==================== audio_sample_serializer
audio_sample_serializer, the metal 1 layer:
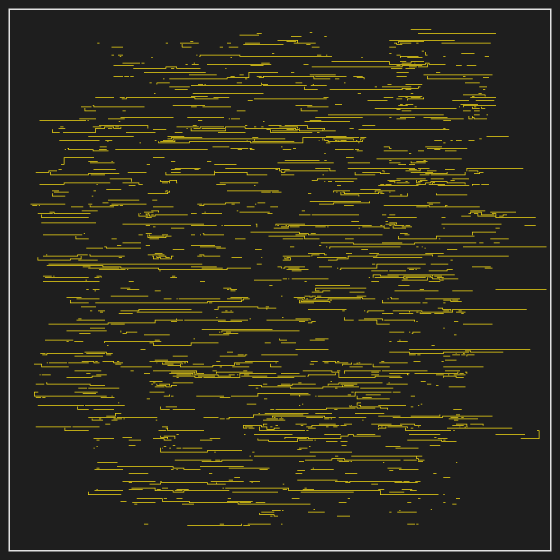

**config.mk**
```make
export PLATFORM = sky130hd
export DESIGN_NAME = audio_sample_serializer
export DESIGN_NICKNAME = d
export VERILOG_FILES = /design/src/rtl/audio_sample_serializer.sv
export SDC_FILE = /design/constraint.sdc
export NUM_CORES = 1
export LEC_CHECK = 0
export CORE_MARGIN = 3
export CORE_UTILIZATION = 40
export CTS_CLUSTER_DIAMETER = 30
export DETAILED_ROUTE_END_ITERATION = 16
export PLACE_DENSITY_LB_ADDON = 0.12
export RECOVER_POWER = 25
export SLEW_MARGIN = 10
export SYNTH_ARGS = -nofsm -noshare
export SYNTH_HDL_FRONTEND = slang
export SYNTH_SLANG_ARGS = --single-unit
```
**constraint.sdc**
```tcl
create_clock -name c -period 2.8 [get_ports c]
set_clock_uncertainty 0.1 [all_clocks]
set_input_delay 0.42 -clock c [delete_from_list [all_inputs] [get_ports c]]
set_output_delay 0.42 -clock c [all_outputs]
set_load 0.01 [all_outputs]
```
**src/rtl/audio_sample_serializer.sv**
```systemverilog
// audio_sample_serializer: sink end of the audio path. It buffers parallel samples
// in a small FIFO and shifts them out as an I2S-style stream (sck/ws/sd).
// Ports:
//   c, rn        system clock, asynchronous active-low reset
//   x, x_valid   sample push (two's complement); x_ready is registered "not full"
//   sck, ws, sd  serial bit clock, word select (0=L, 1=R), serial data MSB first
//   underrun     one-cycle pulse when a slot starts with the FIFO empty
//   level        FIFO occupancy
module audio_sample_serializer #(
    parameter int WIDTH = 32,
    parameter int DIV   = 4,
    parameter int DEPTH = 4
) (
    input  logic                   c,
    input  logic                   rn,
    input  logic [WIDTH-1:0]       x,
    input  logic                   x_valid,
    output logic                   x_ready,
    output logic                   sck,
    output logic                   ws,
    output logic                   sd,
    output logic                   underrun,
    output logic [$clog2(DEPTH):0] level
);

    localparam int PW = $clog2(DEPTH);
    localparam int LW = PW + 1;
    localparam int BW = (WIDTH > 1) ? $clog2(WIDTH) : 1;
    localparam int CW = (DIV > 1) ? $clog2(DIV) : 1;

    localparam logic [CW-1:0] CNT_LAST = CW'(DIV - 1);
    localparam logic [BW-1:0] B_LAST   = BW'(WIDTH - 1);
    localparam logic [LW-1:0] FULL_LVL = LW'(DEPTH);

    logic [WIDTH-1:0] mem_q [DEPTH];

    logic [PW-1:0]    wr_ptr_q, wr_ptr_d;
    logic [PW-1:0]    rd_ptr_q, rd_ptr_d;
    logic [LW-1:0]    cnt_q, cnt_d;
    logic             ready_q, ready_d;
    logic [CW-1:0]    div_q, div_d;
    logic             sck_q, sck_d;
    logic             ws_q, ws_d;
    logic             ur_q, ur_d;
    logic [BW-1:0]    b_q, b_d;
    logic [WIDTH-1:0] sh_q, sh_d;

    logic tick;
    logic fall;
    logic slot_start;
    logic empty;
    logic push;
    logic pop;

    always_comb begin
        tick       = (div_q == CNT_LAST);
        fall       = tick && sck_q;
        empty      = (cnt_q == '0);
        push       = x_valid && ready_q;
        slot_start = 1'b0;

        div_d = tick ? '0 : div_q + 1'b1;
        sck_d = tick ? ~sck_q : sck_q;
        b_d   = b_q;
        ws_d  = ws_q;
        sh_d  = sh_q;
        ur_d  = 1'b0;

        if (fall) begin
            b_d        = (b_q == B_LAST) ? '0 : b_q + 1'b1;
            slot_start = (b_q == B_LAST);
            if (slot_start) begin
                // the pop sees the FIFO as of this cycle: no push bypass
                sh_d = empty ? '0 : mem_q[rd_ptr_q];
                ur_d = empty;
            end else begin
                sh_d = {sh_q[WIDTH-2:0], 1'b0};
            end
            // word select leads the slot by one bit
            if (b_d == B_LAST) begin
                ws_d = ~ws_q;
            end
        end

        pop = slot_start && !empty;

        wr_ptr_d = push ? wr_ptr_q + 1'b1 : wr_ptr_q;
        rd_ptr_d = pop ? rd_ptr_q + 1'b1 : rd_ptr_q;

        unique case ({push, pop})
            2'b10:   cnt_d = cnt_q + 1'b1;
            2'b01:   cnt_d = cnt_q - 1'b1;
            default: cnt_d = cnt_q;
        endcase

        ready_d = (cnt_d != FULL_LVL);
    end

    always_ff @(posedge c or negedge rn) begin
        if (!rn) begin
            wr_ptr_q <= '0;
            rd_ptr_q <= '0;
            cnt_q    <= '0;
            ready_q  <= 1'b1;
            div_q    <= '0;
            sck_q    <= 1'b0;
            ws_q     <= 1'b0;
            ur_q     <= 1'b0;
            b_q      <= B_LAST;
            sh_q     <= '0;
        end else begin
            wr_ptr_q <= wr_ptr_d;
            rd_ptr_q <= rd_ptr_d;
            cnt_q    <= cnt_d;
            ready_q  <= ready_d;
            div_q    <= div_d;
            sck_q    <= sck_d;
            ws_q     <= ws_d;
            ur_q     <= ur_d;
            b_q      <= b_d;
            sh_q     <= sh_d;
        end
    end

    // sample storage needs no reset: occupancy is tracked by the pointers
    always_ff @(posedge c) begin
        if (push) begin
            mem_q[wr_ptr_q] <= x;
        end
    end

    assign x_ready  = ready_q;
    assign sck      = sck_q;
    assign ws       = ws_q;
    assign sd       = sh_q[WIDTH-1];
    assign underrun = ur_q;
    assign level    = cnt_q;

endmodule

```
==================== clockdiv_flat
[config.mk]
export PLATFORM = sky130hd
export DESIGN_NAME = clockdiv_flat
export DESIGN_NICKNAME = d
export VERILOG_FILES = /design/src/rtl/clockdiv_pkg.sv /design/src/rtl/clockdiv_if.sv /design/src/rtl/clockdiv_counter.sv /design/src/rtl/clockdiv.sv /design/src/flat_wrapper.sv
export SDC_FILE = /design/constraint.sdc
export NUM_CORES = 1
export LEC_CHECK = 0
export CAP_MARGIN = 0
export CORE_ASPECT_RATIO = 0.9
export CORE_MARGIN = 5
export CORE_UTILIZATION = 25
export DETAILED_ROUTE_END_ITERATION = 7
export PLACE_DENSITY_LB_ADDON = 0.05
export SLEW_MARGIN = 10
export SYNTH_ARGS = -nofsm -noshare
export SYNTH_HDL_FRONTEND = slang
export SYNTH_HIERARCHICAL = 1
export SYNTH_SLANG_ARGS = --single-unit
export TNS_END_PERCENT = 5
[constraint.sdc]
create_clock -name clkin -period 2.2 [get_ports clkin]
set_input_delay 0.55 -clock clkin [delete_from_list [all_inputs] [get_ports clkin]]
set_output_delay 0.55 -clock clkin [all_outputs]
set_load 0.05 [all_outputs]
[src/rtl/clockdiv_pkg.sv]
// Shared constants and helpers for the clock divider.
// Phase-width and counter-width functions, plus named division ratios.
package clockdiv_pkg;

    // Ratios for a 50 MHz clkin
    localparam int DIV_2KHZ = 25000;
    localparam int DIV_2HZ  = 25000000;

    typedef struct packed {
        int low;
        int high;
    } phase_t;

    // Low phase takes the ceiling half, so odd ratios run low one cycle longer
    function automatic phase_t phases(input int div);
        phase_t p;
        p.low  = div - div / 2;
        p.high = div / 2;
        return p;
    endfunction

    function automatic int cnt_width(input int div);
        return (div < 2) ? 1 : $clog2(div);
    endfunction

endpackage

[src/rtl/clockdiv_if.sv]
// Output bundle of the clock divider.
// clkout: divided clock; tick: one-cycle strobe at each clkout rise.
interface clockdiv_if;
    logic clkout;
    logic tick;

    modport master (output clkout, output tick);
    modport slave  (input  clkout, input  tick);
endinterface

[src/rtl/clockdiv_counter.sv]
// Wrapping counter 0..MAX-1 for the clock divider.
// Ports: clkin, rst_n (async, active low), cnt, wrap (cnt == MAX-1).
module clockdiv_counter #(
    parameter int MAX   = 4,
    parameter int WIDTH = 2
) (
    input  logic             clkin,
    input  logic             rst_n,
    output logic [WIDTH-1:0] cnt,
    output logic             wrap
);

    assign wrap = (cnt == WIDTH'(MAX - 1));

    always_ff @(posedge clkin or negedge rst_n) begin
        if (!rst_n) begin
            cnt <= '0;
        end else if (wrap) begin
            cnt <= '0;
        end else begin
            cnt <= cnt + 1'b1;
        end
    end

endmodule

[src/rtl/clockdiv.sv]
// Integer clock divider: clkout period = DIV clkin cycles, registered output.
// Ports: clkin, rst_n (async, active low), out (clockdiv_if.master: clkout, tick).
// Macro CLOCKDIV_TICK_EN enables the tick strobe; otherwise tick is tied to 0.
module clockdiv
    import clockdiv_pkg::*;
#(
    parameter int DIV = DIV_2KHZ
) (
    input  logic         clkin,
    input  logic         rst_n,
    clockdiv_if.master   out
);

    localparam phase_t PH  = phases(DIV);
    localparam int     LOW = PH.low;
    localparam int     W   = cnt_width(DIV);

    if (DIV < 2) begin : g_bad_div
        $error("clockdiv: DIV must be at least 2");
    end

    logic [W-1:0] cnt;
    logic [W-1:0] cnt_nxt;
    logic         wrap;
    logic         clk_q;

    clockdiv_counter #(
        .MAX   (DIV),
        .WIDTH (W)
    ) u_cnt (
        .clkin (clkin),
        .rst_n (rst_n),
        .cnt   (cnt),
        .wrap  (wrap)
    );

    // Compare against the next count so clkout lines up with cnt itself:
    // clkout is high exactly while cnt is in LOW..DIV-1.
    assign cnt_nxt = wrap ? '0 : cnt + 1'b1;

    always_ff @(posedge clkin or negedge rst_n) begin
        if (!rst_n) begin
            clk_q <= 1'b0;
        end else begin
            clk_q <= (cnt_nxt >= W'(LOW));
        end
    end

    assign out.clkout = clk_q;

`ifdef CLOCKDIV_TICK_EN
    logic tick_q;

    // High during the first high cycle of clkout
    always_ff @(posedge clkin or negedge rst_n) begin
        if (!rst_n) begin
            tick_q <= 1'b0;
        end else begin
            tick_q <= (cnt_nxt == W'(LOW));
        end
    end

    assign out.tick = tick_q;
`else
    assign out.tick = 1'b0;
`endif

endmodule

[src/flat_wrapper.sv]
// flat-port wrapper written by rule: the top's interface ports become plain ports
module clockdiv_flat import clockdiv_pkg::*;
#(
    parameter int DIV = DIV_2KHZ
)
  (clkin, rst_n, out_clkout, out_tick);
  clockdiv_if out_i ();
  input  logic clkin;
  input  logic rst_n;
  output wire logic [$bits(out_i.clkout)-1:0] out_clkout;
  output wire logic [$bits(out_i.tick)-1:0] out_tick;
  assign out_clkout = out_i.clkout;
  assign out_tick = out_i.tick;
  clockdiv #(.DIV(DIV)) u_core (.clkin(clkin), .rst_n(rst_n), .out(out_i));
endmodule
audio_sample_serializer, wiring heat map:
Bar = 50 µm. The die is cut into 28 by 28 equal tiles; dark blue is low, red is high, scaled to the fullest tile. Values are wire area over tile area, all layers added.
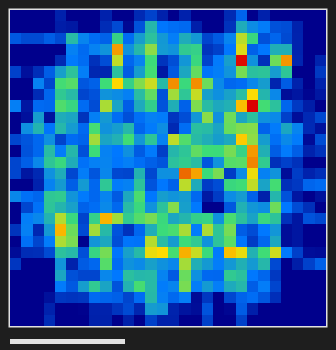
- fullest tile: 0.40
- nearly empty tiles: 17%
- tiles over half the peak: 12%
- mean over tiles: 0.10
routed wire length: 12,460 µm
WL/cell: 19.58 µm
detailed-route via count: 3,383

Notes on 'the metal 1 layer' of audio_sample_serializer above:
- nets with wire on the layer: 414
- share of all routed wire: 45%
- longest straight run: 39.1 µm
- main direction: horizontal
met1 Usage GRT: 18.77%

==> impl_metrics.ini, audio_sample_serializer <==
; synthesis and place-and-route metrics
[job]
drv_cap = 0

[critical_path]
worstRegToRegCells = 11
r2r_start = b_q[0]$_DFFE_PN1N_
crit_end = x_ready$_DFF_PN1_

[status]
status = finished, final reports clean

[yosys]
syn_area_per_cell_um2 = 19.79
ys_sh_xor_pct = 1.135
synth_seq_share_pct = 73.44

[timing]
hold_violations = 0
fin_setup_tns_ns = 0
slew_headroom_pct = 53.69

[floorplan]
coreArea_um2 = 16820
tapcell.inserted = 220
row_count = 47

[pwr]
clock_power_mw = 2.14
total_power_mw = 6.192
powerComb_mw = 0.687

[detailed_routing]
wl_met2_um = 6301
top_layer = met4

[cts]
root_buffer = clkbuf_16

[grt]
grt_util_met2_pct = 23.18
top_usage_layer = met2
antenna_found_initial = 0
grt_pass1_vias = 3531

[layout]
n_antenna_cell = 0
drive_above_1_share_pct = 18.99
seq_area_um2 = 5104
finalInstanceArea_um2 = 8212

[placement]
gp_congestion = 0.7170
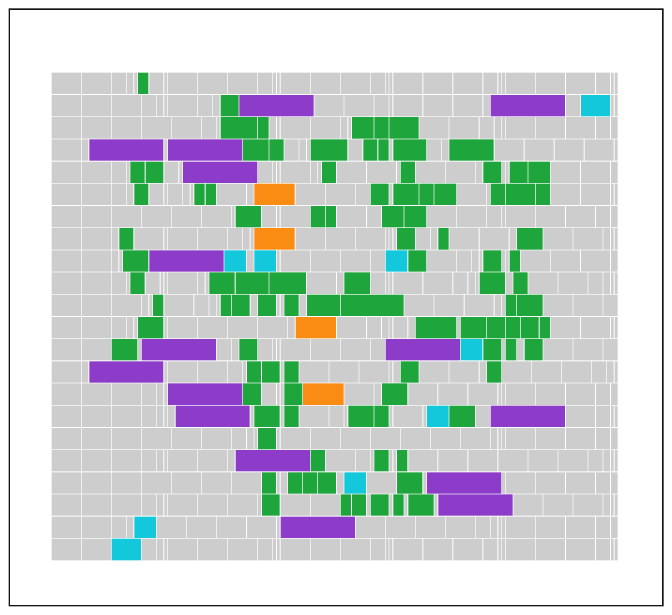
clockdiv_flat: cells coloured by class
Fill, decap, tap and diode cells in grey.
- orange: clock drivers and dummy loads (cells 4)
- purple: sequential cells (cells 16)
- cyan: remaining buffers and delay cells (cells 9)
- green: remaining logic cells (cells 100)
Final Util: 30.76%
row cnt: 22
total core area: 4156 µm²

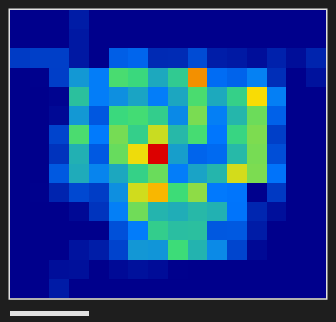
clockdiv_flat: wiring heat map
Bar = 20 µm. The die is cut into 16 by 15 equal tiles; dark blue is low, red is high, scaled to the fullest tile. Values are wire area over tile area, all layers added.
- fullest tile: 0.47
- densest ninth of the die: middle
- emptiest ninth of the die: bottom left
- mean over tiles: 0.080
- nearly empty tiles: 45%
GRT Resource Usage Total: 11.47%
detailed-route via count: 983

==> impl_metrics.ini, clockdiv_flat <==
; synthesis and place-and-route metrics
[layout]
finalInstanceArea_um2 = 1279
multiInputCombCellCount = 99
nets = 134
area_delta_synth_final_pct = 16.27
seq_area_um2 = 400.4
fillCellCount = 430

[grt]
use_met1_pct = 15.94
grt-ovfl-total = 0

[status]
status = finished, final reports clean

[floorplan]
die_w_um = 79.92
tapcell.inserted = 60
dieHeight_um = 72.93

[yosys]
ys_sh_simple_pct = 34.02
flop_cell = dfrtp_1
netlist_top_cells_count = dfrtp_1, nand2_1, nand3_1, xor2_1, nor4_1

[pwr]
total_power_mw = 0.5754
leakage_nw = 0.4725
p_seq_share_pct = 51.1

[critical_path]
start_kind = flip-flop
cp_cell_sequence = ha_1 -> and2_2 -> or4_1 -> a21oi_1 -> o21ai_1 -> o22ai_1
crit_type = flip-flop to flip-flop
r2r_start = u_core/u_cnt/cnt[0]$_DFF_PN0_
reg2reg_setup_slack_ns = 0.21

[cts]
clkTransAtPathRegs_ns = 0.07
cts_tree = done
hold_buffers = 0

[placement]
post_dp_cell_area_um2 = 1224

[timing]
fin_skew_ns = 0.001610

[detailed_routing]
drc = 0

==================== if_id_skid_register
## src/rtl/pipe_pkg.sv

```systemverilog
// pipe_pkg: shared state encoding, NOP constant and default field widths for pipeline stage registers
package pipe_pkg;
   typedef enum logic [1:0] {EMPTY, BUSY, FULL} pipe_state_t;
   localparam logic [31:0] MIPS_NOP = 32'h0000_0000;
   localparam int INSTR_W_DEF = 32;
   localparam int PC_W_DEF = 32;
endpackage

```

## src/rtl/pipe_entry.sv

```systemverilog
// pipe_entry: load/clear data register with valid; ports clk_i, rst_i, clr_i (to CLR_VAL, invalid), ld_i, d_i -> q_o, v_o
module pipe_entry #(
   parameter int W = 1,
   parameter logic [W-1:0] CLR_VAL = '0
) (
   input  logic         clk_i,
   input  logic         rst_i,
   input  logic         clr_i,
   input  logic         ld_i,
   input  logic [W-1:0] d_i,
   output logic [W-1:0] q_o,
   output logic         v_o
);
   always_ff @(posedge clk_i) begin
      if (rst_i || clr_i) begin
         q_o <= CLR_VAL;
         v_o <= 1'b0;
      end else if (ld_i) begin
         q_o <= d_i;
         v_o <= 1'b1;
      end
   end
endmodule

```

## src/rtl/if_id_skid_register.sv

```systemverilog
// if_id_skid_register: IF/ID stage with valid/ready, 2-entry skid buffer, flush; ports clk_i, rst_i, flush_i, in_valid_i/in_ready_o/instruction_i/pc_result_i upstream, out_valid_o/out_ready_i/instruction_o/pc_result_o downstream
module if_id_skid_register
   import pipe_pkg::*;
#(
   parameter int INSTR_W = INSTR_W_DEF,
   parameter int PC_W = PC_W_DEF,
   parameter logic [INSTR_W-1:0] NOP_INSTR = INSTR_W'(MIPS_NOP)
) (
   input  logic               clk_i,
   input  logic               rst_i,
   input  logic               flush_i,
   input  logic               in_valid_i,
   output logic               in_ready_o,
   input  logic [INSTR_W-1:0] instruction_i,
   input  logic [PC_W-1:0]    pc_result_i,
   output logic               out_valid_o,
   input  logic               out_ready_i,
   output logic [INSTR_W-1:0] instruction_o,
   output logic [PC_W-1:0]    pc_result_o
);
   localparam int W = INSTR_W + PC_W;
   pipe_state_t state_q, state_d;
   logic in_ready_q, in_fire, out_fire, kill;
   logic main_ld, main_clr, skid_ld, skid_clr, main_v, skid_v;
   logic [W-1:0] main_q, main_d, skid_q;
   assign kill = rst_i | flush_i;
   assign in_fire = in_valid_i & in_ready_q;
   assign out_fire = main_v & out_ready_i;
   always_comb begin
      state_d = kill ? EMPTY :
                state_q == EMPTY ? (in_fire ? BUSY : EMPTY) :
                state_q == BUSY ? ((in_fire & ~out_fire) ? FULL : (~in_fire & out_fire) ? EMPTY : BUSY) :
                (out_fire ? BUSY : FULL);
   end
   always_ff @(posedge clk_i) begin
      if (rst_i) begin
         state_q <= EMPTY;
         in_ready_q <= 1'b1;
      end else begin
         state_q <= state_d;
         in_ready_q <= state_d != FULL;
      end
   end
   // Main refills from skid when FULL drains, otherwise straight from fetch.
   assign main_d = state_q == FULL ? skid_q : {instruction_i, pc_result_i};
   assign main_ld = ~kill & ((in_fire & (state_q == EMPTY | out_fire)) | (state_q == FULL & out_fire));
   assign main_clr = flush_i | (state_q == BUSY & out_fire & ~in_fire);
   assign skid_ld = ~kill & state_q == BUSY & in_fire & ~out_fire;
   assign skid_clr = flush_i | (state_q == FULL & out_fire);
   pipe_entry #(.W(W), .CLR_VAL({NOP_INSTR, {PC_W{1'b0}}})) u_main (
      .clk_i(clk_i), .rst_i(rst_i), .clr_i(main_clr), .ld_i(main_ld),
      .d_i(main_d), .q_o(main_q), .v_o(main_v)
   );
   pipe_entry #(.W(W), .CLR_VAL('0)) u_skid (
      .clk_i(clk_i), .rst_i(rst_i), .clr_i(skid_clr), .ld_i(skid_ld),
      .d_i({instruction_i, pc_result_i}), .q_o(skid_q), .v_o(skid_v)
   );
   // The skid entry is occupied exactly in FULL.
   a_skid_full: assert property (@(posedge clk_i) disable iff (rst_i) skid_v == (state_q == FULL));
   assign in_ready_o = in_ready_q;
   assign out_valid_o = main_v;
   assign {instruction_o, pc_result_o} = main_q;
endmodule

```

## config.mk

```make
export PLATFORM = sky130hd
export DESIGN_NAME = if_id_skid_register
export DESIGN_NICKNAME = d
export VERILOG_FILES = /design/src/rtl/pipe_pkg.sv /design/src/rtl/pipe_entry.sv /design/src/rtl/if_id_skid_register.sv
export SDC_FILE = /design/constraint.sdc
export NUM_CORES = 1
export LEC_CHECK = 0
export ABC_AREA = 0
export CORE_AREA = 5 5 115 117
export CTS_BUF_LIST = sky130_fd_sc_hd__clkbuf_2
export CTS_CLUSTER_DIAMETER = 40
export CTS_CLUSTER_SIZE = 30
export DETAILED_ROUTE_END_ITERATION = 16
export DIE_AREA = 0 0 120 122
export PLACE_DENSITY = 0.85
export SLEW_MARGIN = 10
export SYNTH_ARGS = -nofsm -noshare
export SYNTH_HDL_FRONTEND = slang
export SYNTH_SLANG_ARGS = --single-unit
```

## constraint.sdc

```tcl
create_clock -name clk_i -period 1.5 [get_ports clk_i]
set_input_delay 0.225 -clock clk_i [delete_from_list [all_inputs] [get_ports clk_i]]
set_output_delay 0.225 -clock clk_i [all_outputs]
set_load 0.01 [all_outputs]
```

==================== pipe_stall_ctrl
File: src/rtl/pipe_stall_ctrl.sv
// pipe_stall_ctrl: turns load-use, taken-branch and multi-cycle-op events into per-stage enables/flushes.
// Latency: Mealy outputs, combinational from state and current inputs; state updates on the next clk edge.
// Backpressure: holds the front end while a multi-cycle op waits for mc_done. Optional macro: PIPE_STALL_PERF_CNT_EN.
module pipe_stall_ctrl #(
  parameter int LU_STALL_CYC = 1,
  parameter int MC_TIMEOUT   = 64,
  parameter int CNT_W        = 32
) (
  input  logic             clk,
  input  logic             rst,
  input  logic             hz_load_use,
  input  logic             br_taken_ex,
  input  logic             mc_op_ex,
  input  logic             mc_done,
  output logic             mc_go,
  output logic             pc_en,
  output logic             ifde_en,
  output logic             deex_en,
  output logic             exmem_en,
  output logic             ifde_flush,
  output logic             deex_flush,
  output logic             exmem_flush,
  output logic             mc_err,
  output logic [1:0]       dbg_state,
  output logic [CNT_W-1:0] stall_cycles,
  output logic [CNT_W-1:0] flush_events
);

  localparam logic [1:0] ST_RUN = 2'd0;
  localparam logic [1:0] ST_LU  = 2'd1;
  localparam logic [1:0] ST_MC  = 2'd2;

  // The timeout counter only ever has to reach MC_TIMEOUT-1 before the forced release.
  localparam int              TO_W    = $clog2(MC_TIMEOUT);
  localparam logic [TO_W-1:0] TO_LAST = TO_W'(MC_TIMEOUT - 1);

  logic [1:0]      state_q, state_d;
  logic [1:0]      lu_q, lu_d;
  logic [TO_W-1:0] to_q, to_d;
  logic            err_q;
  logic            err_set;

  // Next-state and Mealy output decode; reset forces every stage to hold a bubble.
  always_comb begin
    mc_go       = 1'b0;
    pc_en       = 1'b1;
    ifde_en     = 1'b1;
    deex_en     = 1'b1;
    exmem_en    = 1'b1;
    ifde_flush  = 1'b0;
    deex_flush  = 1'b0;
    exmem_flush = 1'b0;
    state_d     = state_q;
    lu_d        = lu_q;
    to_d        = to_q;
    err_set     = 1'b0;
    if (rst) begin
      pc_en       = 1'b0;
      ifde_en     = 1'b0;
      deex_en     = 1'b0;
      exmem_en    = 1'b0;
      ifde_flush  = 1'b1;
      deex_flush  = 1'b1;
      exmem_flush = 1'b1;
    end else begin
      case (state_q)
        ST_RUN: begin
          if (mc_op_ex) begin
            // Start the unit and freeze everything upstream of EX.
            mc_go       = 1'b1;
            pc_en       = 1'b0;
            ifde_en     = 1'b0;
            deex_en     = 1'b0;
            exmem_flush = 1'b1;
            state_d     = ST_MC;
            to_d        = '0;
          end else if (br_taken_ex) begin
            // PC takes the target; the two wrong-path instructions become bubbles.
            ifde_flush = 1'b1;
            deex_flush = 1'b1;
          end else if (hz_load_use) begin
            pc_en      = 1'b0;
            ifde_en    = 1'b0;
            deex_flush = 1'b1;
            if (LU_STALL_CYC > 1) begin
              state_d = ST_LU;
              lu_d    = 2'(LU_STALL_CYC - 1);
            end
          end
        end
        ST_LU: begin
          pc_en      = 1'b0;
          ifde_en    = 1'b0;
          deex_flush = 1'b1;
          if (br_taken_ex) begin
            ifde_flush = 1'b1;
          end
          lu_d = lu_q - 2'd1;
          if (lu_q <= 2'd1) begin
            state_d = ST_RUN;
          end
        end
        ST_MC: begin
          if (mc_done || (to_q == TO_LAST)) begin
            // Release: EX/MEM captures the result, front end resumes.
            state_d = ST_RUN;
            err_set = ~mc_done;
          end else begin
            pc_en       = 1'b0;
            ifde_en     = 1'b0;
            deex_en     = 1'b0;
            exmem_flush = 1'b1;
            to_d        = to_q + 1'b1;
          end
        end
        default: state_d = ST_RUN;
      endcase
    end
  end

  // State, stall counters and the sticky timeout flag.
  always_ff @(posedge clk) begin
    if (rst) begin
      state_q <= ST_RUN;
      lu_q    <= '0;
      to_q    <= '0;
      err_q   <= 1'b0;
    end else begin
      state_q <= state_d;
      lu_q    <= lu_d;
      to_q    <= to_d;
      err_q   <= err_q | err_set;
    end
  end

  assign mc_err    = err_q & ~rst;
  assign dbg_state = state_q;

`ifdef PIPE_STALL_PERF_CNT_EN
  logic [CNT_W-1:0] stall_q;
  logic [CNT_W-1:0] flush_q;
  logic             br_flush;

  assign br_flush = ~rst & br_taken_ex &
                    (((state_q == ST_RUN) & ~mc_op_ex) | (state_q == ST_LU));

  // Saturating performance counters.
  always_ff @(posedge clk) begin
    if (rst) begin
      stall_q <= '0;
      flush_q <= '0;
    end else begin
      if (!pc_en && !(&stall_q)) stall_q <= stall_q + 1'b1;
      if (br_flush && !(&flush_q)) flush_q <= flush_q + 1'b1;
    end
  end

  assign stall_cycles = stall_q;
  assign flush_events = flush_q;
`else
  assign stall_cycles = '0;
  assign flush_events = '0;
`endif

endmodule
File: config.mk
export PLATFORM = sky130hd
export DESIGN_NAME = pipe_stall_ctrl
export DESIGN_NICKNAME = d
export VERILOG_FILES = /design/src/rtl/pipe_stall_ctrl.sv
export SDC_FILE = /design/constraint.sdc
export NUM_CORES = 1
export LEC_CHECK = 0
export CORE_MARGIN = 10
export CORE_UTILIZATION = 35
export CTS_BUF_LIST = sky130_fd_sc_hd__clkbuf_2
export DETAILED_ROUTE_END_ITERATION = 7
export PLACE_DENSITY = 0.87
export SLEW_MARGIN = 5
export SYNTH_ARGS = -nofsm -noshare
export SYNTH_HDL_FRONTEND = slang
export SYNTH_SLANG_ARGS = --single-unit
File: constraint.sdc
create_clock -name clk -period 4 [get_ports clk]
set_clock_uncertainty 0.2 [all_clocks]
set_input_delay 0.6 -clock clk [delete_from_list [all_inputs] [get_ports clk]]
set_output_delay 0.6 -clock clk [all_outputs]
set_load 0.02 [all_outputs]
==================== unified_mem_arbiter
<file path="config.mk">
export PLATFORM = sky130hd
export DESIGN_NAME = unified_mem_arbiter
export DESIGN_NICKNAME = d
export VERILOG_FILES = /design/src/rtl/unified_mem_arbiter.sv
export SDC_FILE = /design/constraint.sdc
export NUM_CORES = 1
export LEC_CHECK = 0
export CORE_MARGIN = 1
export CORE_UTILIZATION = 38
export DETAILED_ROUTE_END_ITERATION = 10
export PLACE_DENSITY = 0.84
export RECOVER_POWER = 100
export SLEW_MARGIN = 5
export SYNTH_ARGS = -nofsm -noshare
export SYNTH_HDL_FRONTEND = slang
export SYNTH_SLANG_ARGS = --single-unit
</file>
<file path="constraint.sdc">
create_clock -name clk -period 1.9 [get_ports clk]
set_input_delay 0.57 -clock clk [delete_from_list [all_inputs] [get_ports clk]]
set_output_delay 0.57 -clock clk [all_outputs]
set_load 0.005 [all_outputs]
</file>
<file path="src/rtl/unified_mem_arbiter.sv">
// Unified memory arbiter: shares one single-ported memory between
// instruction fetch and load/store with data priority and fetch cancel.
module unified_mem_arbiter #(
    parameter int MEM_LATENCY = 2
) (
    input  logic        clk,
    input  logic        reset,
    input  logic        if_req,
    input  logic [31:0] if_addr,
    input  logic        if_abort,
    output logic [31:0] if_rdata,
    output logic        if_ready,
    input  logic        d_req,
    input  logic        d_we,
    input  logic [31:0] d_addr,
    input  logic [31:0] d_wdata,
    output logic [31:0] d_rdata,
    output logic        d_ready,
    output logic [31:0] mem_addr,
    output logic [31:0] mem_wdata,
    output logic        mem_read,
    output logic        mem_write,
    input  logic [31:0] mem_rdata,
    output logic        busy
);

    localparam int CW = (MEM_LATENCY > 1) ? $clog2(MEM_LATENCY) : 1;
    localparam logic [CW-1:0] CNT_INIT = CW'(MEM_LATENCY - 1);

    localparam logic [1:0] IDLE   = 2'd0;
    localparam logic [1:0] ACCESS = 2'd1;
    localparam logic [1:0] DONE   = 2'd2;

    logic [1:0]    state;
    logic          owner_d;
    logic          we;
    logic          cancel;
    logic [CW-1:0] cnt;
    logic [31:0]   addr_q;
    logic [31:0]   wdata_q;
    logic [31:0]   if_rdata_q;
    logic [31:0]   d_rdata_q;

    logic arb;
    logic served_d;
    logic served_f;
    logic grant_d;
    logic grant_f;

    // A cancelled fetch leaves if_req free to carry a fresh request in DONE.
    always_comb begin
        arb      = (state == IDLE) || (state == DONE);
        served_d = (state == DONE) && owner_d;
        served_f = (state == DONE) && !owner_d && !cancel;
        grant_d  = arb && d_req && !served_d;
        grant_f  = arb && !grant_d && if_req && !if_abort && !served_f;
    end

    always_ff @(posedge clk or negedge reset) begin
        if (!reset) begin
            state      <= IDLE;
            owner_d    <= 1'b0;
            we         <= 1'b0;
            cancel     <= 1'b0;
            cnt        <= '0;
            addr_q     <= '0;
            wdata_q    <= '0;
            if_rdata_q <= '0;
            d_rdata_q  <= '0;
        end else begin
            unique case (state)
                IDLE, DONE: begin
                    if (grant_d) begin
                        state   <= ACCESS;
                        owner_d <= 1'b1;
                        we      <= d_we;
                        addr_q  <= d_addr;
                        wdata_q <= d_wdata;
                        cnt     <= CNT_INIT;
                        cancel  <= 1'b0;
                    end else if (grant_f) begin
                        state   <= ACCESS;
                        owner_d <= 1'b0;
                        we      <= 1'b0;
                        addr_q  <= if_addr;
                        wdata_q <= '0;
                        cnt     <= CNT_INIT;
                        cancel  <= 1'b0;
                    end else begin
                        state <= IDLE;
                    end
                end
                ACCESS: begin
                    if (!owner_d && if_abort)
                        cancel <= 1'b1;
                    if (cnt == '0) begin
                        state <= DONE;
                        if (!we) begin
                            if (owner_d)
                                d_rdata_q <= mem_rdata;
                            else if (!cancel && !if_abort)
                                if_rdata_q <= mem_rdata;
                        end
                    end else begin
                        cnt <= cnt - CW'(1);
                    end
                end
                default: state <= IDLE;
            endcase
        end
    end

    assign mem_addr  = addr_q;
    assign mem_wdata = wdata_q;
    assign mem_read  = (state == ACCESS) && !we;
    assign mem_write = (state == ACCESS) && we;
    assign busy      = (state != IDLE);
    assign if_ready  = (state == DONE) && !owner_d && !cancel;
    assign d_ready   = (state == DONE) && owner_d;
    assign if_rdata  = if_rdata_q;
    assign d_rdata   = d_rdata_q;

endmodule

</file>
==================== clink_frame_tx
File: src/rtl/clink_frame_tx.sv
`timescale 1ns/1ps
// Camera Link base-configuration frame generator: sequences fval/lval/dval
// around an AXI-Stream pixel source and emits the registered 28-bit serializer word.
module clink_frame_tx #(
  parameter int unsigned FV_SETUP = 4,
  parameter int unsigned H_BLANK  = 16,
  parameter int unsigned FV_HOLD  = 4,
  parameter int unsigned V_BLANK  = 32
) (
  input  logic        clk,
  input  logic        rst_n,
  input  logic        start,
  input  logic [11:0] width,
  input  logic [11:0] height,
  input  logic [23:0] s_pix_tdata,
  input  logic        s_pix_tvalid,
  output logic        s_pix_tready,
  output logic [27:0] tx_word,
  output logic        busy,
  output logic        frame_done,
  output logic        underrun
);

  typedef enum logic [2:0] {
    S_IDLE,
    S_FV_SETUP,
    S_LINE,
    S_HBLANK,
    S_FV_HOLD,
    S_VBLANK
  } state_t;

  localparam logic [15:0] SETUP_LAST  = 16'(FV_SETUP - 1);
  localparam logic [15:0] HBLANK_LAST = 16'(H_BLANK - 1);
  localparam logic [15:0] HOLD_LAST   = 16'(FV_HOLD - 1);
  localparam logic [15:0] VBLANK_LAST = 16'(V_BLANK - 1);

  state_t      state_q, state_d;
  logic [15:0] cnt_q, cnt_d;
  logic [11:0] beat_q, beat_d;
  logic [11:0] line_q, line_d;
  logic [11:0] w_q, w_d;
  logic [11:0] h_q, h_d;
  logic [27:0] word_q, word_d;
  logic        frame_done_q, frame_done_d;
  logic        underrun_q, underrun_d;

  logic        fval_c, lval_c, dval_c;
  logic [23:0] pix_c;

  always_ff @(posedge clk or negedge rst_n) begin
    if (!rst_n) begin
      state_q      <= S_IDLE;
      cnt_q        <= '0;
      beat_q       <= '0;
      line_q       <= '0;
      w_q          <= '0;
      h_q          <= '0;
      word_q       <= '0;
      frame_done_q <= 1'b0;
      underrun_q   <= 1'b0;
    end else begin
      state_q      <= state_d;
      cnt_q        <= cnt_d;
      beat_q       <= beat_d;
      line_q       <= line_d;
      w_q          <= w_d;
      h_q          <= h_d;
      word_q       <= word_d;
      frame_done_q <= frame_done_d;
      underrun_q   <= underrun_d;
    end
  end

  always_comb begin
    state_d      = state_q;
    cnt_d        = cnt_q;
    beat_d       = beat_q;
    line_d       = line_q;
    w_d          = w_q;
    h_d          = h_q;
    frame_done_d = 1'b0;
    case (state_q)
      S_IDLE: begin
        if (start && (width != '0) && (height != '0)) begin
          w_d     = width;
          h_d     = height;
          cnt_d   = '0;
          state_d = S_FV_SETUP;
        end
      end
      S_FV_SETUP: begin
        if (cnt_q == SETUP_LAST) begin
          cnt_d   = '0;
          beat_d  = '0;
          line_d  = '0;
          state_d = S_LINE;
        end else begin
          cnt_d = cnt_q + 16'd1;
        end
      end
      S_LINE: begin
        // Stalled beats hold the counter, so a line always carries exactly w_q valid beats.
        if (s_pix_tvalid) begin
          if (beat_q == w_q - 12'd1) begin
            beat_d = '0;
            cnt_d  = '0;
            if (line_q == h_q - 12'd1) begin
              state_d = S_FV_HOLD;
            end else begin
              line_d  = line_q + 12'd1;
              state_d = S_HBLANK;
            end
          end else begin
            beat_d = beat_q + 12'd1;
          end
        end
      end
      S_HBLANK: begin
        if (cnt_q == HBLANK_LAST) begin
          cnt_d   = '0;
          state_d = S_LINE;
        end else begin
          cnt_d = cnt_q + 16'd1;
        end
      end
      S_FV_HOLD: begin
        if (cnt_q == HOLD_LAST) begin
          cnt_d        = '0;
          frame_done_d = 1'b1;
          state_d      = S_VBLANK;
        end else begin
          cnt_d = cnt_q + 16'd1;
        end
      end
      S_VBLANK: begin
        if (cnt_q == VBLANK_LAST) begin
          cnt_d   = '0;
          state_d = S_IDLE;
        end else begin
          cnt_d = cnt_q + 16'd1;
        end
      end
      default: begin
        state_d = S_IDLE;
        cnt_d   = '0;
      end
    endcase
  end

  always_comb begin
    fval_c     = (state_q == S_FV_SETUP) || (state_q == S_LINE) ||
                 (state_q == S_HBLANK)   || (state_q == S_FV_HOLD);
    lval_c     = (state_q == S_LINE);
    dval_c     = lval_c && s_pix_tvalid;
    pix_c      = dval_c ? s_pix_tdata : '0;
    underrun_d = lval_c && !s_pix_tvalid;

    // Camera Link port A/B/C bit scatter onto the four 7-bit serializer lanes.
    word_d     = '0;
    word_d[6]  = pix_c[0];
    word_d[5]  = pix_c[1];
    word_d[4]  = pix_c[2];
    word_d[3]  = pix_c[3];
    word_d[2]  = pix_c[4];
    word_d[1]  = pix_c[5];
    word_d[27] = pix_c[6];
    word_d[26] = pix_c[7];
    word_d[0]  = pix_c[8];
    word_d[13] = pix_c[9];
    word_d[12] = pix_c[10];
    word_d[11] = pix_c[11];
    word_d[10] = pix_c[12];
    word_d[9]  = pix_c[13];
    word_d[25] = pix_c[14];
    word_d[24] = pix_c[15];
    word_d[8]  = pix_c[16];
    word_d[7]  = pix_c[17];
    word_d[20] = pix_c[18];
    word_d[19] = pix_c[19];
    word_d[18] = pix_c[20];
    word_d[17] = pix_c[21];
    word_d[23] = pix_c[22];
    word_d[22] = pix_c[23];
    word_d[16] = lval_c;
    word_d[15] = fval_c;
    word_d[14] = dval_c;
    word_d[21] = 1'b0;
  end

  assign s_pix_tready = (state_q == S_LINE);
  assign busy         = (state_q != S_IDLE);
  assign tx_word      = word_q;
  assign frame_done   = frame_done_q;
  assign underrun     = underrun_q;

endmodule

File: config.mk
export PLATFORM = sky130hd
export DESIGN_NAME = clink_frame_tx
export DESIGN_NICKNAME = d
export VERILOG_FILES = /design/src/rtl/clink_frame_tx.sv
export SDC_FILE = /design/constraint.sdc
export NUM_CORES = 1
export LEC_CHECK = 0
export ABC_CLOCK_PERIOD_IN_PS = 3300
export CAP_MARGIN = 20
export CELL_PAD_IN_SITES_DETAIL_PLACEMENT = 2
export CELL_PAD_IN_SITES_GLOBAL_PLACEMENT = 2
export CORE_ASPECT_RATIO = 0.75
export CORE_MARGIN = 2
export CORE_UTILIZATION = 30
export CTS_CLUSTER_DIAMETER = 80
export CTS_CLUSTER_SIZE = 16
export DETAILED_ROUTE_END_ITERATION = 8
export HOLD_SLACK_MARGIN = 0.02
export PLACE_DENSITY = 0.83
export SLEW_MARGIN = 5
export SYNTH_ARGS = -nofsm -noshare
export SYNTH_HDL_FRONTEND = slang
export SYNTH_SLANG_ARGS = --single-unit
File: constraint.sdc
create_clock -name clk -period 3.3 [get_ports clk]
set_clock_uncertainty 0.05 [all_clocks]
set_input_delay 0.66 -clock clk [delete_from_list [all_inputs] [get_ports clk]]
set_output_delay 0.66 -clock clk [all_outputs]
set_load 0.1 [all_outputs]
if_id_skid_register, the metal 1 layer:
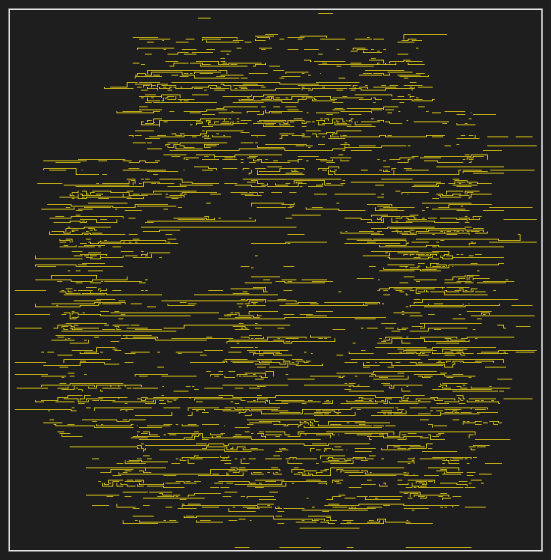
- nets with wire on the layer: 804
- longest straight run: 35.0 µm
detailed-route via count: 5,163
routed wire length: 17,520 µm

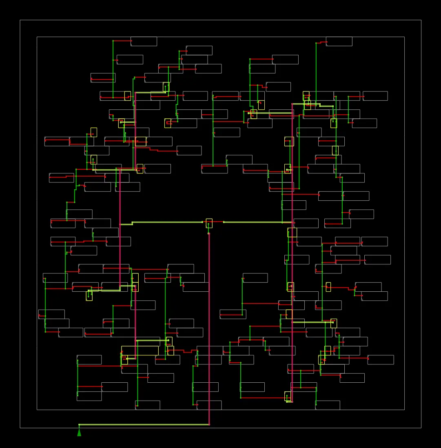
if_id_skid_register: clock routing
Late-Pin Clk Latency: 0.71 ns
Clock Sinks: 132

==> impl_metrics.ini, if_id_skid_register <==
; synthesis and place-and-route metrics
[timing]
setup_ws_ns = -0.2926
finalSetupViolations = 131
fin_setup_tns_ns = -16.80

[layout]
finalInstanceArea_um2 = 8546
fin_cells = 961

[status]
status = finished, violations left
violations = negative setup slack

[detailed_routing]
wl_met3_um = 890

[grt]
grt_max_degree = 39

[yosys]
largest_area_cell = dfxtp_1
yosys.area.top_type_share_pct = 48.52
synth_seq_share_pct = 48.52

[pwr]
pg_seq_mw = 3.60

[cts]
clkTransAtPathRegs_ns = 0.18

[critical_path]
critPathCaptureType = flip-flop
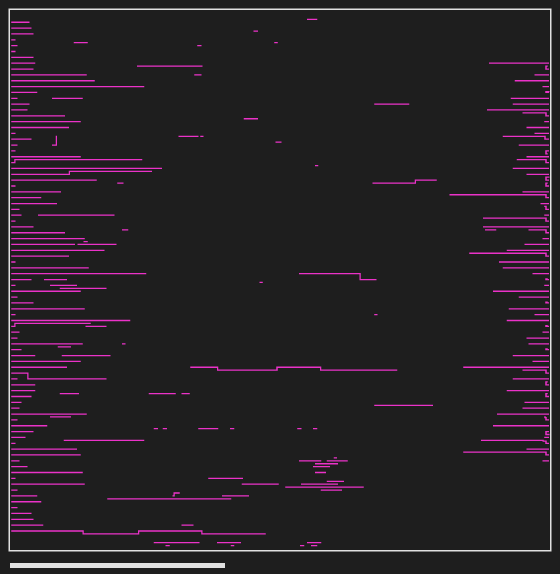
unified_mem_arbiter: signal wires on met3
Bar = 50 µm.
- share of all routed wire: 9.4%
- main direction: horizontal
routed wire length: 17,960 µm
grt met3 use: 8.430%
detailed-route via count: 4,981

==> impl_metrics.ini, unified_mem_arbiter <==
; synthesis and place-and-route metrics
[status]
status = finished, violations left
violations = design-rule violations, negative setup slack

[critical_path]
cp_cell_sequence = or3_1 -> or4_4 -> buf_8 -> mux2_4
worst_ep_required_time_ns = 2.19
crit_family = simple AND/OR/NAND/NOR gates

[placement]
gp_congestion = 0.8282
portBuffers = 266

[yosys]
yosys.area.top_type_share_pct = 57.77
synth.most_common_cell = dfrtp_1
mux_area_share_pct = 14.36

[layout]
inv_count = 0
multiInputCombCellCount = 253
comb_share_pct = 23.73

[timing]
finalSetupViolations = 10
setup_ws_ns = -0.01421

[detailed_routing]
wl_met2_um = 8932
drc = 17

[grt]
grt_util_met2_pct = 38.99
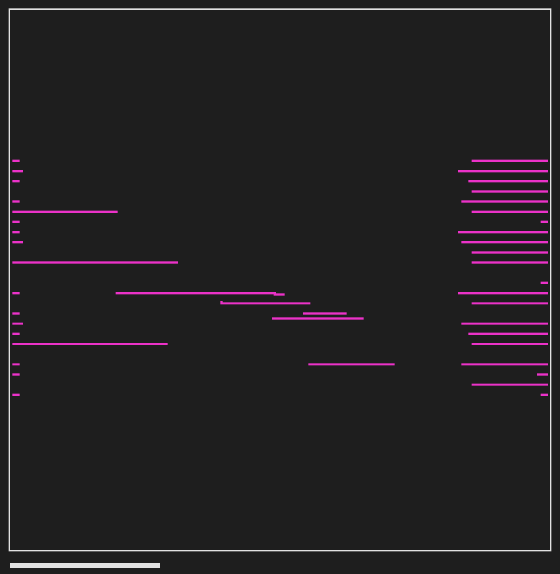
pipe_stall_ctrl: signal wires on met3
Bar = 20 µm.
- nets with wire on the layer: 41
- wire length on this layer: 314 µm
- share of all routed wire: 15%
routed wire length: 2143 µm
detailed-route via count: 639
grt met3 use: 6.395%

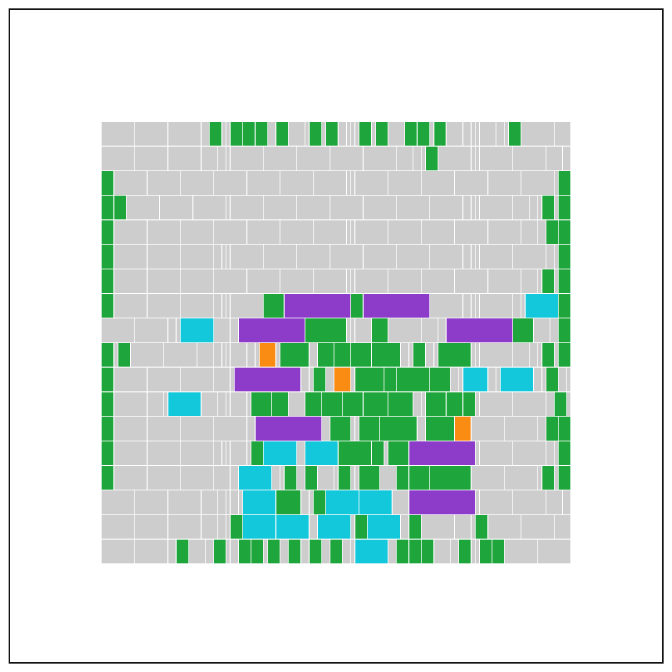
pipe_stall_ctrl: cells coloured by class
Fill, decap, tap and diode cells in grey.
- purple: sequential cells (cells 8)
- cyan: remaining buffers and delay cells (cells 16)
- orange: clock-net drivers (cells 3)
- green: remaining logic cells (cells 109)
Final Util: 35.15%
total core area: 2545 µm²
post-route design area: 894.6 µm²

==> impl_metrics.ini, pipe_stall_ctrl <==
; synthesis and place-and-route metrics
[layout]
nets = 145
lay_top_count = conb_1
largest_class = multi-input combinational cells
largest_reg_flops = 6

[pwr]
pg_seq_mw = 0.0836
switchingPower_mw = 0.1124
powerComb_mw = 0.103

[cts]
cts_htree_levels = 1

[timing]
setup_ws_ns = 0.6616
fin_setup_tns_ns = 0
whs_ns = 0.3130

[yosys]
yosys_cells = 122
yosys.area.top_type_share_pct = 51.97
mux_area_share_pct = 0

[critical_path]
crit_family = buffers and inverters
critPathSlowestCell = clkdlybuf4s50_1

[worst_hold_path]
holdPathStages = 2

[status]
status = finished, final reports clean

[detailed_routing]
wl_met2_um = 1057

[grt]
top_usage_layer = met2
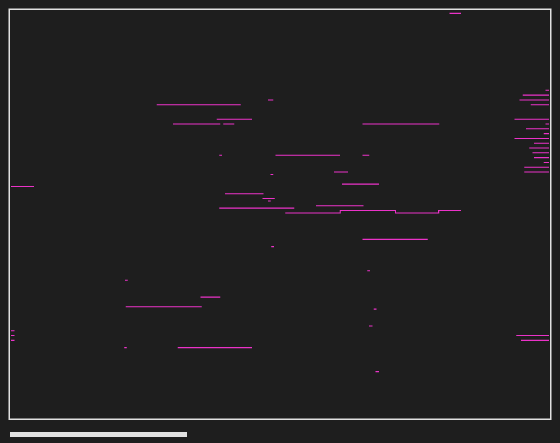
clink_frame_tx: signal wires on met3
Bar = 50 µm.
- main direction: horizontal
- nets with wire on the layer: 38
- share of all routed wire: 2.4%
grt met3 use: 2.954%
detailed-route via count: 4,232
routed wire length: 15,760 µm

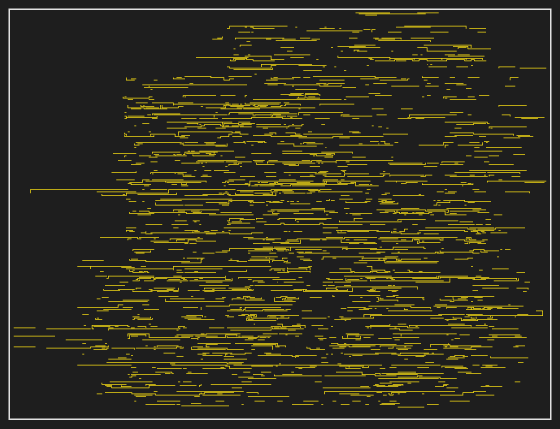
clink_frame_tx: the metal 1 layer
- main direction: horizontal
- wire length on this layer: 6,910 µm
met1 Usage GRT: 22.32%

==> impl_metrics.ini, clink_frame_tx <==
; synthesis and place-and-route metrics
[status]
status = finished, final reports clean

[detailed_routing]
wl_met3_um = 380
vias_per_cell = 5.244
drc = 0
drtPass1Iterations = 4

[critical_path]
path_max_fanout = 7
startpoint = h_q[3]$_DFFE_PN0P_

[timing]
min_period_ns = 3.153

[layout]
fin_cells = 807
clock_area_share_pct = 5.181

[yosys]
netlist_top_cells_count = dfrtp_1, o21ai_0, and3_1, nor2_1, nand2_1
ys_sh_aoi_pct = 10.23
ys_area_um2 = 4976

[pwr]
p_int_mw = 3.075
p_seq_share_pct = 32.3
switchingPower_mw = 2.400

[floorplan]
die_area_um2 = 17640

[placement]
post_dp_cell_area_um2 = 6041

==> screenshots <==
Wiring heat map.
shot_01.png
Bar = 50 µm. The die is cut into 25 by 25 equal tiles; dark blue is low, red is high, scaled to the fullest tile. Values are wire area over tile area, all layers added.
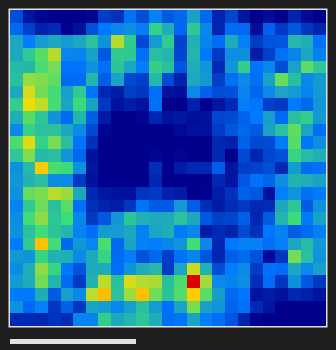
shot_02.png
Bar = 50 µm. The die is cut into 31 by 23 equal tiles; dark blue is low, red is high, scaled to the fullest tile. Values are wire area over tile area, all layers added.
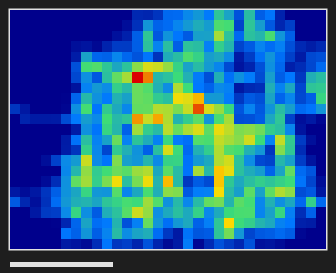
shot_03.png
Bar = 20 µm. The die is cut into 24 by 24 equal tiles; dark blue is low, red is high, scaled to the fullest tile. Values are wire area over tile area, all layers added.
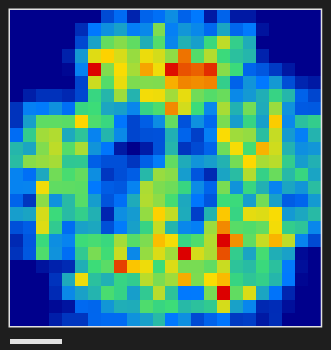
shot_04.png
Bar = 20 µm. The die is cut into 14 by 14 equal tiles; dark blue is low, red is high, scaled to the fullest tile. Values are wire area over tile area, all layers added.
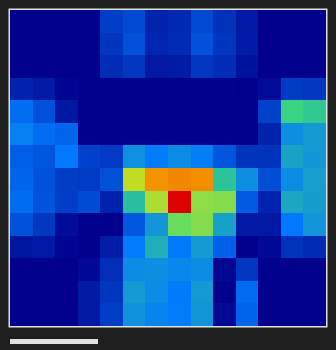
| from | picture |
|---|---|
| if_id_skid_register | shot_03.png |
| clink_frame_tx | shot_02.png |
| pipe_stall_ctrl | shot_04.png |
| unified_mem_arbiter | shot_01.png |
The one with the smallest die is shot_04.png.

Key to shot_02.png:
- mean over tiles: 0.14
- tiles over half the peak: 16%
- nearly empty tiles: 21%


==================== xbar_sched
xbar_sched, the metal 1 layer:
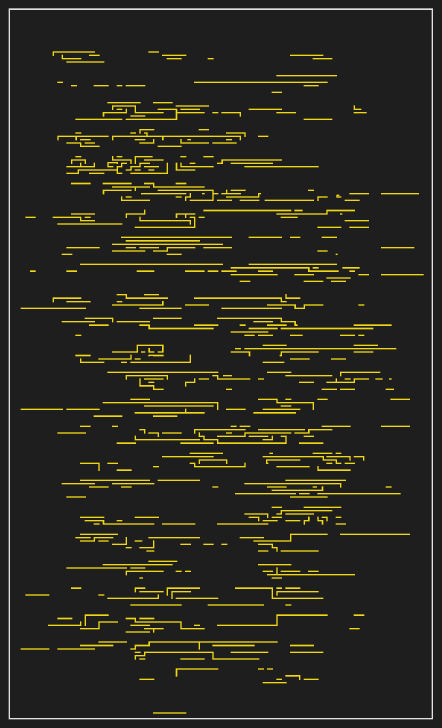

## config.mk

```make
export PLATFORM = sky130hd
export DESIGN_NAME = xbar_sched
export DESIGN_NICKNAME = d
export VERILOG_FILES = /design/src/rtl/xbar_sched.sv
export SDC_FILE = /design/constraint.sdc
export NUM_CORES = 1
export LEC_CHECK = 0
export ABC_CLOCK_PERIOD_IN_PS = 2590
export CAP_MARGIN = 40
export CORE_ASPECT_RATIO = 1.75
export CORE_MARGIN = 2
export CORE_UTILIZATION = 50
export CTS_CLUSTER_DIAMETER = 50
export DETAILED_ROUTE_END_ITERATION = 16
export GPL_TIMING_DRIVEN = 0
export PLACE_DENSITY = 0.78
export SKIP_CTS_REPAIR_TIMING = 1
export SYNTH_ARGS = -nofsm -noshare
export SYNTH_HDL_FRONTEND = slang
export SYNTH_SLANG_ARGS = --single-unit
```

## constraint.sdc

```tcl
create_clock -name clk -period 2.59 [get_ports clk]
set_input_delay 0.259 -clock clk [delete_from_list [all_inputs] [get_ports clk]]
set_output_delay 0.259 -clock clk [all_outputs]
set_load 0.01 [all_outputs]
```

## src/rtl/xbar_sched.sv

```systemverilog
// rtl/xbar_sched.sv - burst scheduler for the 4x4 FIFO crossbar (input FIFOs 0-3 to output FIFOs 4-7)
// Optional XBAR_SCHED_STRICT_PRIO_EN: fixed priority with input 0 highest, no round-robin pointer.
module xbar_sched #(
  parameter int MAX_BURST = 4,
  parameter int CNT_W     = 4
) (
  input  logic       clk,
  input  logic       reset,
  input  logic       en,
  input  logic [3:0] in_empty,
  input  logic [3:0] out_full,
  input  logic [1:0] head_dest0,
  input  logic [1:0] head_dest1,
  input  logic [1:0] head_dest2,
  input  logic [1:0] head_dest3,
  output logic [1:0] demux0,
  output logic [3:0] pop,
  output logic [3:0] push,
  output logic       busy,
  output logic       grant_done
);
  localparam logic [1:0] IDLE  = 2'd0;
  localparam logic [1:0] GRANT = 2'd1;
  localparam logic [1:0] XFER  = 2'd2;
  localparam logic [CNT_W-1:0] LAST_CNT = CNT_W'(MAX_BURST - 1);

  logic [1:0]       state;
  logic [1:0]       grant;
  logic [1:0]       dest_q;
  logic [1:0]       scan_base;
  logic [1:0]       winner;
  logic [1:0]       idx;
  logic [CNT_W-1:0] burst_cnt;
  logic [3:0][1:0]  hd;
  logic [3:0]       elig;
  logic             found;
  logic             ok;
  logic             stay;
  logic             in_xfer;

  assign hd = {head_dest3, head_dest2, head_dest1, head_dest0};

  always_comb begin
    elig = '0;
    for (int i = 0; i < 4; i++)
      elig[i] = en && !in_empty[i] && !out_full[hd[i]];
  end

  // First eligible input scanning upward from scan_base, wrapping mod 4.
  always_comb begin
    winner = 2'd0;
    found  = 1'b0;
    idx    = 2'd0;
    for (int k = 0; k < 4; k++) begin
      idx = scan_base + 2'(k);
      if (!found && elig[idx]) begin
        winner = idx;
        found  = 1'b1;
      end
    end
  end

  // A head word bound elsewhere ends the burst so it gets re-arbitrated.
  assign ok         = !in_empty[grant] && !out_full[dest_q] && (hd[grant] == dest_q);
  assign in_xfer    = (state == XFER);
  assign stay       = ok && (burst_cnt < LAST_CNT) && en;
  assign pop        = (in_xfer && ok) ? (4'b0001 << grant) : 4'b0000;
  assign push       = (in_xfer && ok) ? (4'b0001 << dest_q) : 4'b0000;
  assign busy       = (state == GRANT) || in_xfer;
  assign grant_done = in_xfer && !stay;

  always_ff @(posedge clk or posedge reset) begin
    if (reset) begin
      state     <= IDLE;
      demux0    <= 2'd0;
      grant     <= 2'd0;
      dest_q    <= 2'd0;
      burst_cnt <= '0;
    end else begin
      case (state)
        IDLE: begin
          if (found) begin
            state     <= GRANT;
            grant     <= winner;
            demux0    <= winner;
            dest_q    <= hd[winner];
            burst_cnt <= '0;
          end
        end
        GRANT: state <= XFER;
        XFER: begin
          if (ok)
            burst_cnt <= burst_cnt + CNT_W'(1);
          if (!stay)
            state <= IDLE;
        end
        default: state <= IDLE;
      endcase
    end
  end

`ifdef XBAR_SCHED_STRICT_PRIO_EN
  assign scan_base = 2'd0;
`else
  logic [1:0] rr_ptr;
  assign scan_base = rr_ptr;

  always_ff @(posedge clk or posedge reset) begin
    if (reset)
      rr_ptr <= 2'd0;
    else if (grant_done)
      rr_ptr <= grant + 2'd1;
  end
`endif

endmodule
```

==================== decode_stage
### src/rtl/decode_pkg.sv
// decode_pkg: opcodes, decoded packet layout, field bounds and stage states shared with execute
package decode_pkg;
  typedef enum logic [5:0] {
    NOP   = 6'd0,
    ADD   = 6'd1,
    SUB   = 6'd2,
    LOAD  = 6'd3,
    STORE = 6'd4,
    BEQ   = 6'd5,
    JMP   = 6'd6,
    HALT  = 6'd7
  } opcode_t;
  localparam int OPCODE_MSB = 31;
  localparam int OPCODE_LSB = 26;
  localparam int DST_MSB    = 25;
  localparam int DST_LSB    = 21;
  localparam int SRC0_MSB   = 20;
  localparam int SRC0_LSB   = 16;
  localparam int SRC1_MSB   = 15;
  localparam int SRC1_LSB   = 11;
  localparam int IMM_MSB    = 15;
  localparam int IMM_LSB    = 0;
  typedef struct packed {
    logic [63:0] pc;
    logic [5:0]  opcode;
    logic [4:0]  dst;
    logic [4:0]  src0;
    logic [4:0]  src1;
    logic [63:0] imm;
    logic        is_branch;
    logic        is_mem;
    logic        illegal;
  } DecodedInsn;
  typedef enum logic [1:0] {EMPTY, FULL, SKID} state_t;
endpackage

### src/rtl/decode_logic.sv
// decode_logic: combinational crack of one instruction word and its PC into a DecodedInsn
module decode_logic
  import decode_pkg::*;
#(
  parameter int ADDR_WIDTH = 64,
  parameter int INSN_WIDTH = 32
) (
  input  logic [ADDR_WIDTH-1:0] pc,
  input  logic [INSN_WIDTH-1:0] insn,
  output DecodedInsn            d
);
  logic [5:0] op;
  assign op = insn[OPCODE_MSB:OPCODE_LSB];
  always_comb begin
    d           = '0;
    d.pc        = 64'(pc);
    d.opcode    = op;
    d.dst       = insn[DST_MSB:DST_LSB];
    d.src0      = insn[SRC0_MSB:SRC0_LSB];
    d.src1      = insn[SRC1_MSB:SRC1_LSB];
    d.imm       = {{48{insn[IMM_MSB]}}, insn[IMM_MSB:IMM_LSB]};
    d.is_branch = (op == BEQ) || (op == JMP);
    d.is_mem    = (op == LOAD) || (op == STORE);
    d.illegal   = op > HALT;
  end
endmodule

### src/rtl/decode_stage.sv
// decode_stage: valid/ready decode stage with 2-entry skid buffer; DECODE_STATS_EN adds stat counters
module decode_stage
  import decode_pkg::*;
#(
  parameter int core_id    = 0,
  parameter int ADDR_WIDTH = 64,
  parameter int INSN_WIDTH = 32
) (
  input  logic                  clk,
  input  logic                  reset_n,
  input  logic                  fetch_valid,
  output logic                  fetch_ready,
  input  logic [ADDR_WIDTH-1:0] fetch_pc,
  input  logic [INSN_WIDTH-1:0] fetch_insn,
  input  logic                  flush,
  output logic                  exec_valid,
  input  logic                  exec_ready,
  output logic [ADDR_WIDTH-1:0] exec_pc,
  output logic [5:0]            exec_opcode,
  output logic [4:0]            exec_dst,
  output logic [4:0]            exec_src0,
  output logic [4:0]            exec_src1,
  output logic [63:0]           exec_imm,
  output logic                  exec_is_branch,
  output logic                  exec_is_mem,
  output logic                  exec_illegal
`ifdef DECODE_STATS_EN
  ,
  output logic [31:0]           stat_decoded,
  output logic [31:0]           stat_illegal,
  output logic [31:0]           stat_stall_cycles
`endif
);
  if (core_id < 0 || INSN_WIDTH != 32) begin : g_bad_cfg
    $error("decode_stage: unsupported configuration");
  end
  state_t     state, state_d;
  DecodedInsn dec, out_q, skid_q;
  logic       acc, take, ld_out, ld_skid, from_skid;
  decode_logic #(.ADDR_WIDTH(ADDR_WIDTH), .INSN_WIDTH(INSN_WIDTH)) u_dec (
    .pc   (fetch_pc),
    .insn (fetch_insn),
    .d    (dec)
  );
  assign acc  = fetch_valid & fetch_ready;
  assign take = exec_valid & exec_ready;
  always_ff @(posedge clk)
    state <= !reset_n ? EMPTY : state_d;
  always_comb begin
    state_d = flush ? EMPTY :
              state == EMPTY ? (acc ? FULL : EMPTY) :
              state == FULL  ? (acc & !take ? SKID : !acc & take ? EMPTY : FULL) :
                               (take ? FULL : SKID);
    from_skid = state == SKID;
    ld_out    = !flush & ((state == EMPTY & acc) | (state == FULL & acc & take) | (state == SKID & take));
    ld_skid   = !flush & state == FULL & acc & !take;
  end
  always_ff @(posedge clk)
    if (!reset_n) begin
      out_q  <= '0;
      skid_q <= '0;
    end else begin
      if (ld_out) out_q <= from_skid ? skid_q : dec;
      if (ld_skid) skid_q <= dec;
    end
  // ready derives from state and reset only, never from exec_ready
  always_comb begin
    fetch_ready    = reset_n & (state != SKID);
    exec_valid     = state != EMPTY;
    exec_pc        = out_q.pc[ADDR_WIDTH-1:0];
    exec_opcode    = out_q.opcode;
    exec_dst       = out_q.dst;
    exec_src0      = out_q.src0;
    exec_src1      = out_q.src1;
    exec_imm       = out_q.imm;
    exec_is_branch = out_q.is_branch;
    exec_is_mem    = out_q.is_mem;
    exec_illegal   = out_q.illegal;
  end
`ifdef DECODE_STATS_EN
  always_ff @(posedge clk)
    if (!reset_n) begin
      stat_decoded      <= '0;
      stat_illegal      <= '0;
      stat_stall_cycles <= '0;
    end else begin
      if (take) stat_decoded <= stat_decoded + 32'd1;
      if (take & out_q.illegal) stat_illegal <= stat_illegal + 32'd1;
      if (exec_valid & !exec_ready) stat_stall_cycles <= stat_stall_cycles + 32'd1;
    end
`endif
endmodule

### config.mk
export PLATFORM = sky130hd
export DESIGN_NAME = decode_stage
export DESIGN_NICKNAME = d
export VERILOG_FILES = /design/src/rtl/decode_pkg.sv /design/src/rtl/decode_logic.sv /design/src/rtl/decode_stage.sv
export SDC_FILE = /design/constraint.sdc
export NUM_CORES = 1
export LEC_CHECK = 0
export ABC_AREA = 1
export ABC_CLOCK_PERIOD_IN_PS = 3000
export CAP_MARGIN = 20
export CORE_MARGIN = 2
export CORE_UTILIZATION = 25
export CTS_BUF_LIST = sky130_fd_sc_hd__clkbuf_16
export DETAILED_ROUTE_END_ITERATION = 6
export GPL_TIMING_DRIVEN = 0
export PLACE_DENSITY = 0.54
export REMOVE_ABC_BUFFERS = 1
export SETUP_SLACK_MARGIN = 0.4
export SKIP_CTS_REPAIR_TIMING = 1
export SYNTH_ARGS = -nofsm -noshare
export SYNTH_HDL_FRONTEND = slang
export SYNTH_SLANG_ARGS = --single-unit
### constraint.sdc
create_clock -name clk -period 3 [get_ports clk]
set_clock_uncertainty 0.1 [all_clocks]
set_input_delay 0.45 -clock clk [delete_from_list [all_inputs] [get_ports clk]]
set_output_delay 0.45 -clock clk [all_outputs]
set_load 0.1 [all_outputs]
==================== ex_muldiv_unit_flat
<file path="config.mk">
export PLATFORM = sky130hd
export DESIGN_NAME = ex_muldiv_unit_flat
export DESIGN_NICKNAME = d
export VERILOG_FILES = /design/src/rtl/ex_muldiv_unit_if.sv /design/src/rtl/ex_muldiv_unit.sv /design/src/flat_wrapper.sv
export SDC_FILE = /design/constraint.sdc
export NUM_CORES = 1
export LEC_CHECK = 0
export ABC_AREA = 0
export CAP_MARGIN = 20
export CORE_MARGIN = 4
export CORE_UTILIZATION = 38
export DETAILED_ROUTE_END_ITERATION = 12
export PLACE_DENSITY = 0.61
export SYNTH_ARGS = -nofsm -noshare
export SYNTH_HDL_FRONTEND = slang
export SYNTH_SLANG_ARGS = --single-unit
</file>
<file path="constraint.sdc">
create_clock -name clk -period 19.5 [get_ports clk]
set_clock_uncertainty 0.15 [all_clocks]
set_input_delay 3.9 -clock clk [delete_from_list [all_inputs] [get_ports clk]]
set_output_delay 3.9 -clock clk [all_outputs]
set_load 0.005 [all_outputs]
</file>
<file path="src/rtl/ex_muldiv_unit_if.sv">
`default_nettype none
// ============================================================================
//  Module   : ex_muldiv_unit_if
//  Purpose  : Issue/result bundle between the execute stage (master) and the
//             multi-cycle RV32M multiply/divide engine (slave).
//  Signals  : start    - issue request
//             funct3   - M-extension operation select
//             operand1 - rs1 value (dividend / multiplicand)
//             operand2 - rs2 value (divisor / multiplier)
//             flush    - abort the operation in flight
//             busy     - operation in flight, execute stage must stall
//             done     - one-cycle pulse, result valid
//             result   - final value, held until the next done
//  Revision : 1.0  initial release
// ============================================================================
interface ex_muldiv_unit_if #(
    parameter int XLEN = 32
);
    logic            start;
    logic [2:0]      funct3;
    logic [XLEN-1:0] operand1;
    logic [XLEN-1:0] operand2;
    logic            flush;
    logic            busy;
    logic            done;
    logic [XLEN-1:0] result;

    modport master (
        output start, funct3, operand1, operand2, flush,
        input  busy, done, result
    );

    modport slave (
        input  start, funct3, operand1, operand2, flush,
        output busy, done, result
    );
endinterface
`default_nettype wire

</file>
<file path="src/rtl/ex_muldiv_unit.sv">
`default_nettype none
// ============================================================================
//  Module   : ex_muldiv_unit
//  Purpose  : Multi-cycle RV32M multiply/divide engine. Multiplies with an
//             unsigned shift-add on operand magnitudes (MUL_STEP bits/cycle),
//             divides with restoring division (1 bit/cycle), then applies the
//             sign fix-up in a single FIX cycle. Divide-by-zero, signed
//             overflow and multiply-by-zero finish straight from accept.
//  Ports    : clk  - clock, rising edge
//             rst  - synchronous active-high reset
//             bus  - ex_muldiv_unit_if.slave (start/funct3/operand1/operand2/
//                    flush in; busy/done/result out)
//  Revision : 1.0  initial release
// ============================================================================
module ex_muldiv_unit #(
    parameter int XLEN     = 32,
    parameter int MUL_STEP = 4
) (
    input  logic            clk,
    input  logic            rst,
    ex_muldiv_unit_if.slave bus
);

    localparam int c_K_MUL = XLEN / MUL_STEP;
    localparam int c_K_DIV = XLEN;
    localparam int c_CNT_W = $clog2(c_K_DIV + 1);

    localparam logic [c_CNT_W-1:0] c_K_MUL_LAST = c_CNT_W'(c_K_MUL - 1);
    localparam logic [c_CNT_W-1:0] c_K_DIV_LAST = c_CNT_W'(c_K_DIV - 1);
    localparam logic [c_CNT_W-1:0] c_CNT_ONE    = c_CNT_W'(1);
    localparam logic [XLEN-1:0]    c_INT_MIN    = {1'b1, {(XLEN-1){1'b0}}};

    localparam logic [1:0] c_ST_IDLE = 2'd0;
    localparam logic [1:0] c_ST_CALC = 2'd1;
    localparam logic [1:0] c_ST_FIX  = 2'd2;
    localparam logic [1:0] c_ST_DONE = 2'd3;

    // ------------------------------------------------------------------
    // State
    // r_acc holds {high, low}: for multiply the partial product shifts
    // down through it while the multiplier is consumed from the low half;
    // for divide the high half is the partial remainder and the low half
    // shifts the dividend out while the quotient shifts in.
    // ------------------------------------------------------------------
    logic [1:0]          r_state;
    logic [c_CNT_W-1:0]  r_cnt;
    logic [2:0]          r_funct3;
    logic [2*XLEN-1:0]   r_acc;
    logic [XLEN-1:0]     r_opb;
    logic                r_neg_res;
    logic                r_neg_rem;
    logic [XLEN-1:0]     r_result;

    // ------------------------------------------------------------------
    // Accept-time decode (operates on the incoming request)
    // ------------------------------------------------------------------
    logic            w_is_div;
    logic            w_op1_signed;
    logic            w_op2_signed;
    logic            w_op1_neg;
    logic            w_op2_neg;
    logic [XLEN-1:0] w_op1_mag;
    logic [XLEN-1:0] w_op2_mag;
    logic            w_div_zero;
    logic            w_overflow;
    logic            w_mul_zero;
    logic            w_fast;
    logic [XLEN-1:0] w_fast_val;
    logic            w_accept;

    assign w_is_div     = bus.funct3[2];
    // MUL's low word is sign-agnostic, so it is treated as unsigned.
    assign w_op1_signed = (bus.funct3 == 3'b001) || (bus.funct3 == 3'b010) ||
                          (bus.funct3 == 3'b100) || (bus.funct3 == 3'b110);
    assign w_op2_signed = (bus.funct3 == 3'b001) || (bus.funct3 == 3'b100) ||
                          (bus.funct3 == 3'b110);
    assign w_op1_neg    = w_op1_signed && bus.operand1[XLEN-1];
    assign w_op2_neg    = w_op2_signed && bus.operand2[XLEN-1];
    assign w_op1_mag    = w_op1_neg ? -bus.operand1 : bus.operand1;
    assign w_op2_mag    = w_op2_neg ? -bus.operand2 : bus.operand2;

    assign w_div_zero   = w_is_div && (bus.operand2 == '0);
    // Signed overflow only exists for DIV/REM (funct3[0] clear).
    assign w_overflow   = w_is_div && !bus.funct3[0] &&
                          (bus.operand1 == c_INT_MIN) && (bus.operand2 == '1);
    assign w_mul_zero   = !w_is_div &&
                          ((bus.operand1 == '0) || (bus.operand2 == '0));
    assign w_fast       = w_div_zero || w_overflow || w_mul_zero;

    always_comb begin
        w_fast_val = '0;
        if (w_div_zero) begin
            w_fast_val = bus.funct3[1] ? bus.operand1 : '1;
        end else if (w_overflow) begin
            w_fast_val = bus.funct3[1] ? '0 : bus.operand1;
        end
    end

    // Requests are only taken when nothing is in flight; a flush in the
    // same cycle drops the request.
    assign w_accept = bus.start && !bus.flush &&
                      ((r_state == c_ST_IDLE) || (r_state == c_ST_DONE));

    // ------------------------------------------------------------------
    // Multiply step: add multiplicand * low MUL_STEP multiplier bits into
    // the high half, then shift the whole accumulator down MUL_STEP bits.
    // The sum is MUL_STEP bits wider than XLEN so no carry is lost.
    // ------------------------------------------------------------------
    logic [XLEN+MUL_STEP-1:0] w_pp;
    logic [XLEN+MUL_STEP-1:0] w_mul_sum;
    logic [2*XLEN-1:0]        w_mul_next;

    always_comb begin
        w_pp = '0;
        for (int i = 0; i < MUL_STEP; i++) begin
            if (r_acc[i]) begin
                w_pp = w_pp + ({{MUL_STEP{1'b0}}, r_opb} << i);
            end
        end
    end

    assign w_mul_sum  = {{MUL_STEP{1'b0}}, r_acc[2*XLEN-1:XLEN]} + w_pp;
    assign w_mul_next = (2*XLEN)'({w_mul_sum, r_acc[XLEN-1:0]} >> MUL_STEP);

    // ------------------------------------------------------------------
    // Divide step (restoring): shift the next dividend bit into the
    // partial remainder and subtract the divisor; a borrow means restore.
    // ------------------------------------------------------------------
    logic [XLEN:0]     w_div_shift;
    logic [XLEN:0]     w_div_trial;
    logic [2*XLEN-1:0] w_div_next;

    assign w_div_shift = {r_acc[2*XLEN-1:XLEN], r_acc[XLEN-1]};
    assign w_div_trial = w_div_shift - {1'b0, r_opb};
    assign w_div_next  = w_div_trial[XLEN]
                       ? {w_div_shift[XLEN-1:0], r_acc[XLEN-2:0], 1'b0}
                       : {w_div_trial[XLEN-1:0], r_acc[XLEN-2:0], 1'b1};

    logic w_last;
    assign w_last = r_funct3[2] ? (r_cnt == c_K_DIV_LAST)
                                : (r_cnt == c_K_MUL_LAST);

    // ------------------------------------------------------------------
    // Sign fix-up and result selection
    // ------------------------------------------------------------------
    logic [2*XLEN-1:0] w_prod;
    logic [XLEN-1:0]   w_quo;
    logic [XLEN-1:0]   w_rem;
    logic [XLEN-1:0]   w_fix_val;

    assign w_prod = r_neg_res ? -r_acc : r_acc;
    assign w_quo  = r_neg_res ? -r_acc[XLEN-1:0] : r_acc[XLEN-1:0];
    assign w_rem  = r_neg_rem ? -r_acc[2*XLEN-1:XLEN] : r_acc[2*XLEN-1:XLEN];

    always_comb begin
        w_fix_val = '0;
        case (r_funct3)
            3'b000:                 w_fix_val = w_prod[XLEN-1:0];
            3'b001, 3'b010, 3'b011: w_fix_val = w_prod[2*XLEN-1:XLEN];
            3'b100, 3'b101:         w_fix_val = w_quo;
            default:                w_fix_val = w_rem;
        endcase
    end

    // ------------------------------------------------------------------
    // Control
    // ------------------------------------------------------------------
    always_ff @(posedge clk) begin
        if (rst) begin
            r_state   <= c_ST_IDLE;
            r_cnt     <= '0;
            r_funct3  <= '0;
            r_acc     <= '0;
            r_opb     <= '0;
            r_neg_res <= 1'b0;
            r_neg_rem <= 1'b0;
            r_result  <= '0;
        end else begin
            case (r_state)
                c_ST_IDLE, c_ST_DONE: begin
                    if (w_accept) begin
                        r_funct3  <= bus.funct3;
                        r_cnt     <= '0;
                        r_neg_res <= w_op1_neg ^ w_op2_neg;
                        r_neg_rem <= w_op1_neg;
                        if (w_is_div) begin
                            r_acc <= {{XLEN{1'b0}}, w_op1_mag};
                            r_opb <= w_op2_mag;
                        end else begin
                            r_acc <= {{XLEN{1'b0}}, w_op2_mag};
                            r_opb <= w_op1_mag;
                        end
                        if (w_fast) begin
                            r_result <= w_fast_val;
                            r_state  <= c_ST_DONE;
                        end else begin
                            r_state  <= c_ST_CALC;
                        end
                    end else begin
                        r_state <= c_ST_IDLE;
                    end
                end
                c_ST_CALC: begin
                    if (bus.flush) begin
                        r_state <= c_ST_IDLE;
                    end else begin
                        r_acc <= r_funct3[2] ? w_div_next : w_mul_next;
                        r_cnt <= r_cnt + c_CNT_ONE;
                        if (w_last) begin
                            r_state <= c_ST_FIX;
                        end
                    end
                end
                c_ST_FIX: begin
                    if (bus.flush) begin
                        r_state <= c_ST_IDLE;
                    end else begin
                        r_result <= w_fix_val;
                        r_state  <= c_ST_DONE;
                    end
                end
                default: r_state <= c_ST_IDLE;
            endcase
        end
    end

    // Outputs decode straight from registers only.
    assign bus.busy   = (r_state == c_ST_CALC) || (r_state == c_ST_FIX);
    assign bus.done   = (r_state == c_ST_DONE);
    assign bus.result = r_result;

endmodule
`default_nettype wire

</file>
<file path="src/flat_wrapper.sv">
// flat-port wrapper written by rule: the top's interface ports become plain ports
module ex_muldiv_unit_flat 
#(
    parameter int XLEN     = 32,
    parameter int MUL_STEP = 4
)
  (clk, rst, bus_start, bus_funct3, bus_operand1, bus_operand2, bus_flush, bus_busy, bus_done, bus_result);
  ex_muldiv_unit_if #(.XLEN(XLEN)) bus_i ();
  input  logic clk;
  input  logic rst;
  input wire logic [$bits(bus_i.start)-1:0] bus_start;
  input wire logic [$bits(bus_i.funct3)-1:0] bus_funct3;
  input wire logic [$bits(bus_i.operand1)-1:0] bus_operand1;
  input wire logic [$bits(bus_i.operand2)-1:0] bus_operand2;
  input wire logic [$bits(bus_i.flush)-1:0] bus_flush;
  output wire logic [$bits(bus_i.busy)-1:0] bus_busy;
  output wire logic [$bits(bus_i.done)-1:0] bus_done;
  output wire logic [$bits(bus_i.result)-1:0] bus_result;
  assign bus_i.start = bus_start;
  assign bus_i.funct3 = bus_funct3;
  assign bus_i.operand1 = bus_operand1;
  assign bus_i.operand2 = bus_operand2;
  assign bus_i.flush = bus_flush;
  assign bus_busy = bus_i.busy;
  assign bus_done = bus_i.done;
  assign bus_result = bus_i.result;
  ex_muldiv_unit #(.XLEN(XLEN), .MUL_STEP(MUL_STEP)) u_core (.clk(clk), .rst(rst), .bus(bus_i));
endmodule
</file>
==================== stdp_update
**config.mk**
```make
export PLATFORM = sky130hd
export DESIGN_NAME = stdp_update
export DESIGN_NICKNAME = d
export VERILOG_FILES = /design/src/rtl/stdp_pkg.sv /design/src/rtl/stdp_rule.sv /design/src/rtl/stdp_update.sv
export SDC_FILE = /design/constraint.sdc
export NUM_CORES = 1
export LEC_CHECK = 0
export ABC_AREA = 1
export CAP_MARGIN = 20
export CORE_UTILIZATION = 39
export DETAILED_ROUTE_END_ITERATION = 10
export PLACE_DENSITY_LB_ADDON = 0.05
export RECOVER_POWER = 100
export SLEW_MARGIN = 15
export SYNTH_ARGS = -nofsm -noshare
export SYNTH_HDL_FRONTEND = slang
export SYNTH_HIERARCHICAL = 1
export SYNTH_SLANG_ARGS = --single-unit
```
**constraint.sdc**
```tcl
create_clock -name i_clk -period 3.6 [get_ports i_clk]
set_input_delay 0.36 -clock i_clk [delete_from_list [all_inputs] [get_ports i_clk]]
set_output_delay 0.36 -clock i_clk [all_outputs]
set_load 0.02 [all_outputs]
```
**src/rtl/stdp_pkg.sv**
```systemverilog
// Shared types, fixed learning constants and saturating weight arithmetic
// for the STDP weight-update stage.
package stdp_pkg;

    localparam int NUM_SPIKES_DEF = 8;
    localparam int WBITS          = 3;
    localparam int GAMMA          = 8;
    localparam int TBITS          = $clog2(GAMMA);
    localparam int WMAX           = 2**WBITS - 1;

    typedef enum logic [1:0] {
        IDLE    = 2'd0,
        OBSERVE = 2'd1,
        UPDATE  = 2'd2,
        DONE    = 2'd3
    } state_t;

    typedef logic [WBITS-1:0] weight_t;
    typedef logic [TBITS-1:0] time_t;

    localparam weight_t         INC      = weight_t'(1);
    localparam weight_t         DEC      = weight_t'(1);
    localparam logic [WBITS:0]  WMAX_EXT = (WBITS+1)'(WMAX);

    // One guard bit catches overflow before it can wrap.
    function automatic weight_t sat_add(input weight_t w, input weight_t step);
        logic [WBITS:0] w_sum;
        w_sum = {1'b0, w} + {1'b0, step};
        if (w_sum > WMAX_EXT) begin
            sat_add = weight_t'(WMAX);
        end else begin
            sat_add = w_sum[WBITS-1:0];
        end
    endfunction

    function automatic weight_t sat_sub(input weight_t w, input weight_t step);
        logic [WBITS:0] w_diff;
        w_diff = {1'b0, w} - {1'b0, step};
        if (w_diff[WBITS]) begin
            sat_sub = '0;
        end else begin
            sat_sub = w_diff[WBITS-1:0];
        end
    endfunction

endpackage

```
**src/rtl/stdp_rule.sv**
```systemverilog
// Combinational temporal STDP rule for a single synapse: decides potentiate,
// depress or hold from first-spike times and applies saturating arithmetic.
module stdp_rule
    import stdp_pkg::*;
(
    input  weight_t i_w,
    input  logic    i_in_seen,
    input  logic    i_out_seen,
    input  time_t   i_t_in,
    input  time_t   i_t_out,
    input  logic    i_learn_en,
    output weight_t o_w_new
);

    // Equal spike times count as causal; an output spike with no input depresses.
    always_comb begin
        o_w_new = i_w;
        if (!i_learn_en) begin
            o_w_new = i_w;
        end else if (i_in_seen && i_out_seen) begin
            if (i_t_in <= i_t_out) begin
                o_w_new = sat_add(i_w, INC);
            end else begin
                o_w_new = sat_sub(i_w, DEC);
            end
        end else if (!i_in_seen && i_out_seen) begin
            o_w_new = sat_sub(i_w, DEC);
        end else begin
            o_w_new = i_w;
        end
    end

endmodule

```
**src/rtl/stdp_update.sv**
```systemverilog
// STDP learning stage: observes one GAMMA-cycle window of spikes, records
// first-spike times, then updates one synapse weight per cycle.
module stdp_update
    import stdp_pkg::*;
#(
    parameter int NUM_SPIKES = NUM_SPIKES_DEF
) (
    input  logic                     i_clk,
    input  logic                     i_rst,
    input  logic                     i_start,
    input  logic                     i_learn_en,
    input  logic [NUM_SPIKES-1:0]    i_spikes_in,
    input  logic                     i_spike_out,
    input  weight_t [NUM_SPIKES-1:0] i_weights_in,
    output weight_t [NUM_SPIKES-1:0] o_weights_out,
    output logic                     o_weights_valid,
    output logic                     o_busy
);

    localparam int KW = (NUM_SPIKES > 1) ? $clog2(NUM_SPIKES) : 1;

    state_t                   r_state;
    time_t                    r_t;
    logic [KW-1:0]            r_k;
    logic                     r_learn;
    logic [NUM_SPIKES-1:0]    r_in_seen;
    time_t [NUM_SPIKES-1:0]   r_t_in;
    logic                     r_out_seen;
    time_t                    r_t_out;
    weight_t [NUM_SPIKES-1:0] r_w;
    weight_t [NUM_SPIKES-1:0] r_weights_out;
    logic                     r_valid;
    logic                     r_busy;

    weight_t                  w_rule_new;
    weight_t [NUM_SPIKES-1:0] w_next;

    stdp_rule u_rule (
        .i_w        (r_w[r_k]),
        .i_in_seen  (r_in_seen[r_k]),
        .i_out_seen (r_out_seen),
        .i_t_in     (r_t_in[r_k]),
        .i_t_out    (r_t_out),
        .i_learn_en (r_learn),
        .o_w_new    (w_rule_new)
    );

    // Working array with the synapse selected by k replaced by its new weight.
    always_comb begin
        w_next      = r_w;
        w_next[r_k] = w_rule_new;
    end

    // Window FSM: capture, observe first spikes, sweep synapses, publish.
    always_ff @(posedge i_clk or posedge i_rst) begin
        if (i_rst) begin
            r_state       <= IDLE;
            r_t           <= '0;
            r_k           <= '0;
            r_learn       <= 1'b0;
            r_in_seen     <= '0;
            r_t_in        <= '0;
            r_out_seen    <= 1'b0;
            r_t_out       <= '0;
            r_w           <= '0;
            r_weights_out <= '0;
            r_valid       <= 1'b0;
            r_busy        <= 1'b0;
        end else begin
            case (r_state)
                IDLE: begin
                    r_valid <= 1'b0;
                    if (i_start) begin
                        r_w        <= i_weights_in;
                        r_learn    <= i_learn_en;
                        r_t        <= '0;
                        r_k        <= '0;
                        r_in_seen  <= '0;
                        r_t_in     <= '0;
                        r_out_seen <= 1'b0;
                        r_t_out    <= '0;
                        r_busy     <= 1'b1;
                        r_state    <= OBSERVE;
                    end else begin
                        r_state <= IDLE;
                    end
                end
                OBSERVE: begin
                    for (int i = 0; i < NUM_SPIKES; i++) begin
                        if (i_spikes_in[i] && !r_in_seen[i]) begin
                            r_in_seen[i] <= 1'b1;
                            r_t_in[i]    <= r_t;
                        end
                    end
                    if (i_spike_out && !r_out_seen) begin
                        r_out_seen <= 1'b1;
                        r_t_out    <= r_t;
                    end
                    if (r_t == time_t'(GAMMA - 1)) begin
                        r_k     <= '0;
                        r_state <= UPDATE;
                    end else begin
                        r_t <= r_t + time_t'(1);
                    end
                end
                UPDATE: begin
                    r_w <= w_next;
                    if (r_k == KW'(NUM_SPIKES - 1)) begin
                        r_weights_out <= w_next;
                        r_valid       <= 1'b1;
                        r_state       <= DONE;
                    end else begin
                        r_k <= r_k + KW'(1);
                    end
                end
                DONE: begin
                    r_valid <= 1'b0;
                    r_busy  <= 1'b0;
                    r_state <= IDLE;
                end
                default: begin
                    r_valid <= 1'b0;
                    r_busy  <= 1'b0;
                    r_state <= IDLE;
                end
            endcase
        end
    end

    assign o_weights_out   = r_weights_out;
    assign o_weights_valid = r_valid;
    assign o_busy          = r_busy;

endmodule

```

## Gallery

Signal wires on met3.
picture 1
Bar = 50 µm.
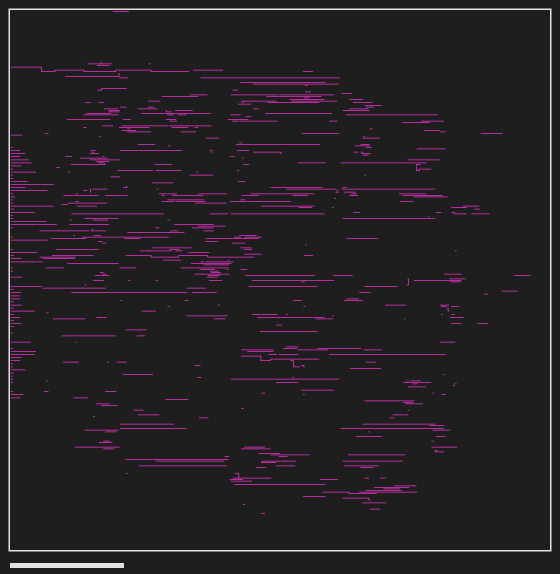
picture 2
Bar = 10 µm.
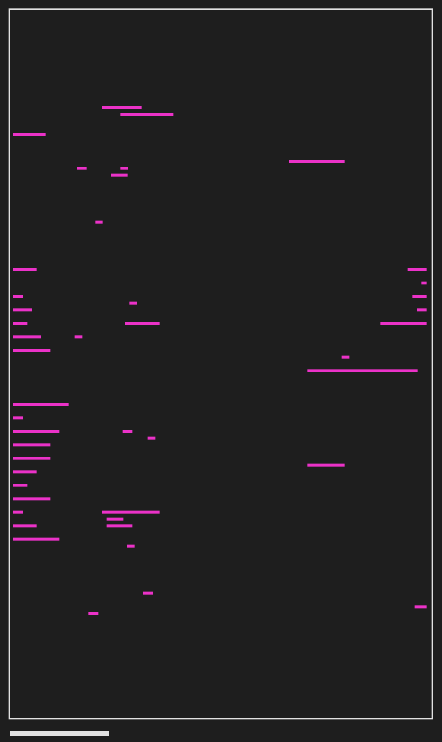
picture 3
Bar = 50 µm.
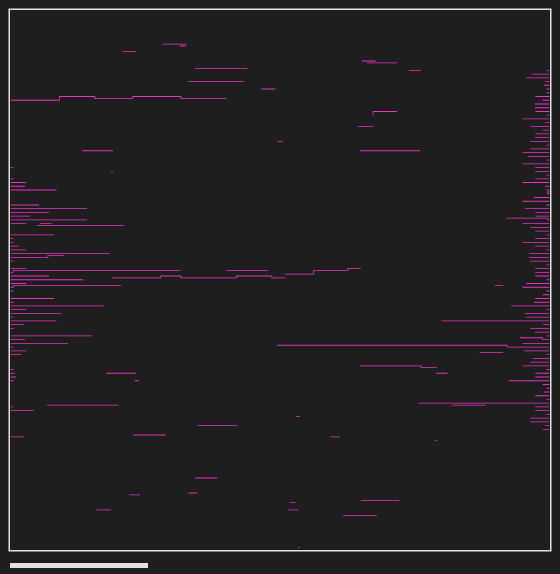
picture 4
Bar = 20 µm.
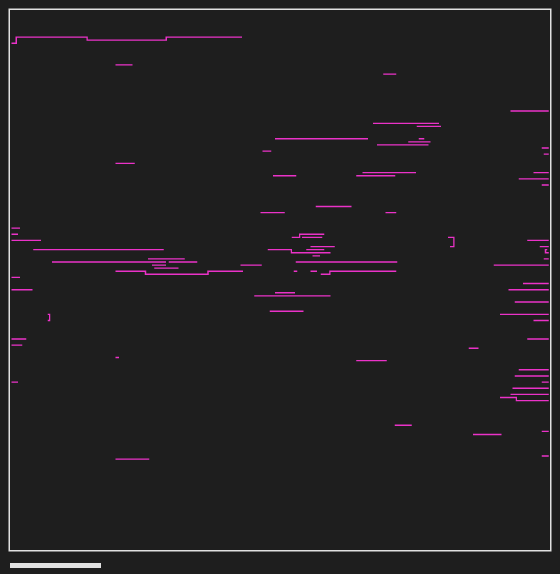
| from | picture |
|---|---|
| ex_muldiv_unit_flat | picture 1 |
| stdp_update | picture 4 |
| xbar_sched | picture 2 |
| decode_stage | picture 3 |

decode_stage, wiring heat map:
Bar = 50 µm. The die is cut into 39 by 39 equal tiles; dark blue is low, red is high, scaled to the fullest tile. Values are wire area over tile area, all layers added.
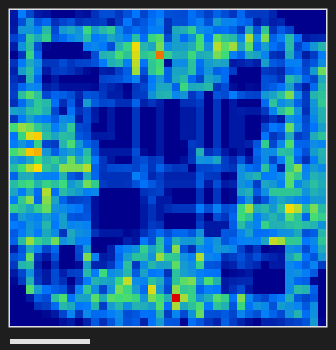
- nearly empty tiles: 15%
- tiles over half the peak: 5.9%
- fullest tile: 0.54
- mean over tiles: 0.12
- emptiest ninth of the die: middle
routed wire length: 28,950 µm
GRT Resource Usage Total: 13.56%
WL/cell: 13.81 µm
detailed-route via count: 8,780

==> impl_metrics.ini, decode_stage <==
; synthesis and place-and-route metrics
[status]
status = finished, final reports clean

[yosys]
ys_sh_xor_pct = 0
yosys_cells = 1459
ys_sh_aoi_pct = 6.574
yosys.area.top_type_share_pct = 43.28

[grt]
top_usage_layer = met2
antenna_found_initial = 1
grt_max_degree = 117
use_met3_pct = 3.645

[layout]
n_antenna_cell = 1
comb_area_um2 = 4044

[critical_path]
cp_cell_sequence = buf_8 -> dlymetal6s2s_1
crit_path_max_incr_delay_ns = 0.76
crit_family = buffers and inverters

[floorplan]
coreArea_um2 = 36520
num_io_pins = 255

[cts]
clkTransAtPathRegs_ns = 0.07
clkLatencyLatePin_ns = 0.45

[worst_hold_path]
hold_path.class = primary input to flip-flop
min_from = reset_n

[timing]
fin_setup_tns_ns = 0
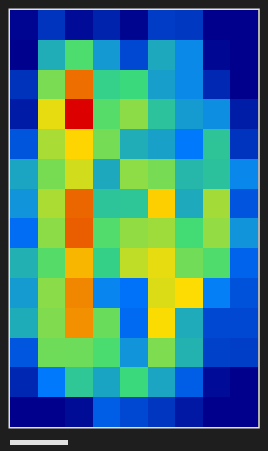
xbar_sched: wiring heat map
Bar = 10 µm. The die is cut into 9 by 14 equal tiles; dark blue is low, red is high, scaled to the fullest tile. Values are wire area over tile area, all layers added.
- nearly empty tiles: 10%
- fullest tile: 0.52
- mean over tiles: 0.19
- emptiest ninth of the die: top right
- tiles over half the peak: 34%
routed wire length: 3674 µm
GRT Resource Usage Total: 26.43%

About 'the metal 1 layer' of xbar_sched:
- share of all routed wire: 33%
- wire length on this layer: 1,210 µm
detailed-route via count: 1,313
met1 Usage GRT: 25.16%

==> impl_metrics.ini, xbar_sched <==
; synthesis and place-and-route metrics
[detailed_routing]
wl_met1_um = 1213
vias_per_cell = 6.631

[status]
status = finished, violations left
violations = negative setup slack

[critical_path]
start_kind = flip-flop
r2r-end = state[0]$_DFFE_PP0P_
path_max_fanout = 8
crit_path_max_incr_delay_ns = 0.57
worst_ep_required_time_ns = 2.33

[timing]
slew_violations = 0
setup_ws_ns = -0.1170
fin_setup_tns_ns = -0.1170
worst_pin_slew_ns = 0.6708
finalSetupViolations = 1
hold_violations = 0

[layout]
seq_cells = 12
final_util_pct = 72.64
fillCellCount = 182
regMostFlops = burst_cnt
n_antenna_cell = 0

[yosys]
logic_family = AND-OR/OR-AND gates
syn_area_per_cell_um2 = 9.540
ys_sh_simple_pct = 21.31
netlist_top_cells_count = dfrtp_1, inv_1, nor2_1, a21oi_1
edf_count = 0
synth_flops = 12

[pwr]
powerComb_mw = 0.818
leakage_nw = 0.8532

[grt]
grt-ovfl-total = 0
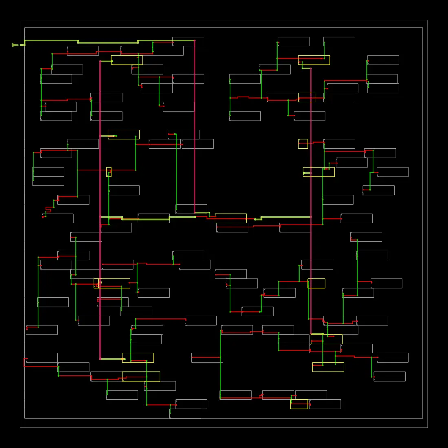
stdp_update: clock routing
FFs & Latches: 95
clkbuf count: 14
Clock Sinks: 95
Clk. pwr: 1.01 mW
Late-Pin Clk Latency: 0.36 ns

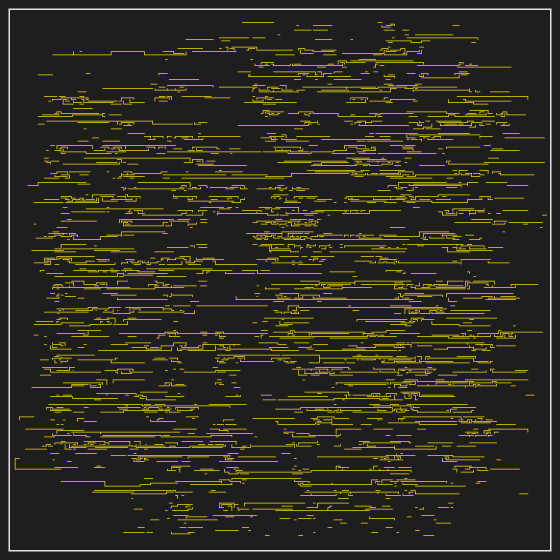
stdp_update: the metal 1 layer
- main direction: horizontal
- nets with wire on the layer: 768
- wire length on this layer: 6,580 µm
- longest straight run: 39.1 µm
- share of all routed wire: 47%
met1 Usage GRT: 28.63%
detailed-route via count: 4,997
routed wire length: 14,060 µm

==> impl_metrics.ini, stdp_update <==
; synthesis and place-and-route metrics
[detailed_routing]
top_layer = met4

[job]
warnings = 31
drv_cap = 1

[worst_hold_path]
hold_path.class = flip-flop to flip-flop

[grt]
antenna_found_initial = 0
grt_max_degree = 84

[yosys]
ys_sh_simple_pct = 37.51
yosys.area.top_type_share_pct = 44.37

[critical_path]
path_max_fanout = 22
worst_ep_required_time_ns = 3.85
critPathSlowestCell = dfrtp_1
start_kind = flip-flop
crit_buf_inv = 2
path_depth = 19

[layout]
area_delta_synth_final_pct = 18.59

[floorplan]
tapcell.inserted = 176

[status]
violations = max-capacitance violations, max-slew violations
status = finished, violations left

[placement]
pre_cts_ws_ns = 0.5537

[timing]
setup_ws_ns = 0.4594
slew_violations = 84

[cts]
post_cts_buffers = 0
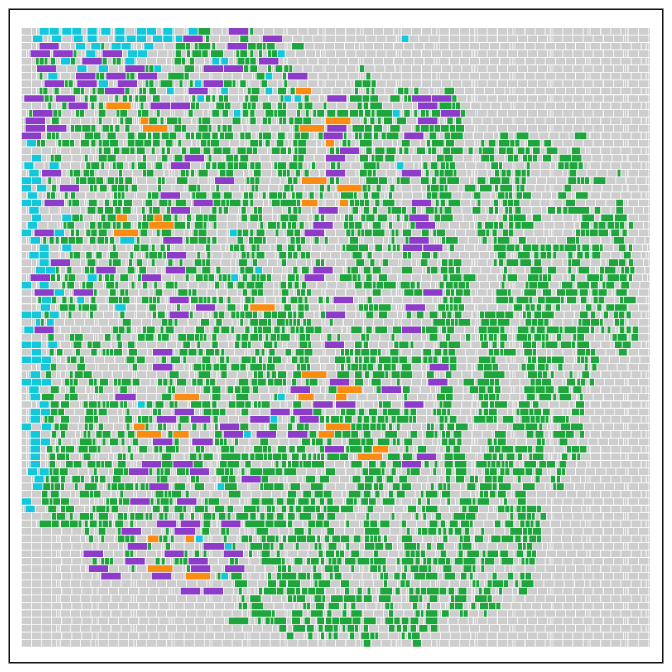
ex_muldiv_unit_flat: cells coloured by class
Fill, decap, tap and diode cells in grey.
- cyan: remaining buffers and delay cells (cells 135)
- orange: clock drivers and dummy loads (cells 32)
- purple: sequential cells (cells 141)
- green: remaining logic cells (cells 2,549)
row cnt: 83
Final Util: 42.84%
post-route design area: 22,160 µm²

==> impl_metrics.ini, ex_muldiv_unit_flat <==
; synthesis and place-and-route metrics
[critical_path]
startpoint = u_core.r_acc[0]$_SDFFE_PP0P_
reg2reg_setup_slack_ns = 8.53
crit_path_max_incr_delay_ns = 0.62

[yosys]
yosys_cells = 2858
synth_seq_share_pct = 14.09
ys_sh_adder_pct = 10.93

[cts]
cts_buffers = 17

[placement]
gp_congestion = 1.000
portBuffers = 104

[detailed_routing]
drt_iter0_markers = 1822
postRouteAntennaNets = 0

[floorplan]
coreArea_um2 = 51720
die_area_um2 = 56460

[status]
status = finished, final reports clean

[layout]
final_layout_top_logic_cells = nor2_1, nand2_1, a21oi_1
lay_top_count = nor2_1

==================== fetch_stage
===== src/rtl/fetch_stage.sv =====
// fetch_stage: instruction-fetch stage. Owns the PC, drives the combinational
// instruction memory, and latches the returned word into the IF/ID register.
// Handles decode stalls, taken-branch redirect with one-bubble flush, and
// halts once the PC reaches the end of the program.
module fetch_stage #(
   parameter int Addr_W   = 8,
   parameter int byte_W   = 4,
   parameter int End_Addr = 68
) (
   input  logic                  clk,
   input  logic                  reset,
   input  logic                  inp_stall,
   input  logic                  inp_branch_taken,
   input  logic [23:0]           inp_branch_imm24,
   input  logic [8*byte_W-1:0]   inp_instruction_data,
   output logic [Addr_W-1:0]     out_pc,
   output logic [8*byte_W-1:0]   out_ir,
   output logic [Addr_W-1:0]     out_ir_pc,
   output logic                  out_ir_valid,
   output logic                  out_halted
);

   localparam logic [Addr_W-1:0] END_A  = Addr_W'(End_Addr);
   localparam logic [Addr_W-1:0] STEP_A = Addr_W'(byte_W);
   localparam logic [Addr_W-1:0] EIGHT  = Addr_W'(8);

   typedef enum logic {RUN = 1'b0, HALT = 1'b1} state_t;

   state_t                r_state;
   logic [Addr_W-1:0]     r_pc;
   logic [8*byte_W-1:0]   r_ir;
   logic [Addr_W-1:0]     r_ir_pc;
   logic                  r_ir_valid;
   logic                  r_halted;

   logic [Addr_W+25:0]    w_off_full;
   logic [Addr_W-1:0]     w_target;
   logic                  w_branch;

   // Branch target: word offset scaled to bytes, relative to the branch's PC + 8.
   // The adder is Addr_W wide so any wrap-around is silently truncated.
   always_comb begin
      w_off_full = {{Addr_W{inp_branch_imm24[23]}}, inp_branch_imm24, 2'b00};
      w_target   = r_ir_pc + EIGHT + w_off_full[Addr_W-1:0];
      // A branch flag is meaningless while the IR holds a bubble.
      w_branch   = inp_branch_taken & r_ir_valid;
   end

   // Fetch FSM: stall > branch redirect > end-of-program halt > sequential fetch.
   always_ff @(posedge clk) begin
      if (reset) begin
         r_state    <= RUN;
         r_pc       <= '0;
         r_ir       <= '0;
         r_ir_pc    <= '0;
         r_ir_valid <= 1'b0;
         r_halted   <= 1'b0;
      end else begin
         case (r_state)
            RUN: begin
               if (inp_stall) begin
                  // Freeze everything; a pending branch is re-presented by decode.
                  r_state <= RUN;
               end else if (w_branch) begin
                  // Redirect and squash the wrong-path word; IR PC is left alone.
                  r_pc       <= w_target;
                  r_ir       <= '0;
                  r_ir_valid <= 1'b0;
               end else if (r_pc >= END_A) begin
                  r_state    <= HALT;
                  r_halted   <= 1'b1;
                  r_ir       <= '0;
                  r_ir_valid <= 1'b0;
               end else begin
                  r_ir       <= inp_instruction_data;
                  r_ir_pc    <= r_pc;
                  r_ir_valid <= 1'b1;
                  r_pc       <= r_pc + STEP_A;
               end
            end
            HALT: begin
               // Parked until reset; stall and branch are don't-cares here.
               r_state <= HALT;
            end
            default: r_state <= HALT;
         endcase
      end
   end

   assign out_pc       = r_pc;
   assign out_ir       = r_ir;
   assign out_ir_pc    = r_ir_pc;
   assign out_ir_valid = r_ir_valid;
   assign out_halted   = r_halted;

endmodule


===== config.mk =====
export PLATFORM = sky130hd
export DESIGN_NAME = fetch_stage
export DESIGN_NICKNAME = d
export VERILOG_FILES = /design/src/rtl/fetch_stage.sv
export SDC_FILE = /design/constraint.sdc
export NUM_CORES = 1
export LEC_CHECK = 0
export CAP_MARGIN = 20
export CORE_ASPECT_RATIO = 1.75
export CORE_UTILIZATION = 36
export DETAILED_ROUTE_END_ITERATION = 7
export PLACE_DENSITY = 0.77
export SLEW_MARGIN = 20
export SYNTH_ARGS = -nofsm -noshare
export SYNTH_HDL_FRONTEND = slang
export SYNTH_SLANG_ARGS = --single-unit
export TNS_END_PERCENT = 50

===== constraint.sdc =====
create_clock -name clk -period 1.85 [get_ports clk]
set_input_delay 0.37 -clock clk [delete_from_list [all_inputs] [get_ports clk]]
set_output_delay 0.37 -clock clk [all_outputs]
set_load 0.1 [all_outputs]

==================== mcs4_bus_fabric
### config.mk
export PLATFORM = sky130hd
export DESIGN_NAME = mcs4_bus_fabric
export DESIGN_NICKNAME = d
export VERILOG_FILES = /design/src/rtl/mcs4_bus_fabric.sv
export SDC_FILE = /design/constraint.sdc
export NUM_CORES = 1
export LEC_CHECK = 0
export ABC_CLOCK_PERIOD_IN_PS = 3000
export CAP_MARGIN = 20
export CORE_MARGIN = 8
export CORE_UTILIZATION = 48
export DETAILED_ROUTE_END_ITERATION = 6
export HOLD_SLACK_MARGIN = 0.12
export PLACE_DENSITY_LB_ADDON = 0.12
export SYNTH_ARGS = -nofsm -noshare
export SYNTH_HDL_FRONTEND = slang
export SYNTH_SLANG_ARGS = --single-unit
### constraint.sdc
create_clock -name clock -period 3 [get_ports clock]
set_clock_uncertainty 0.2 [all_clocks]
set_input_delay 0.6 -clock clock [delete_from_list [all_inputs] [get_ports clock]]
set_output_delay 0.6 -clock clock [all_outputs]
set_load 0.005 [all_outputs]
### src/rtl/mcs4_bus_fabric.sv
// ============================================================================
// Module   : mcs4_bus_fabric
// Brief    : Tristate-free MCS-4 data bus fabric. It resolves the bus value with
//            a fixed-priority mux, follows the 8-phase instruction cycle, captures
//            each fetched byte and flags bus contention.
//            Optional macro BUS_KEEPER_EN enables a registered bus keeper.
// Revision : 1.0 - initial release
// ============================================================================
`default_nettype none

module mcs4_bus_fabric #(
    parameter int N_ROM = 5,
    parameter int N_RAM = 2,
    parameter int CNT_W = 8
) (
    input  logic                 clock,
    input  logic                 reset,
    input  logic [3:0]           cpu_data_o,
    input  logic                 cpu_data_en,
    input  logic [4*N_ROM-1:0]   rom_data_o,
    input  logic [N_ROM-1:0]     rom_data_en,
    input  logic [4*N_RAM-1:0]   ram_data_o,
    input  logic [N_RAM-1:0]     ram_data_en,
    input  logic                 sync,
    input  logic                 clr_err,
    output logic [3:0]           data,
    output logic [2:0]           phase,
    output logic                 phase_valid,
    output logic [7:0]           inst_byte,
    output logic                 inst_valid,
    output logic                 contention,
    output logic [CNT_W-1:0]     contention_cnt,
    output logic                 sync_err
);

    localparam logic [2:0]       c_PH_A1   = 3'd0;
    localparam logic [2:0]       c_PH_M1   = 3'd3;
    localparam logic [2:0]       c_PH_M2   = 3'd4;
    localparam logic [2:0]       c_PH_X3   = 3'd7;
    localparam int               c_EN_W    = $clog2(N_ROM + N_RAM + 2);
    localparam logic [CNT_W-1:0] c_CNT_MAX = {CNT_W{1'b1}};

    logic [3:0]        w_drive;
    logic              w_any;
    logic [c_EN_W-1:0] w_en_cnt;
    logic              w_multi;

    logic [2:0]        r_phase;
    logic              r_phase_valid;
    logic [3:0]        r_opr;
    logic              r_opr_ok;
    logic [7:0]        r_inst_byte;
    logic              r_inst_valid;
    logic              r_contention;
    logic [CNT_W-1:0]  r_cnt;
    logic              r_sync_err;

    // Lowest priority first so higher-priority drivers overwrite it.
    always_comb begin
        w_drive = 4'h0;
        w_any   = 1'b0;
        for (int j = N_RAM - 1; j >= 0; j--) begin
            if (ram_data_en[j]) begin
                w_drive = ram_data_o[4*j +: 4];
                w_any   = 1'b1;
            end
        end
        for (int i = N_ROM - 1; i >= 0; i--) begin
            if (rom_data_en[i]) begin
                w_drive = rom_data_o[4*i +: 4];
                w_any   = 1'b1;
            end
        end
        if (cpu_data_en) begin
            w_drive = cpu_data_o;
            w_any   = 1'b1;
        end
    end

    always_comb begin
        w_en_cnt = c_EN_W'(cpu_data_en);
        for (int i = 0; i < N_ROM; i++) begin
            w_en_cnt = w_en_cnt + c_EN_W'(rom_data_en[i]);
        end
        for (int j = 0; j < N_RAM; j++) begin
            w_en_cnt = w_en_cnt + c_EN_W'(ram_data_en[j]);
        end
        w_multi = (w_en_cnt > c_EN_W'(1));
    end

`ifdef BUS_KEEPER_EN
    logic [3:0] r_keep;

    always_ff @(posedge clock or posedge reset) begin
        if (reset) begin
            r_keep <= 4'h0;
        end else if (w_any) begin
            r_keep <= w_drive;
        end
    end

    assign data = w_any ? w_drive : r_keep;
`else
    assign data = w_any ? w_drive : 4'h0;
`endif

    // A sync always realigns; it is an error unless the cycle was ending in X3.
    always_ff @(posedge clock or posedge reset) begin
        if (reset) begin
            r_phase       <= c_PH_A1;
            r_phase_valid <= 1'b0;
            r_sync_err    <= 1'b0;
        end else begin
            if (sync) begin
                r_phase       <= c_PH_A1;
                r_phase_valid <= 1'b1;
            end else if (r_phase_valid) begin
                r_phase <= r_phase + 3'd1;
            end

            if (sync && r_phase_valid && (r_phase != c_PH_X3)) begin
                r_sync_err <= 1'b1;
            end else if (clr_err) begin
                r_sync_err <= 1'b0;
            end
        end
    end

    // A sync clock discards any half-captured instruction.
    always_ff @(posedge clock or posedge reset) begin
        if (reset) begin
            r_opr        <= 4'h0;
            r_opr_ok     <= 1'b0;
            r_inst_byte  <= 8'h00;
            r_inst_valid <= 1'b0;
        end else begin
            r_inst_valid <= 1'b0;
            if (sync) begin
                r_opr_ok <= 1'b0;
            end else if (r_phase_valid && (r_phase == c_PH_M1)) begin
                r_opr    <= data;
                r_opr_ok <= 1'b1;
            end else if (r_phase_valid && (r_phase == c_PH_M2)) begin
                r_inst_byte  <= {r_opr, data};
                r_inst_valid <= r_opr_ok;
                r_opr_ok     <= 1'b0;
            end
        end
    end

    // A fresh contention event takes precedence over a simultaneous clear.
    always_ff @(posedge clock or posedge reset) begin
        if (reset) begin
            r_contention <= 1'b0;
            r_cnt        <= '0;
        end else if (w_multi) begin
            r_contention <= 1'b1;
            if (clr_err) begin
                r_cnt <= CNT_W'(1);
            end else if (r_cnt != c_CNT_MAX) begin
                r_cnt <= r_cnt + CNT_W'(1);
            end
        end else if (clr_err) begin
            r_contention <= 1'b0;
            r_cnt        <= '0;
        end
    end

    assign phase          = r_phase;
    assign phase_valid    = r_phase_valid;
    assign inst_byte      = r_inst_byte;
    assign inst_valid     = r_inst_valid;
    assign contention     = r_contention;
    assign contention_cnt = r_cnt;
    assign sync_err       = r_sync_err;

endmodule

`default_nettype wire
==================== stream_encoder
[src/rtl/stream_encoder.sv]
// stream_encoder: table-driven variable-length encoder that packs prefix codes MSB-first into
// WIDTH_OUT-bit words behind a small output FIFO. Define STREAM_ENCODER_BIT_COUNT_EN for bit_count.
module stream_encoder #(
  parameter int unsigned WIDTH_IN             = 8,
  parameter int unsigned WIDTH_OUT            = 8,
  parameter int unsigned MAX_CODE_LENGTH      = 8,
  parameter int unsigned LOG2_MAX_CODE_LENGTH = $clog2(MAX_CODE_LENGTH),
  parameter int unsigned OUT_DEPTH            = 4
) (
  input  logic                            clk,
  input  logic                            rst,
  input  logic                            push,
  input  logic [WIDTH_IN-1:0]             d,
  output logic                            full,
  output logic                            half_full,
  input  logic                            flush,
  output logic [WIDTH_OUT-1:0]            q,
  output logic                            ready,
  input  logic                            pop,
  input  logic                            table_push,
  input  logic [WIDTH_IN-1:0]             table_addr,
  input  logic [MAX_CODE_LENGTH-1:0]      table_code,
  input  logic [LOG2_MAX_CODE_LENGTH:0]   table_code_width
`ifdef STREAM_ENCODER_BIT_COUNT_EN
  ,
  output logic [31:0]                     bit_count
`endif
);

  localparam int unsigned CW    = LOG2_MAX_CODE_LENGTH + 1;
  localparam int unsigned ML1   = MAX_CODE_LENGTH + 1;
  localparam int unsigned DEPTH = 2 ** WIDTH_IN;
  localparam int unsigned ACC_W = WIDTH_OUT + MAX_CODE_LENGTH;
  localparam int unsigned SUM_W = $clog2(ACC_W + MAX_CODE_LENGTH + 1);
  localparam int unsigned PTR_W = $clog2(OUT_DEPTH);
  localparam int unsigned CNT_W = PTR_W + 1;

  logic [MAX_CODE_LENGTH-1:0] tbl_code_mem [DEPTH];
  logic [CW-1:0]              tbl_width_mem [DEPTH];
  logic                       tw_push_q;
  logic [WIDTH_IN-1:0]        tw_addr_q;
  logic [MAX_CODE_LENGTH-1:0] tw_code_q;
  logic [CW-1:0]              tw_width_q;

  logic                       s1_valid_q, s1_valid_d;
  logic [MAX_CODE_LENGTH-1:0] s1_code_q, s1_code_d;
  logic [CW-1:0]              s1_width_q, s1_width_d;

  logic [ACC_W-1:0]           acc_q, acc_d, acc_base;
  logic [SUM_W-1:0]           acc_cnt_q, acc_cnt_d, cnt_after, shamt;
  logic                       flush_pend_q, flush_pend_d;

  logic [WIDTH_OUT-1:0]       fifo_mem [OUT_DEPTH];
  logic [PTR_W-1:0]           rd_ptr_q, rd_ptr_d, wr_ptr_q, wr_ptr_d;
  logic [CNT_W-1:0]           fifo_cnt_q, fifo_cnt_d;

  logic                       pop_c, fifo_space, drain_full, drain_tail, drain, append, accept;
  logic [ML1-1:0]             one_hot;
  logic [MAX_CODE_LENGTH-1:0] code_mask;

  // Table write path: inputs registered one cycle, widths clamped to the legal maximum.
  always_ff @(posedge clk) begin
    tw_push_q  <= table_push;
    tw_addr_q  <= table_addr;
    tw_code_q  <= table_code;
    tw_width_q <= (table_code_width > CW'(MAX_CODE_LENGTH)) ? CW'(MAX_CODE_LENGTH)
                                                             : table_code_width;
    if (tw_push_q) begin
      tbl_code_mem[tw_addr_q]  <= tw_code_q;
      tbl_width_mem[tw_addr_q] <= tw_width_q;
    end
  end

  // Drain, append, flush and FIFO bookkeeping for the next edge.
  always_comb begin
    ready      = (fifo_cnt_q != '0);
    half_full  = (fifo_cnt_q >= CNT_W'(OUT_DEPTH / 2));
    q          = ready ? fifo_mem[rd_ptr_q] : '0;
    pop_c      = pop && ready;
    fifo_space = (fifo_cnt_q != CNT_W'(OUT_DEPTH)) || pop_c;
    drain_full = (acc_cnt_q >= SUM_W'(WIDTH_OUT)) && fifo_space;
    drain_tail = flush_pend_q && !s1_valid_q && (acc_cnt_q != '0) &&
                 (acc_cnt_q < SUM_W'(WIDTH_OUT)) && fifo_space;
    drain      = drain_full || drain_tail;
    cnt_after  = drain_full ? (acc_cnt_q - SUM_W'(WIDTH_OUT)) : (drain_tail ? '0 : acc_cnt_q);
    acc_base   = drain ? (acc_q << WIDTH_OUT) : acc_q;
    append     = s1_valid_q && ((cnt_after + SUM_W'(s1_width_q)) <= SUM_W'(ACC_W));
    full       = (s1_valid_q && !append) || flush_pend_q;
    accept     = push && !full;

    one_hot    = ML1'(1) << s1_width_q;
    code_mask  = MAX_CODE_LENGTH'(one_hot - ML1'(1));
    shamt      = SUM_W'(ACC_W) - cnt_after - SUM_W'(s1_width_q);
    acc_d      = acc_base;
    acc_cnt_d  = cnt_after;
    if (append) begin
      acc_d     = acc_base | (ACC_W'(s1_code_q & code_mask) << shamt);
      acc_cnt_d = cnt_after + SUM_W'(s1_width_q);
    end

    s1_valid_d = s1_valid_q && !append;
    s1_code_d  = s1_code_q;
    s1_width_d = s1_width_q;
    if (accept) begin
      s1_valid_d = 1'b1;
      s1_code_d  = tbl_code_mem[d];
      s1_width_d = tbl_width_mem[d];
    end

    flush_pend_d = flush_pend_q;
    if (flush_pend_q && !s1_valid_q && (acc_cnt_q == '0)) flush_pend_d = 1'b0;
    if (flush) flush_pend_d = 1'b1;

    wr_ptr_d   = drain ? wr_ptr_q + PTR_W'(1) : wr_ptr_q;
    rd_ptr_d   = pop_c ? rd_ptr_q + PTR_W'(1) : rd_ptr_q;
    fifo_cnt_d = fifo_cnt_q + CNT_W'(drain) - CNT_W'(pop_c);
  end

  always_ff @(posedge clk) begin
    if (!rst) begin
      s1_valid_q   <= 1'b0;
      acc_q        <= '0;
      acc_cnt_q    <= '0;
      flush_pend_q <= 1'b0;
      rd_ptr_q     <= '0;
      wr_ptr_q     <= '0;
      fifo_cnt_q   <= '0;
    end else begin
      s1_valid_q   <= s1_valid_d;
      acc_q        <= acc_d;
      acc_cnt_q    <= acc_cnt_d;
      flush_pend_q <= flush_pend_d;
      rd_ptr_q     <= rd_ptr_d;
      wr_ptr_q     <= wr_ptr_d;
      fifo_cnt_q   <= fifo_cnt_d;
    end
  end

  // Payload registers carry no reset; validity is tracked by s1_valid_q and the FIFO count.
  always_ff @(posedge clk) begin
    s1_code_q  <= s1_code_d;
    s1_width_q <= s1_width_d;
    if (rst && drain) fifo_mem[wr_ptr_q] <= acc_q[ACC_W-1 -: WIDTH_OUT];
  end

`ifdef STREAM_ENCODER_BIT_COUNT_EN
  logic [31:0] bit_cnt_q, bit_cnt_d;

  always_comb begin
    bit_cnt_d = bit_cnt_q;
    if (append) bit_cnt_d = bit_cnt_q + 32'(s1_width_q);
  end

  always_ff @(posedge clk) begin
    if (!rst) bit_cnt_q <= '0;
    else      bit_cnt_q <= bit_cnt_d;
  end

  assign bit_count = bit_cnt_q;
`endif

endmodule

[config.mk]
export PLATFORM = sky130hd
export DESIGN_NAME = stream_encoder
export DESIGN_NICKNAME = d
export VERILOG_FILES = /design/src/rtl/stream_encoder.sv
export SDC_FILE = /design/constraint.sdc
export NUM_CORES = 2
export LEC_CHECK = 0
export CORE_UTILIZATION = 28
export CTS_BUF_LIST = sky130_fd_sc_hd__clkbuf_4 sky130_fd_sc_hd__clkbuf_8 sky130_fd_sc_hd__clkbuf_16
export DETAILED_ROUTE_END_ITERATION = 8
export PLACE_DENSITY_LB_ADDON = 0.08
export REMOVE_ABC_BUFFERS = 1
export SYNTH_ARGS = -nofsm -noshare
export SYNTH_HDL_FRONTEND = slang
export SYNTH_SLANG_ARGS = --single-unit
export TNS_END_PERCENT = 100
[constraint.sdc]
create_clock -name clk -period 5.5 [get_ports clk]
set_input_delay 0.55 -clock clk [delete_from_list [all_inputs] [get_ports clk]]
set_output_delay 0.55 -clock clk [all_outputs]
set_load 0.1 [all_outputs]
fetch_stage, signal wires on met3:
Bar = 20 µm.
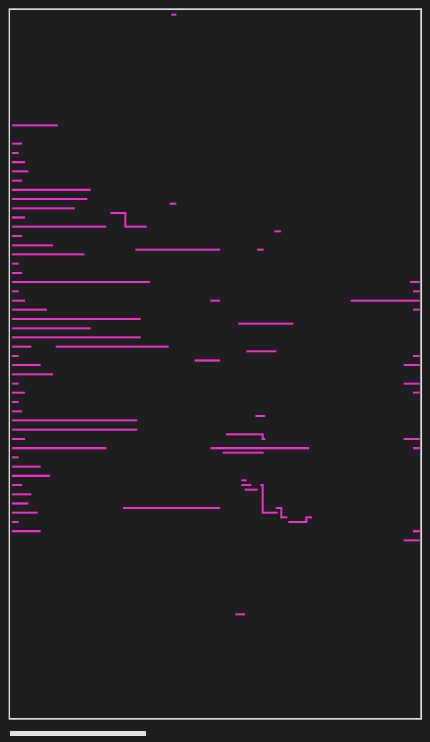
- nets with wire on the layer: 68
- longest straight run: 20.0 µm
- main direction: horizontal
- wire length on this layer: 382 µm
routed wire length: 6927 µm
grt met3 use: 5.473%

==> impl_metrics.ini, fetch_stage <==
; synthesis and place-and-route metrics
[yosys]
yosysWarnings = 0
synth_seq_share_pct = 47.36
synth_flops = 51

[status]
status = finished, violations left
violations = negative setup slack

[detailed_routing]
postRouteAntennaNets = 0

[floorplan]
num_io_pins = 110

[cts]
clock_path_buffers = 2
cts_buffers = 5

[critical_path]
path_max_fanout = 2
worst_ep_required_time_ns = 2.05

[timing]
finalSetupViolations = 4
setup_ws_ns = -0.06133

[pwr]
leakage_nw = 1.673

[worst_hold_path]
hold_path.class = flip-flop to flip-flop
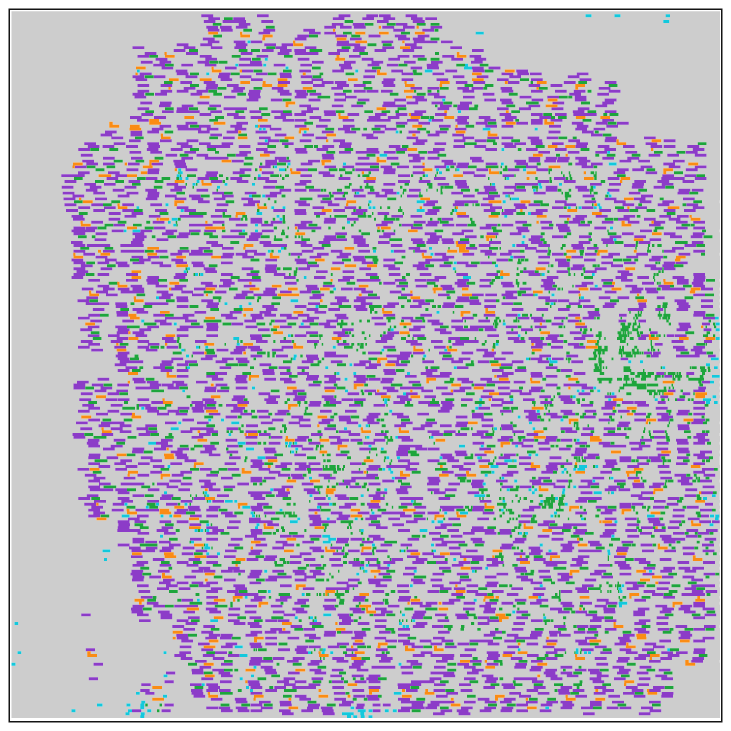
stream_encoder: cells coloured by class
Fill, decap, tap and diode cells in grey.
- green: remaining logic cells (cells 2,313)
- orange: clock drivers and dummy loads (cells 670)
- cyan: remaining buffers and delay cells (cells 457)
- purple: sequential cells (cells 3,169)
post-route design area: 144,500 µm²
sequential cell area share: 65.51%
row cnt: 243

==> impl_metrics.ini, stream_encoder <==
; synthesis and place-and-route metrics
[detailed_routing]
vias = 60094

[yosys]
netlist_area_um2 = 123000
ys_sh_xor_pct = 0.07118
ys_sh_simple_pct = 2.618
ys_sh_aoi_pct = 2.747
mux_area_share_pct = 15.63
yosysWarnings = 0

[layout]
nets = 6364
largest_reg_flops = 2048
clock_area_share_pct = 8.134
inv_count = 25
multiInputCombCellCount = 2288
comb_area_um2 = 26640

[worst_hold_path]
hold_path_end = tw_code_q[1]$_DFF_P_

[pwr]
clock_power_mw = 23.9

[timing]
hold_violations = 0

[critical_path]
crit_family = simple AND/OR/NAND/NOR gates
cp_cell_sequence = inv_1 -> ha_1 -> nor3b_1 -> nand2_1 -> nand2_1 -> inv_1 -> a21oi_1 -> ha_1 -> xnor2_1 -> nor4_2 -> nor2_1 -> nand2_1 -> nand2b_1 -> buf_12
reg2reg_setup_slack_ns = 1.46

[cts]
hold_buffers = 12
cts_buffers = 366
clock-sinks = 3169

[status]
status = finished, final reports clean

[floorplan]
initCoreUtil_pct = 28.10
dieHeight_um = 664.9

[grt]
grt_max_degree = 161
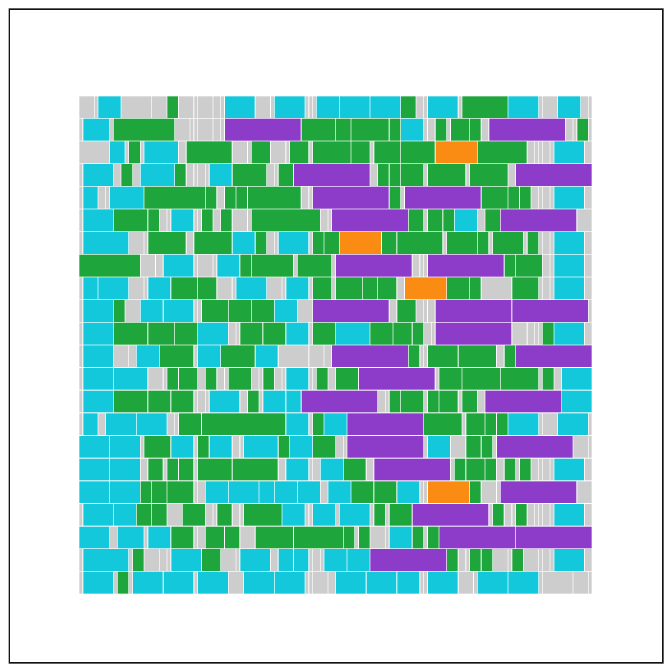
mcs4_bus_fabric: cells coloured by class
Fill, decap, tap and diode cells in grey.
- orange: clock drivers and dummy loads (cells 4)
- green: remaining logic cells (cells 170)
- purple: sequential cells (cells 28)
- cyan: remaining buffers and delay cells (cells 116)
total core area: 3689 µm²
row cnt: 22
sequential cell area share: 22.82%

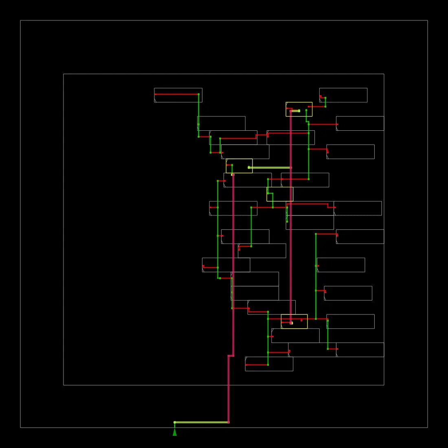
mcs4_bus_fabric: clock routing
clkbuf count: 4
Late-Pin Clk Latency: 0.28 ns

==> impl_metrics.ini, mcs4_bus_fabric <==
; synthesis and place-and-route metrics
[critical_path]
start_kind = primary input
worst_ep_required_time_ns = 2.97

[layout]
inv_count = 19

[status]
violations = negative setup slack
status = finished, violations left

[timing]
setup_ws_ns = -0.7847
min_period_ns = 3.785
finalSetupViolations = 9

[cts]
clock-sinks = 28
hold_buffers = 0
cts_tree = done

[placement]
gp_congestion = 0.8010

[yosys]
ys_sh_xor_pct = 0.4701
netlist_area_um2 = 1863
flop_cell = dfrtp_1
edf_count = 0

[floorplan]
dieHeight_um = 78.30

[detailed_routing]
postRouteAntennaNets = 0
drtPass1Iterations = 4

[pwr]
total_power_mw = 1.433

[grt]
antenna_found_initial = 0

==> gallery <==
Wiring heat map.
Plate I
Bar = 20 µm. The die is cut into 16 by 16 equal tiles; dark blue is low, red is high, scaled to the fullest tile. Values are wire area over tile area, all layers added.
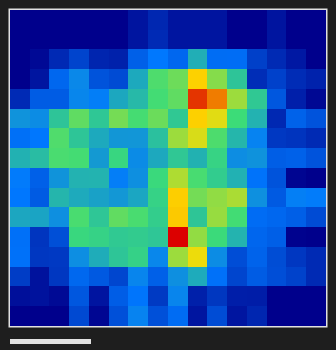
Plate II
Bar = 200 µm. The die is cut into 33 by 33 equal tiles; dark blue is low, red is high, scaled to the fullest tile. Values are wire area over tile area, all layers added.
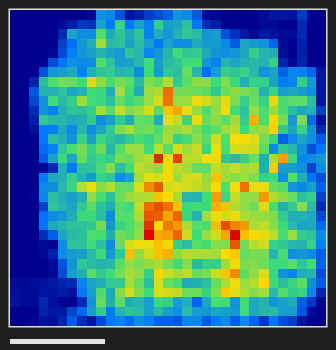
Plate III
Bar = 20 µm. The die is cut into 12 by 21 equal tiles; dark blue is low, red is high, scaled to the fullest tile. Values are wire area over tile area, all layers added.
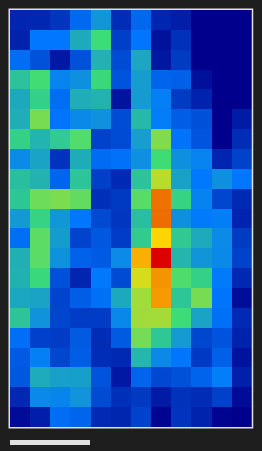
Plate I comes from mcs4_bus_fabric.
Plate II comes from stream_encoder.
Plate III comes from fetch_stage.
The one with the largest die is Plate II.

Key to Plate II:
- mean over tiles: 0.14
- emptiest ninth of the die: bottom left
- fullest tile: 0.35
- densest ninth of the die: middle



==> screenshots <==
Clock routing.
(a)
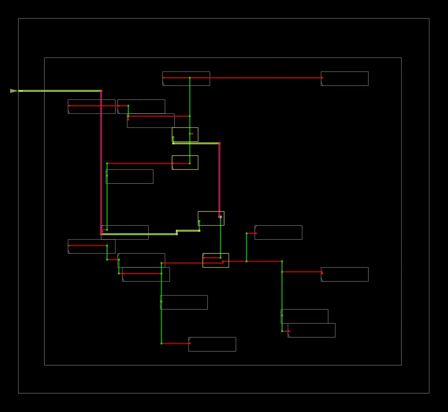
(b)
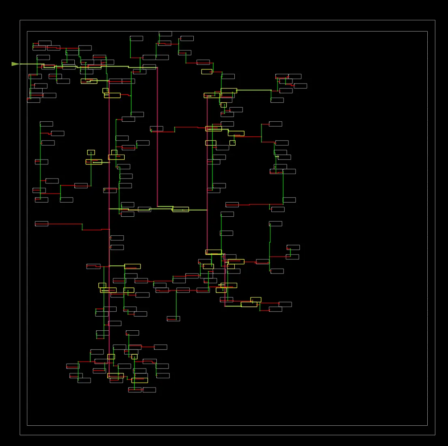
(c)
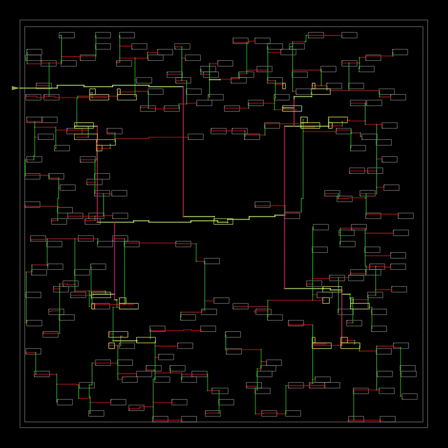
(d)
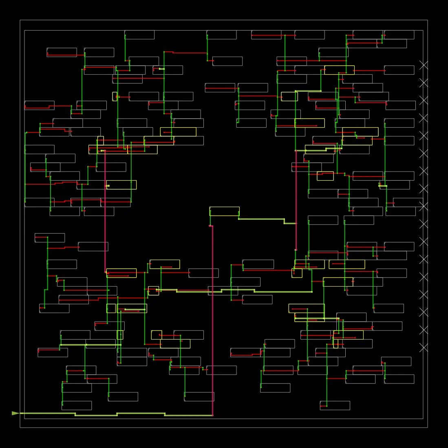
(e)
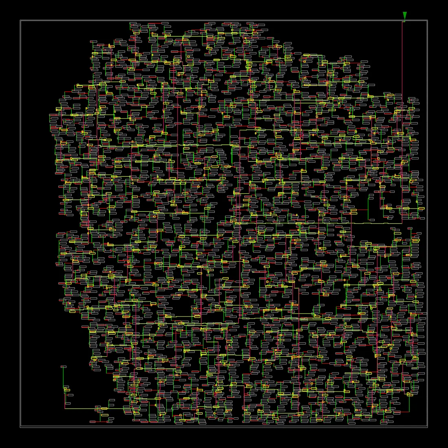
(f)
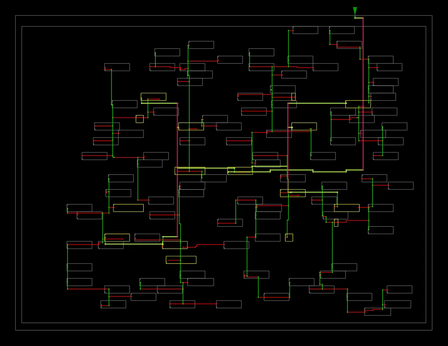
- most sequential cells: (e)
- most clock buffers: (e)
| from | picture |
|---|---|
| clockdiv_flat | (a) |
| clink_frame_tx | (f) |
| ex_muldiv_unit_flat | (b) |
| stream_encoder | (e) |
| decode_stage | (c) |
| unified_mem_arbiter | (d) |


==> screenshots <==
Clock routing.
image #1
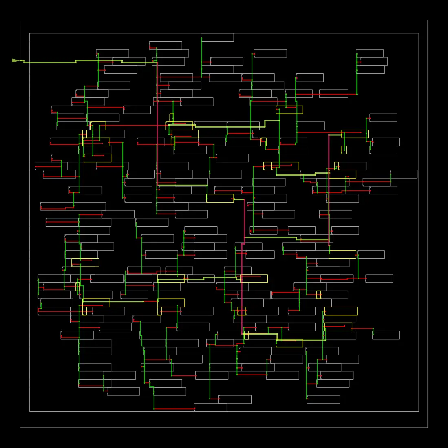
image #2
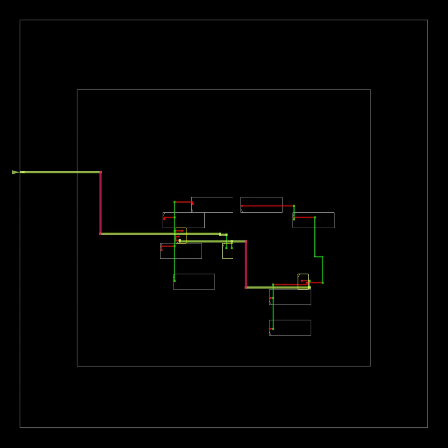
image #3
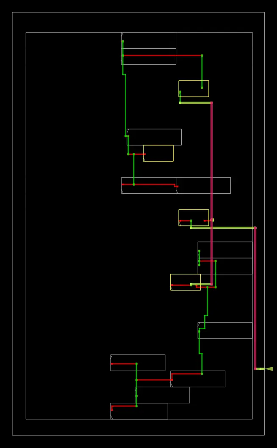
image #4
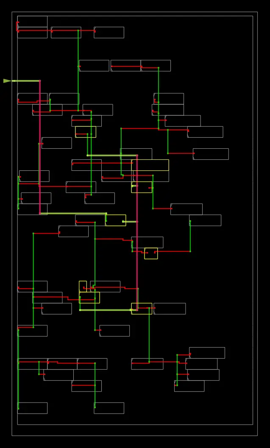
- fetch_stage = image #4
- xbar_sched = image #3
- audio_sample_serializer = image #1
- pipe_stall_ctrl = image #2
Of these, most clock buffers: image #1
Of these, most sequential cells: image #1

Power is estimated from default activity; no workload was simulated.
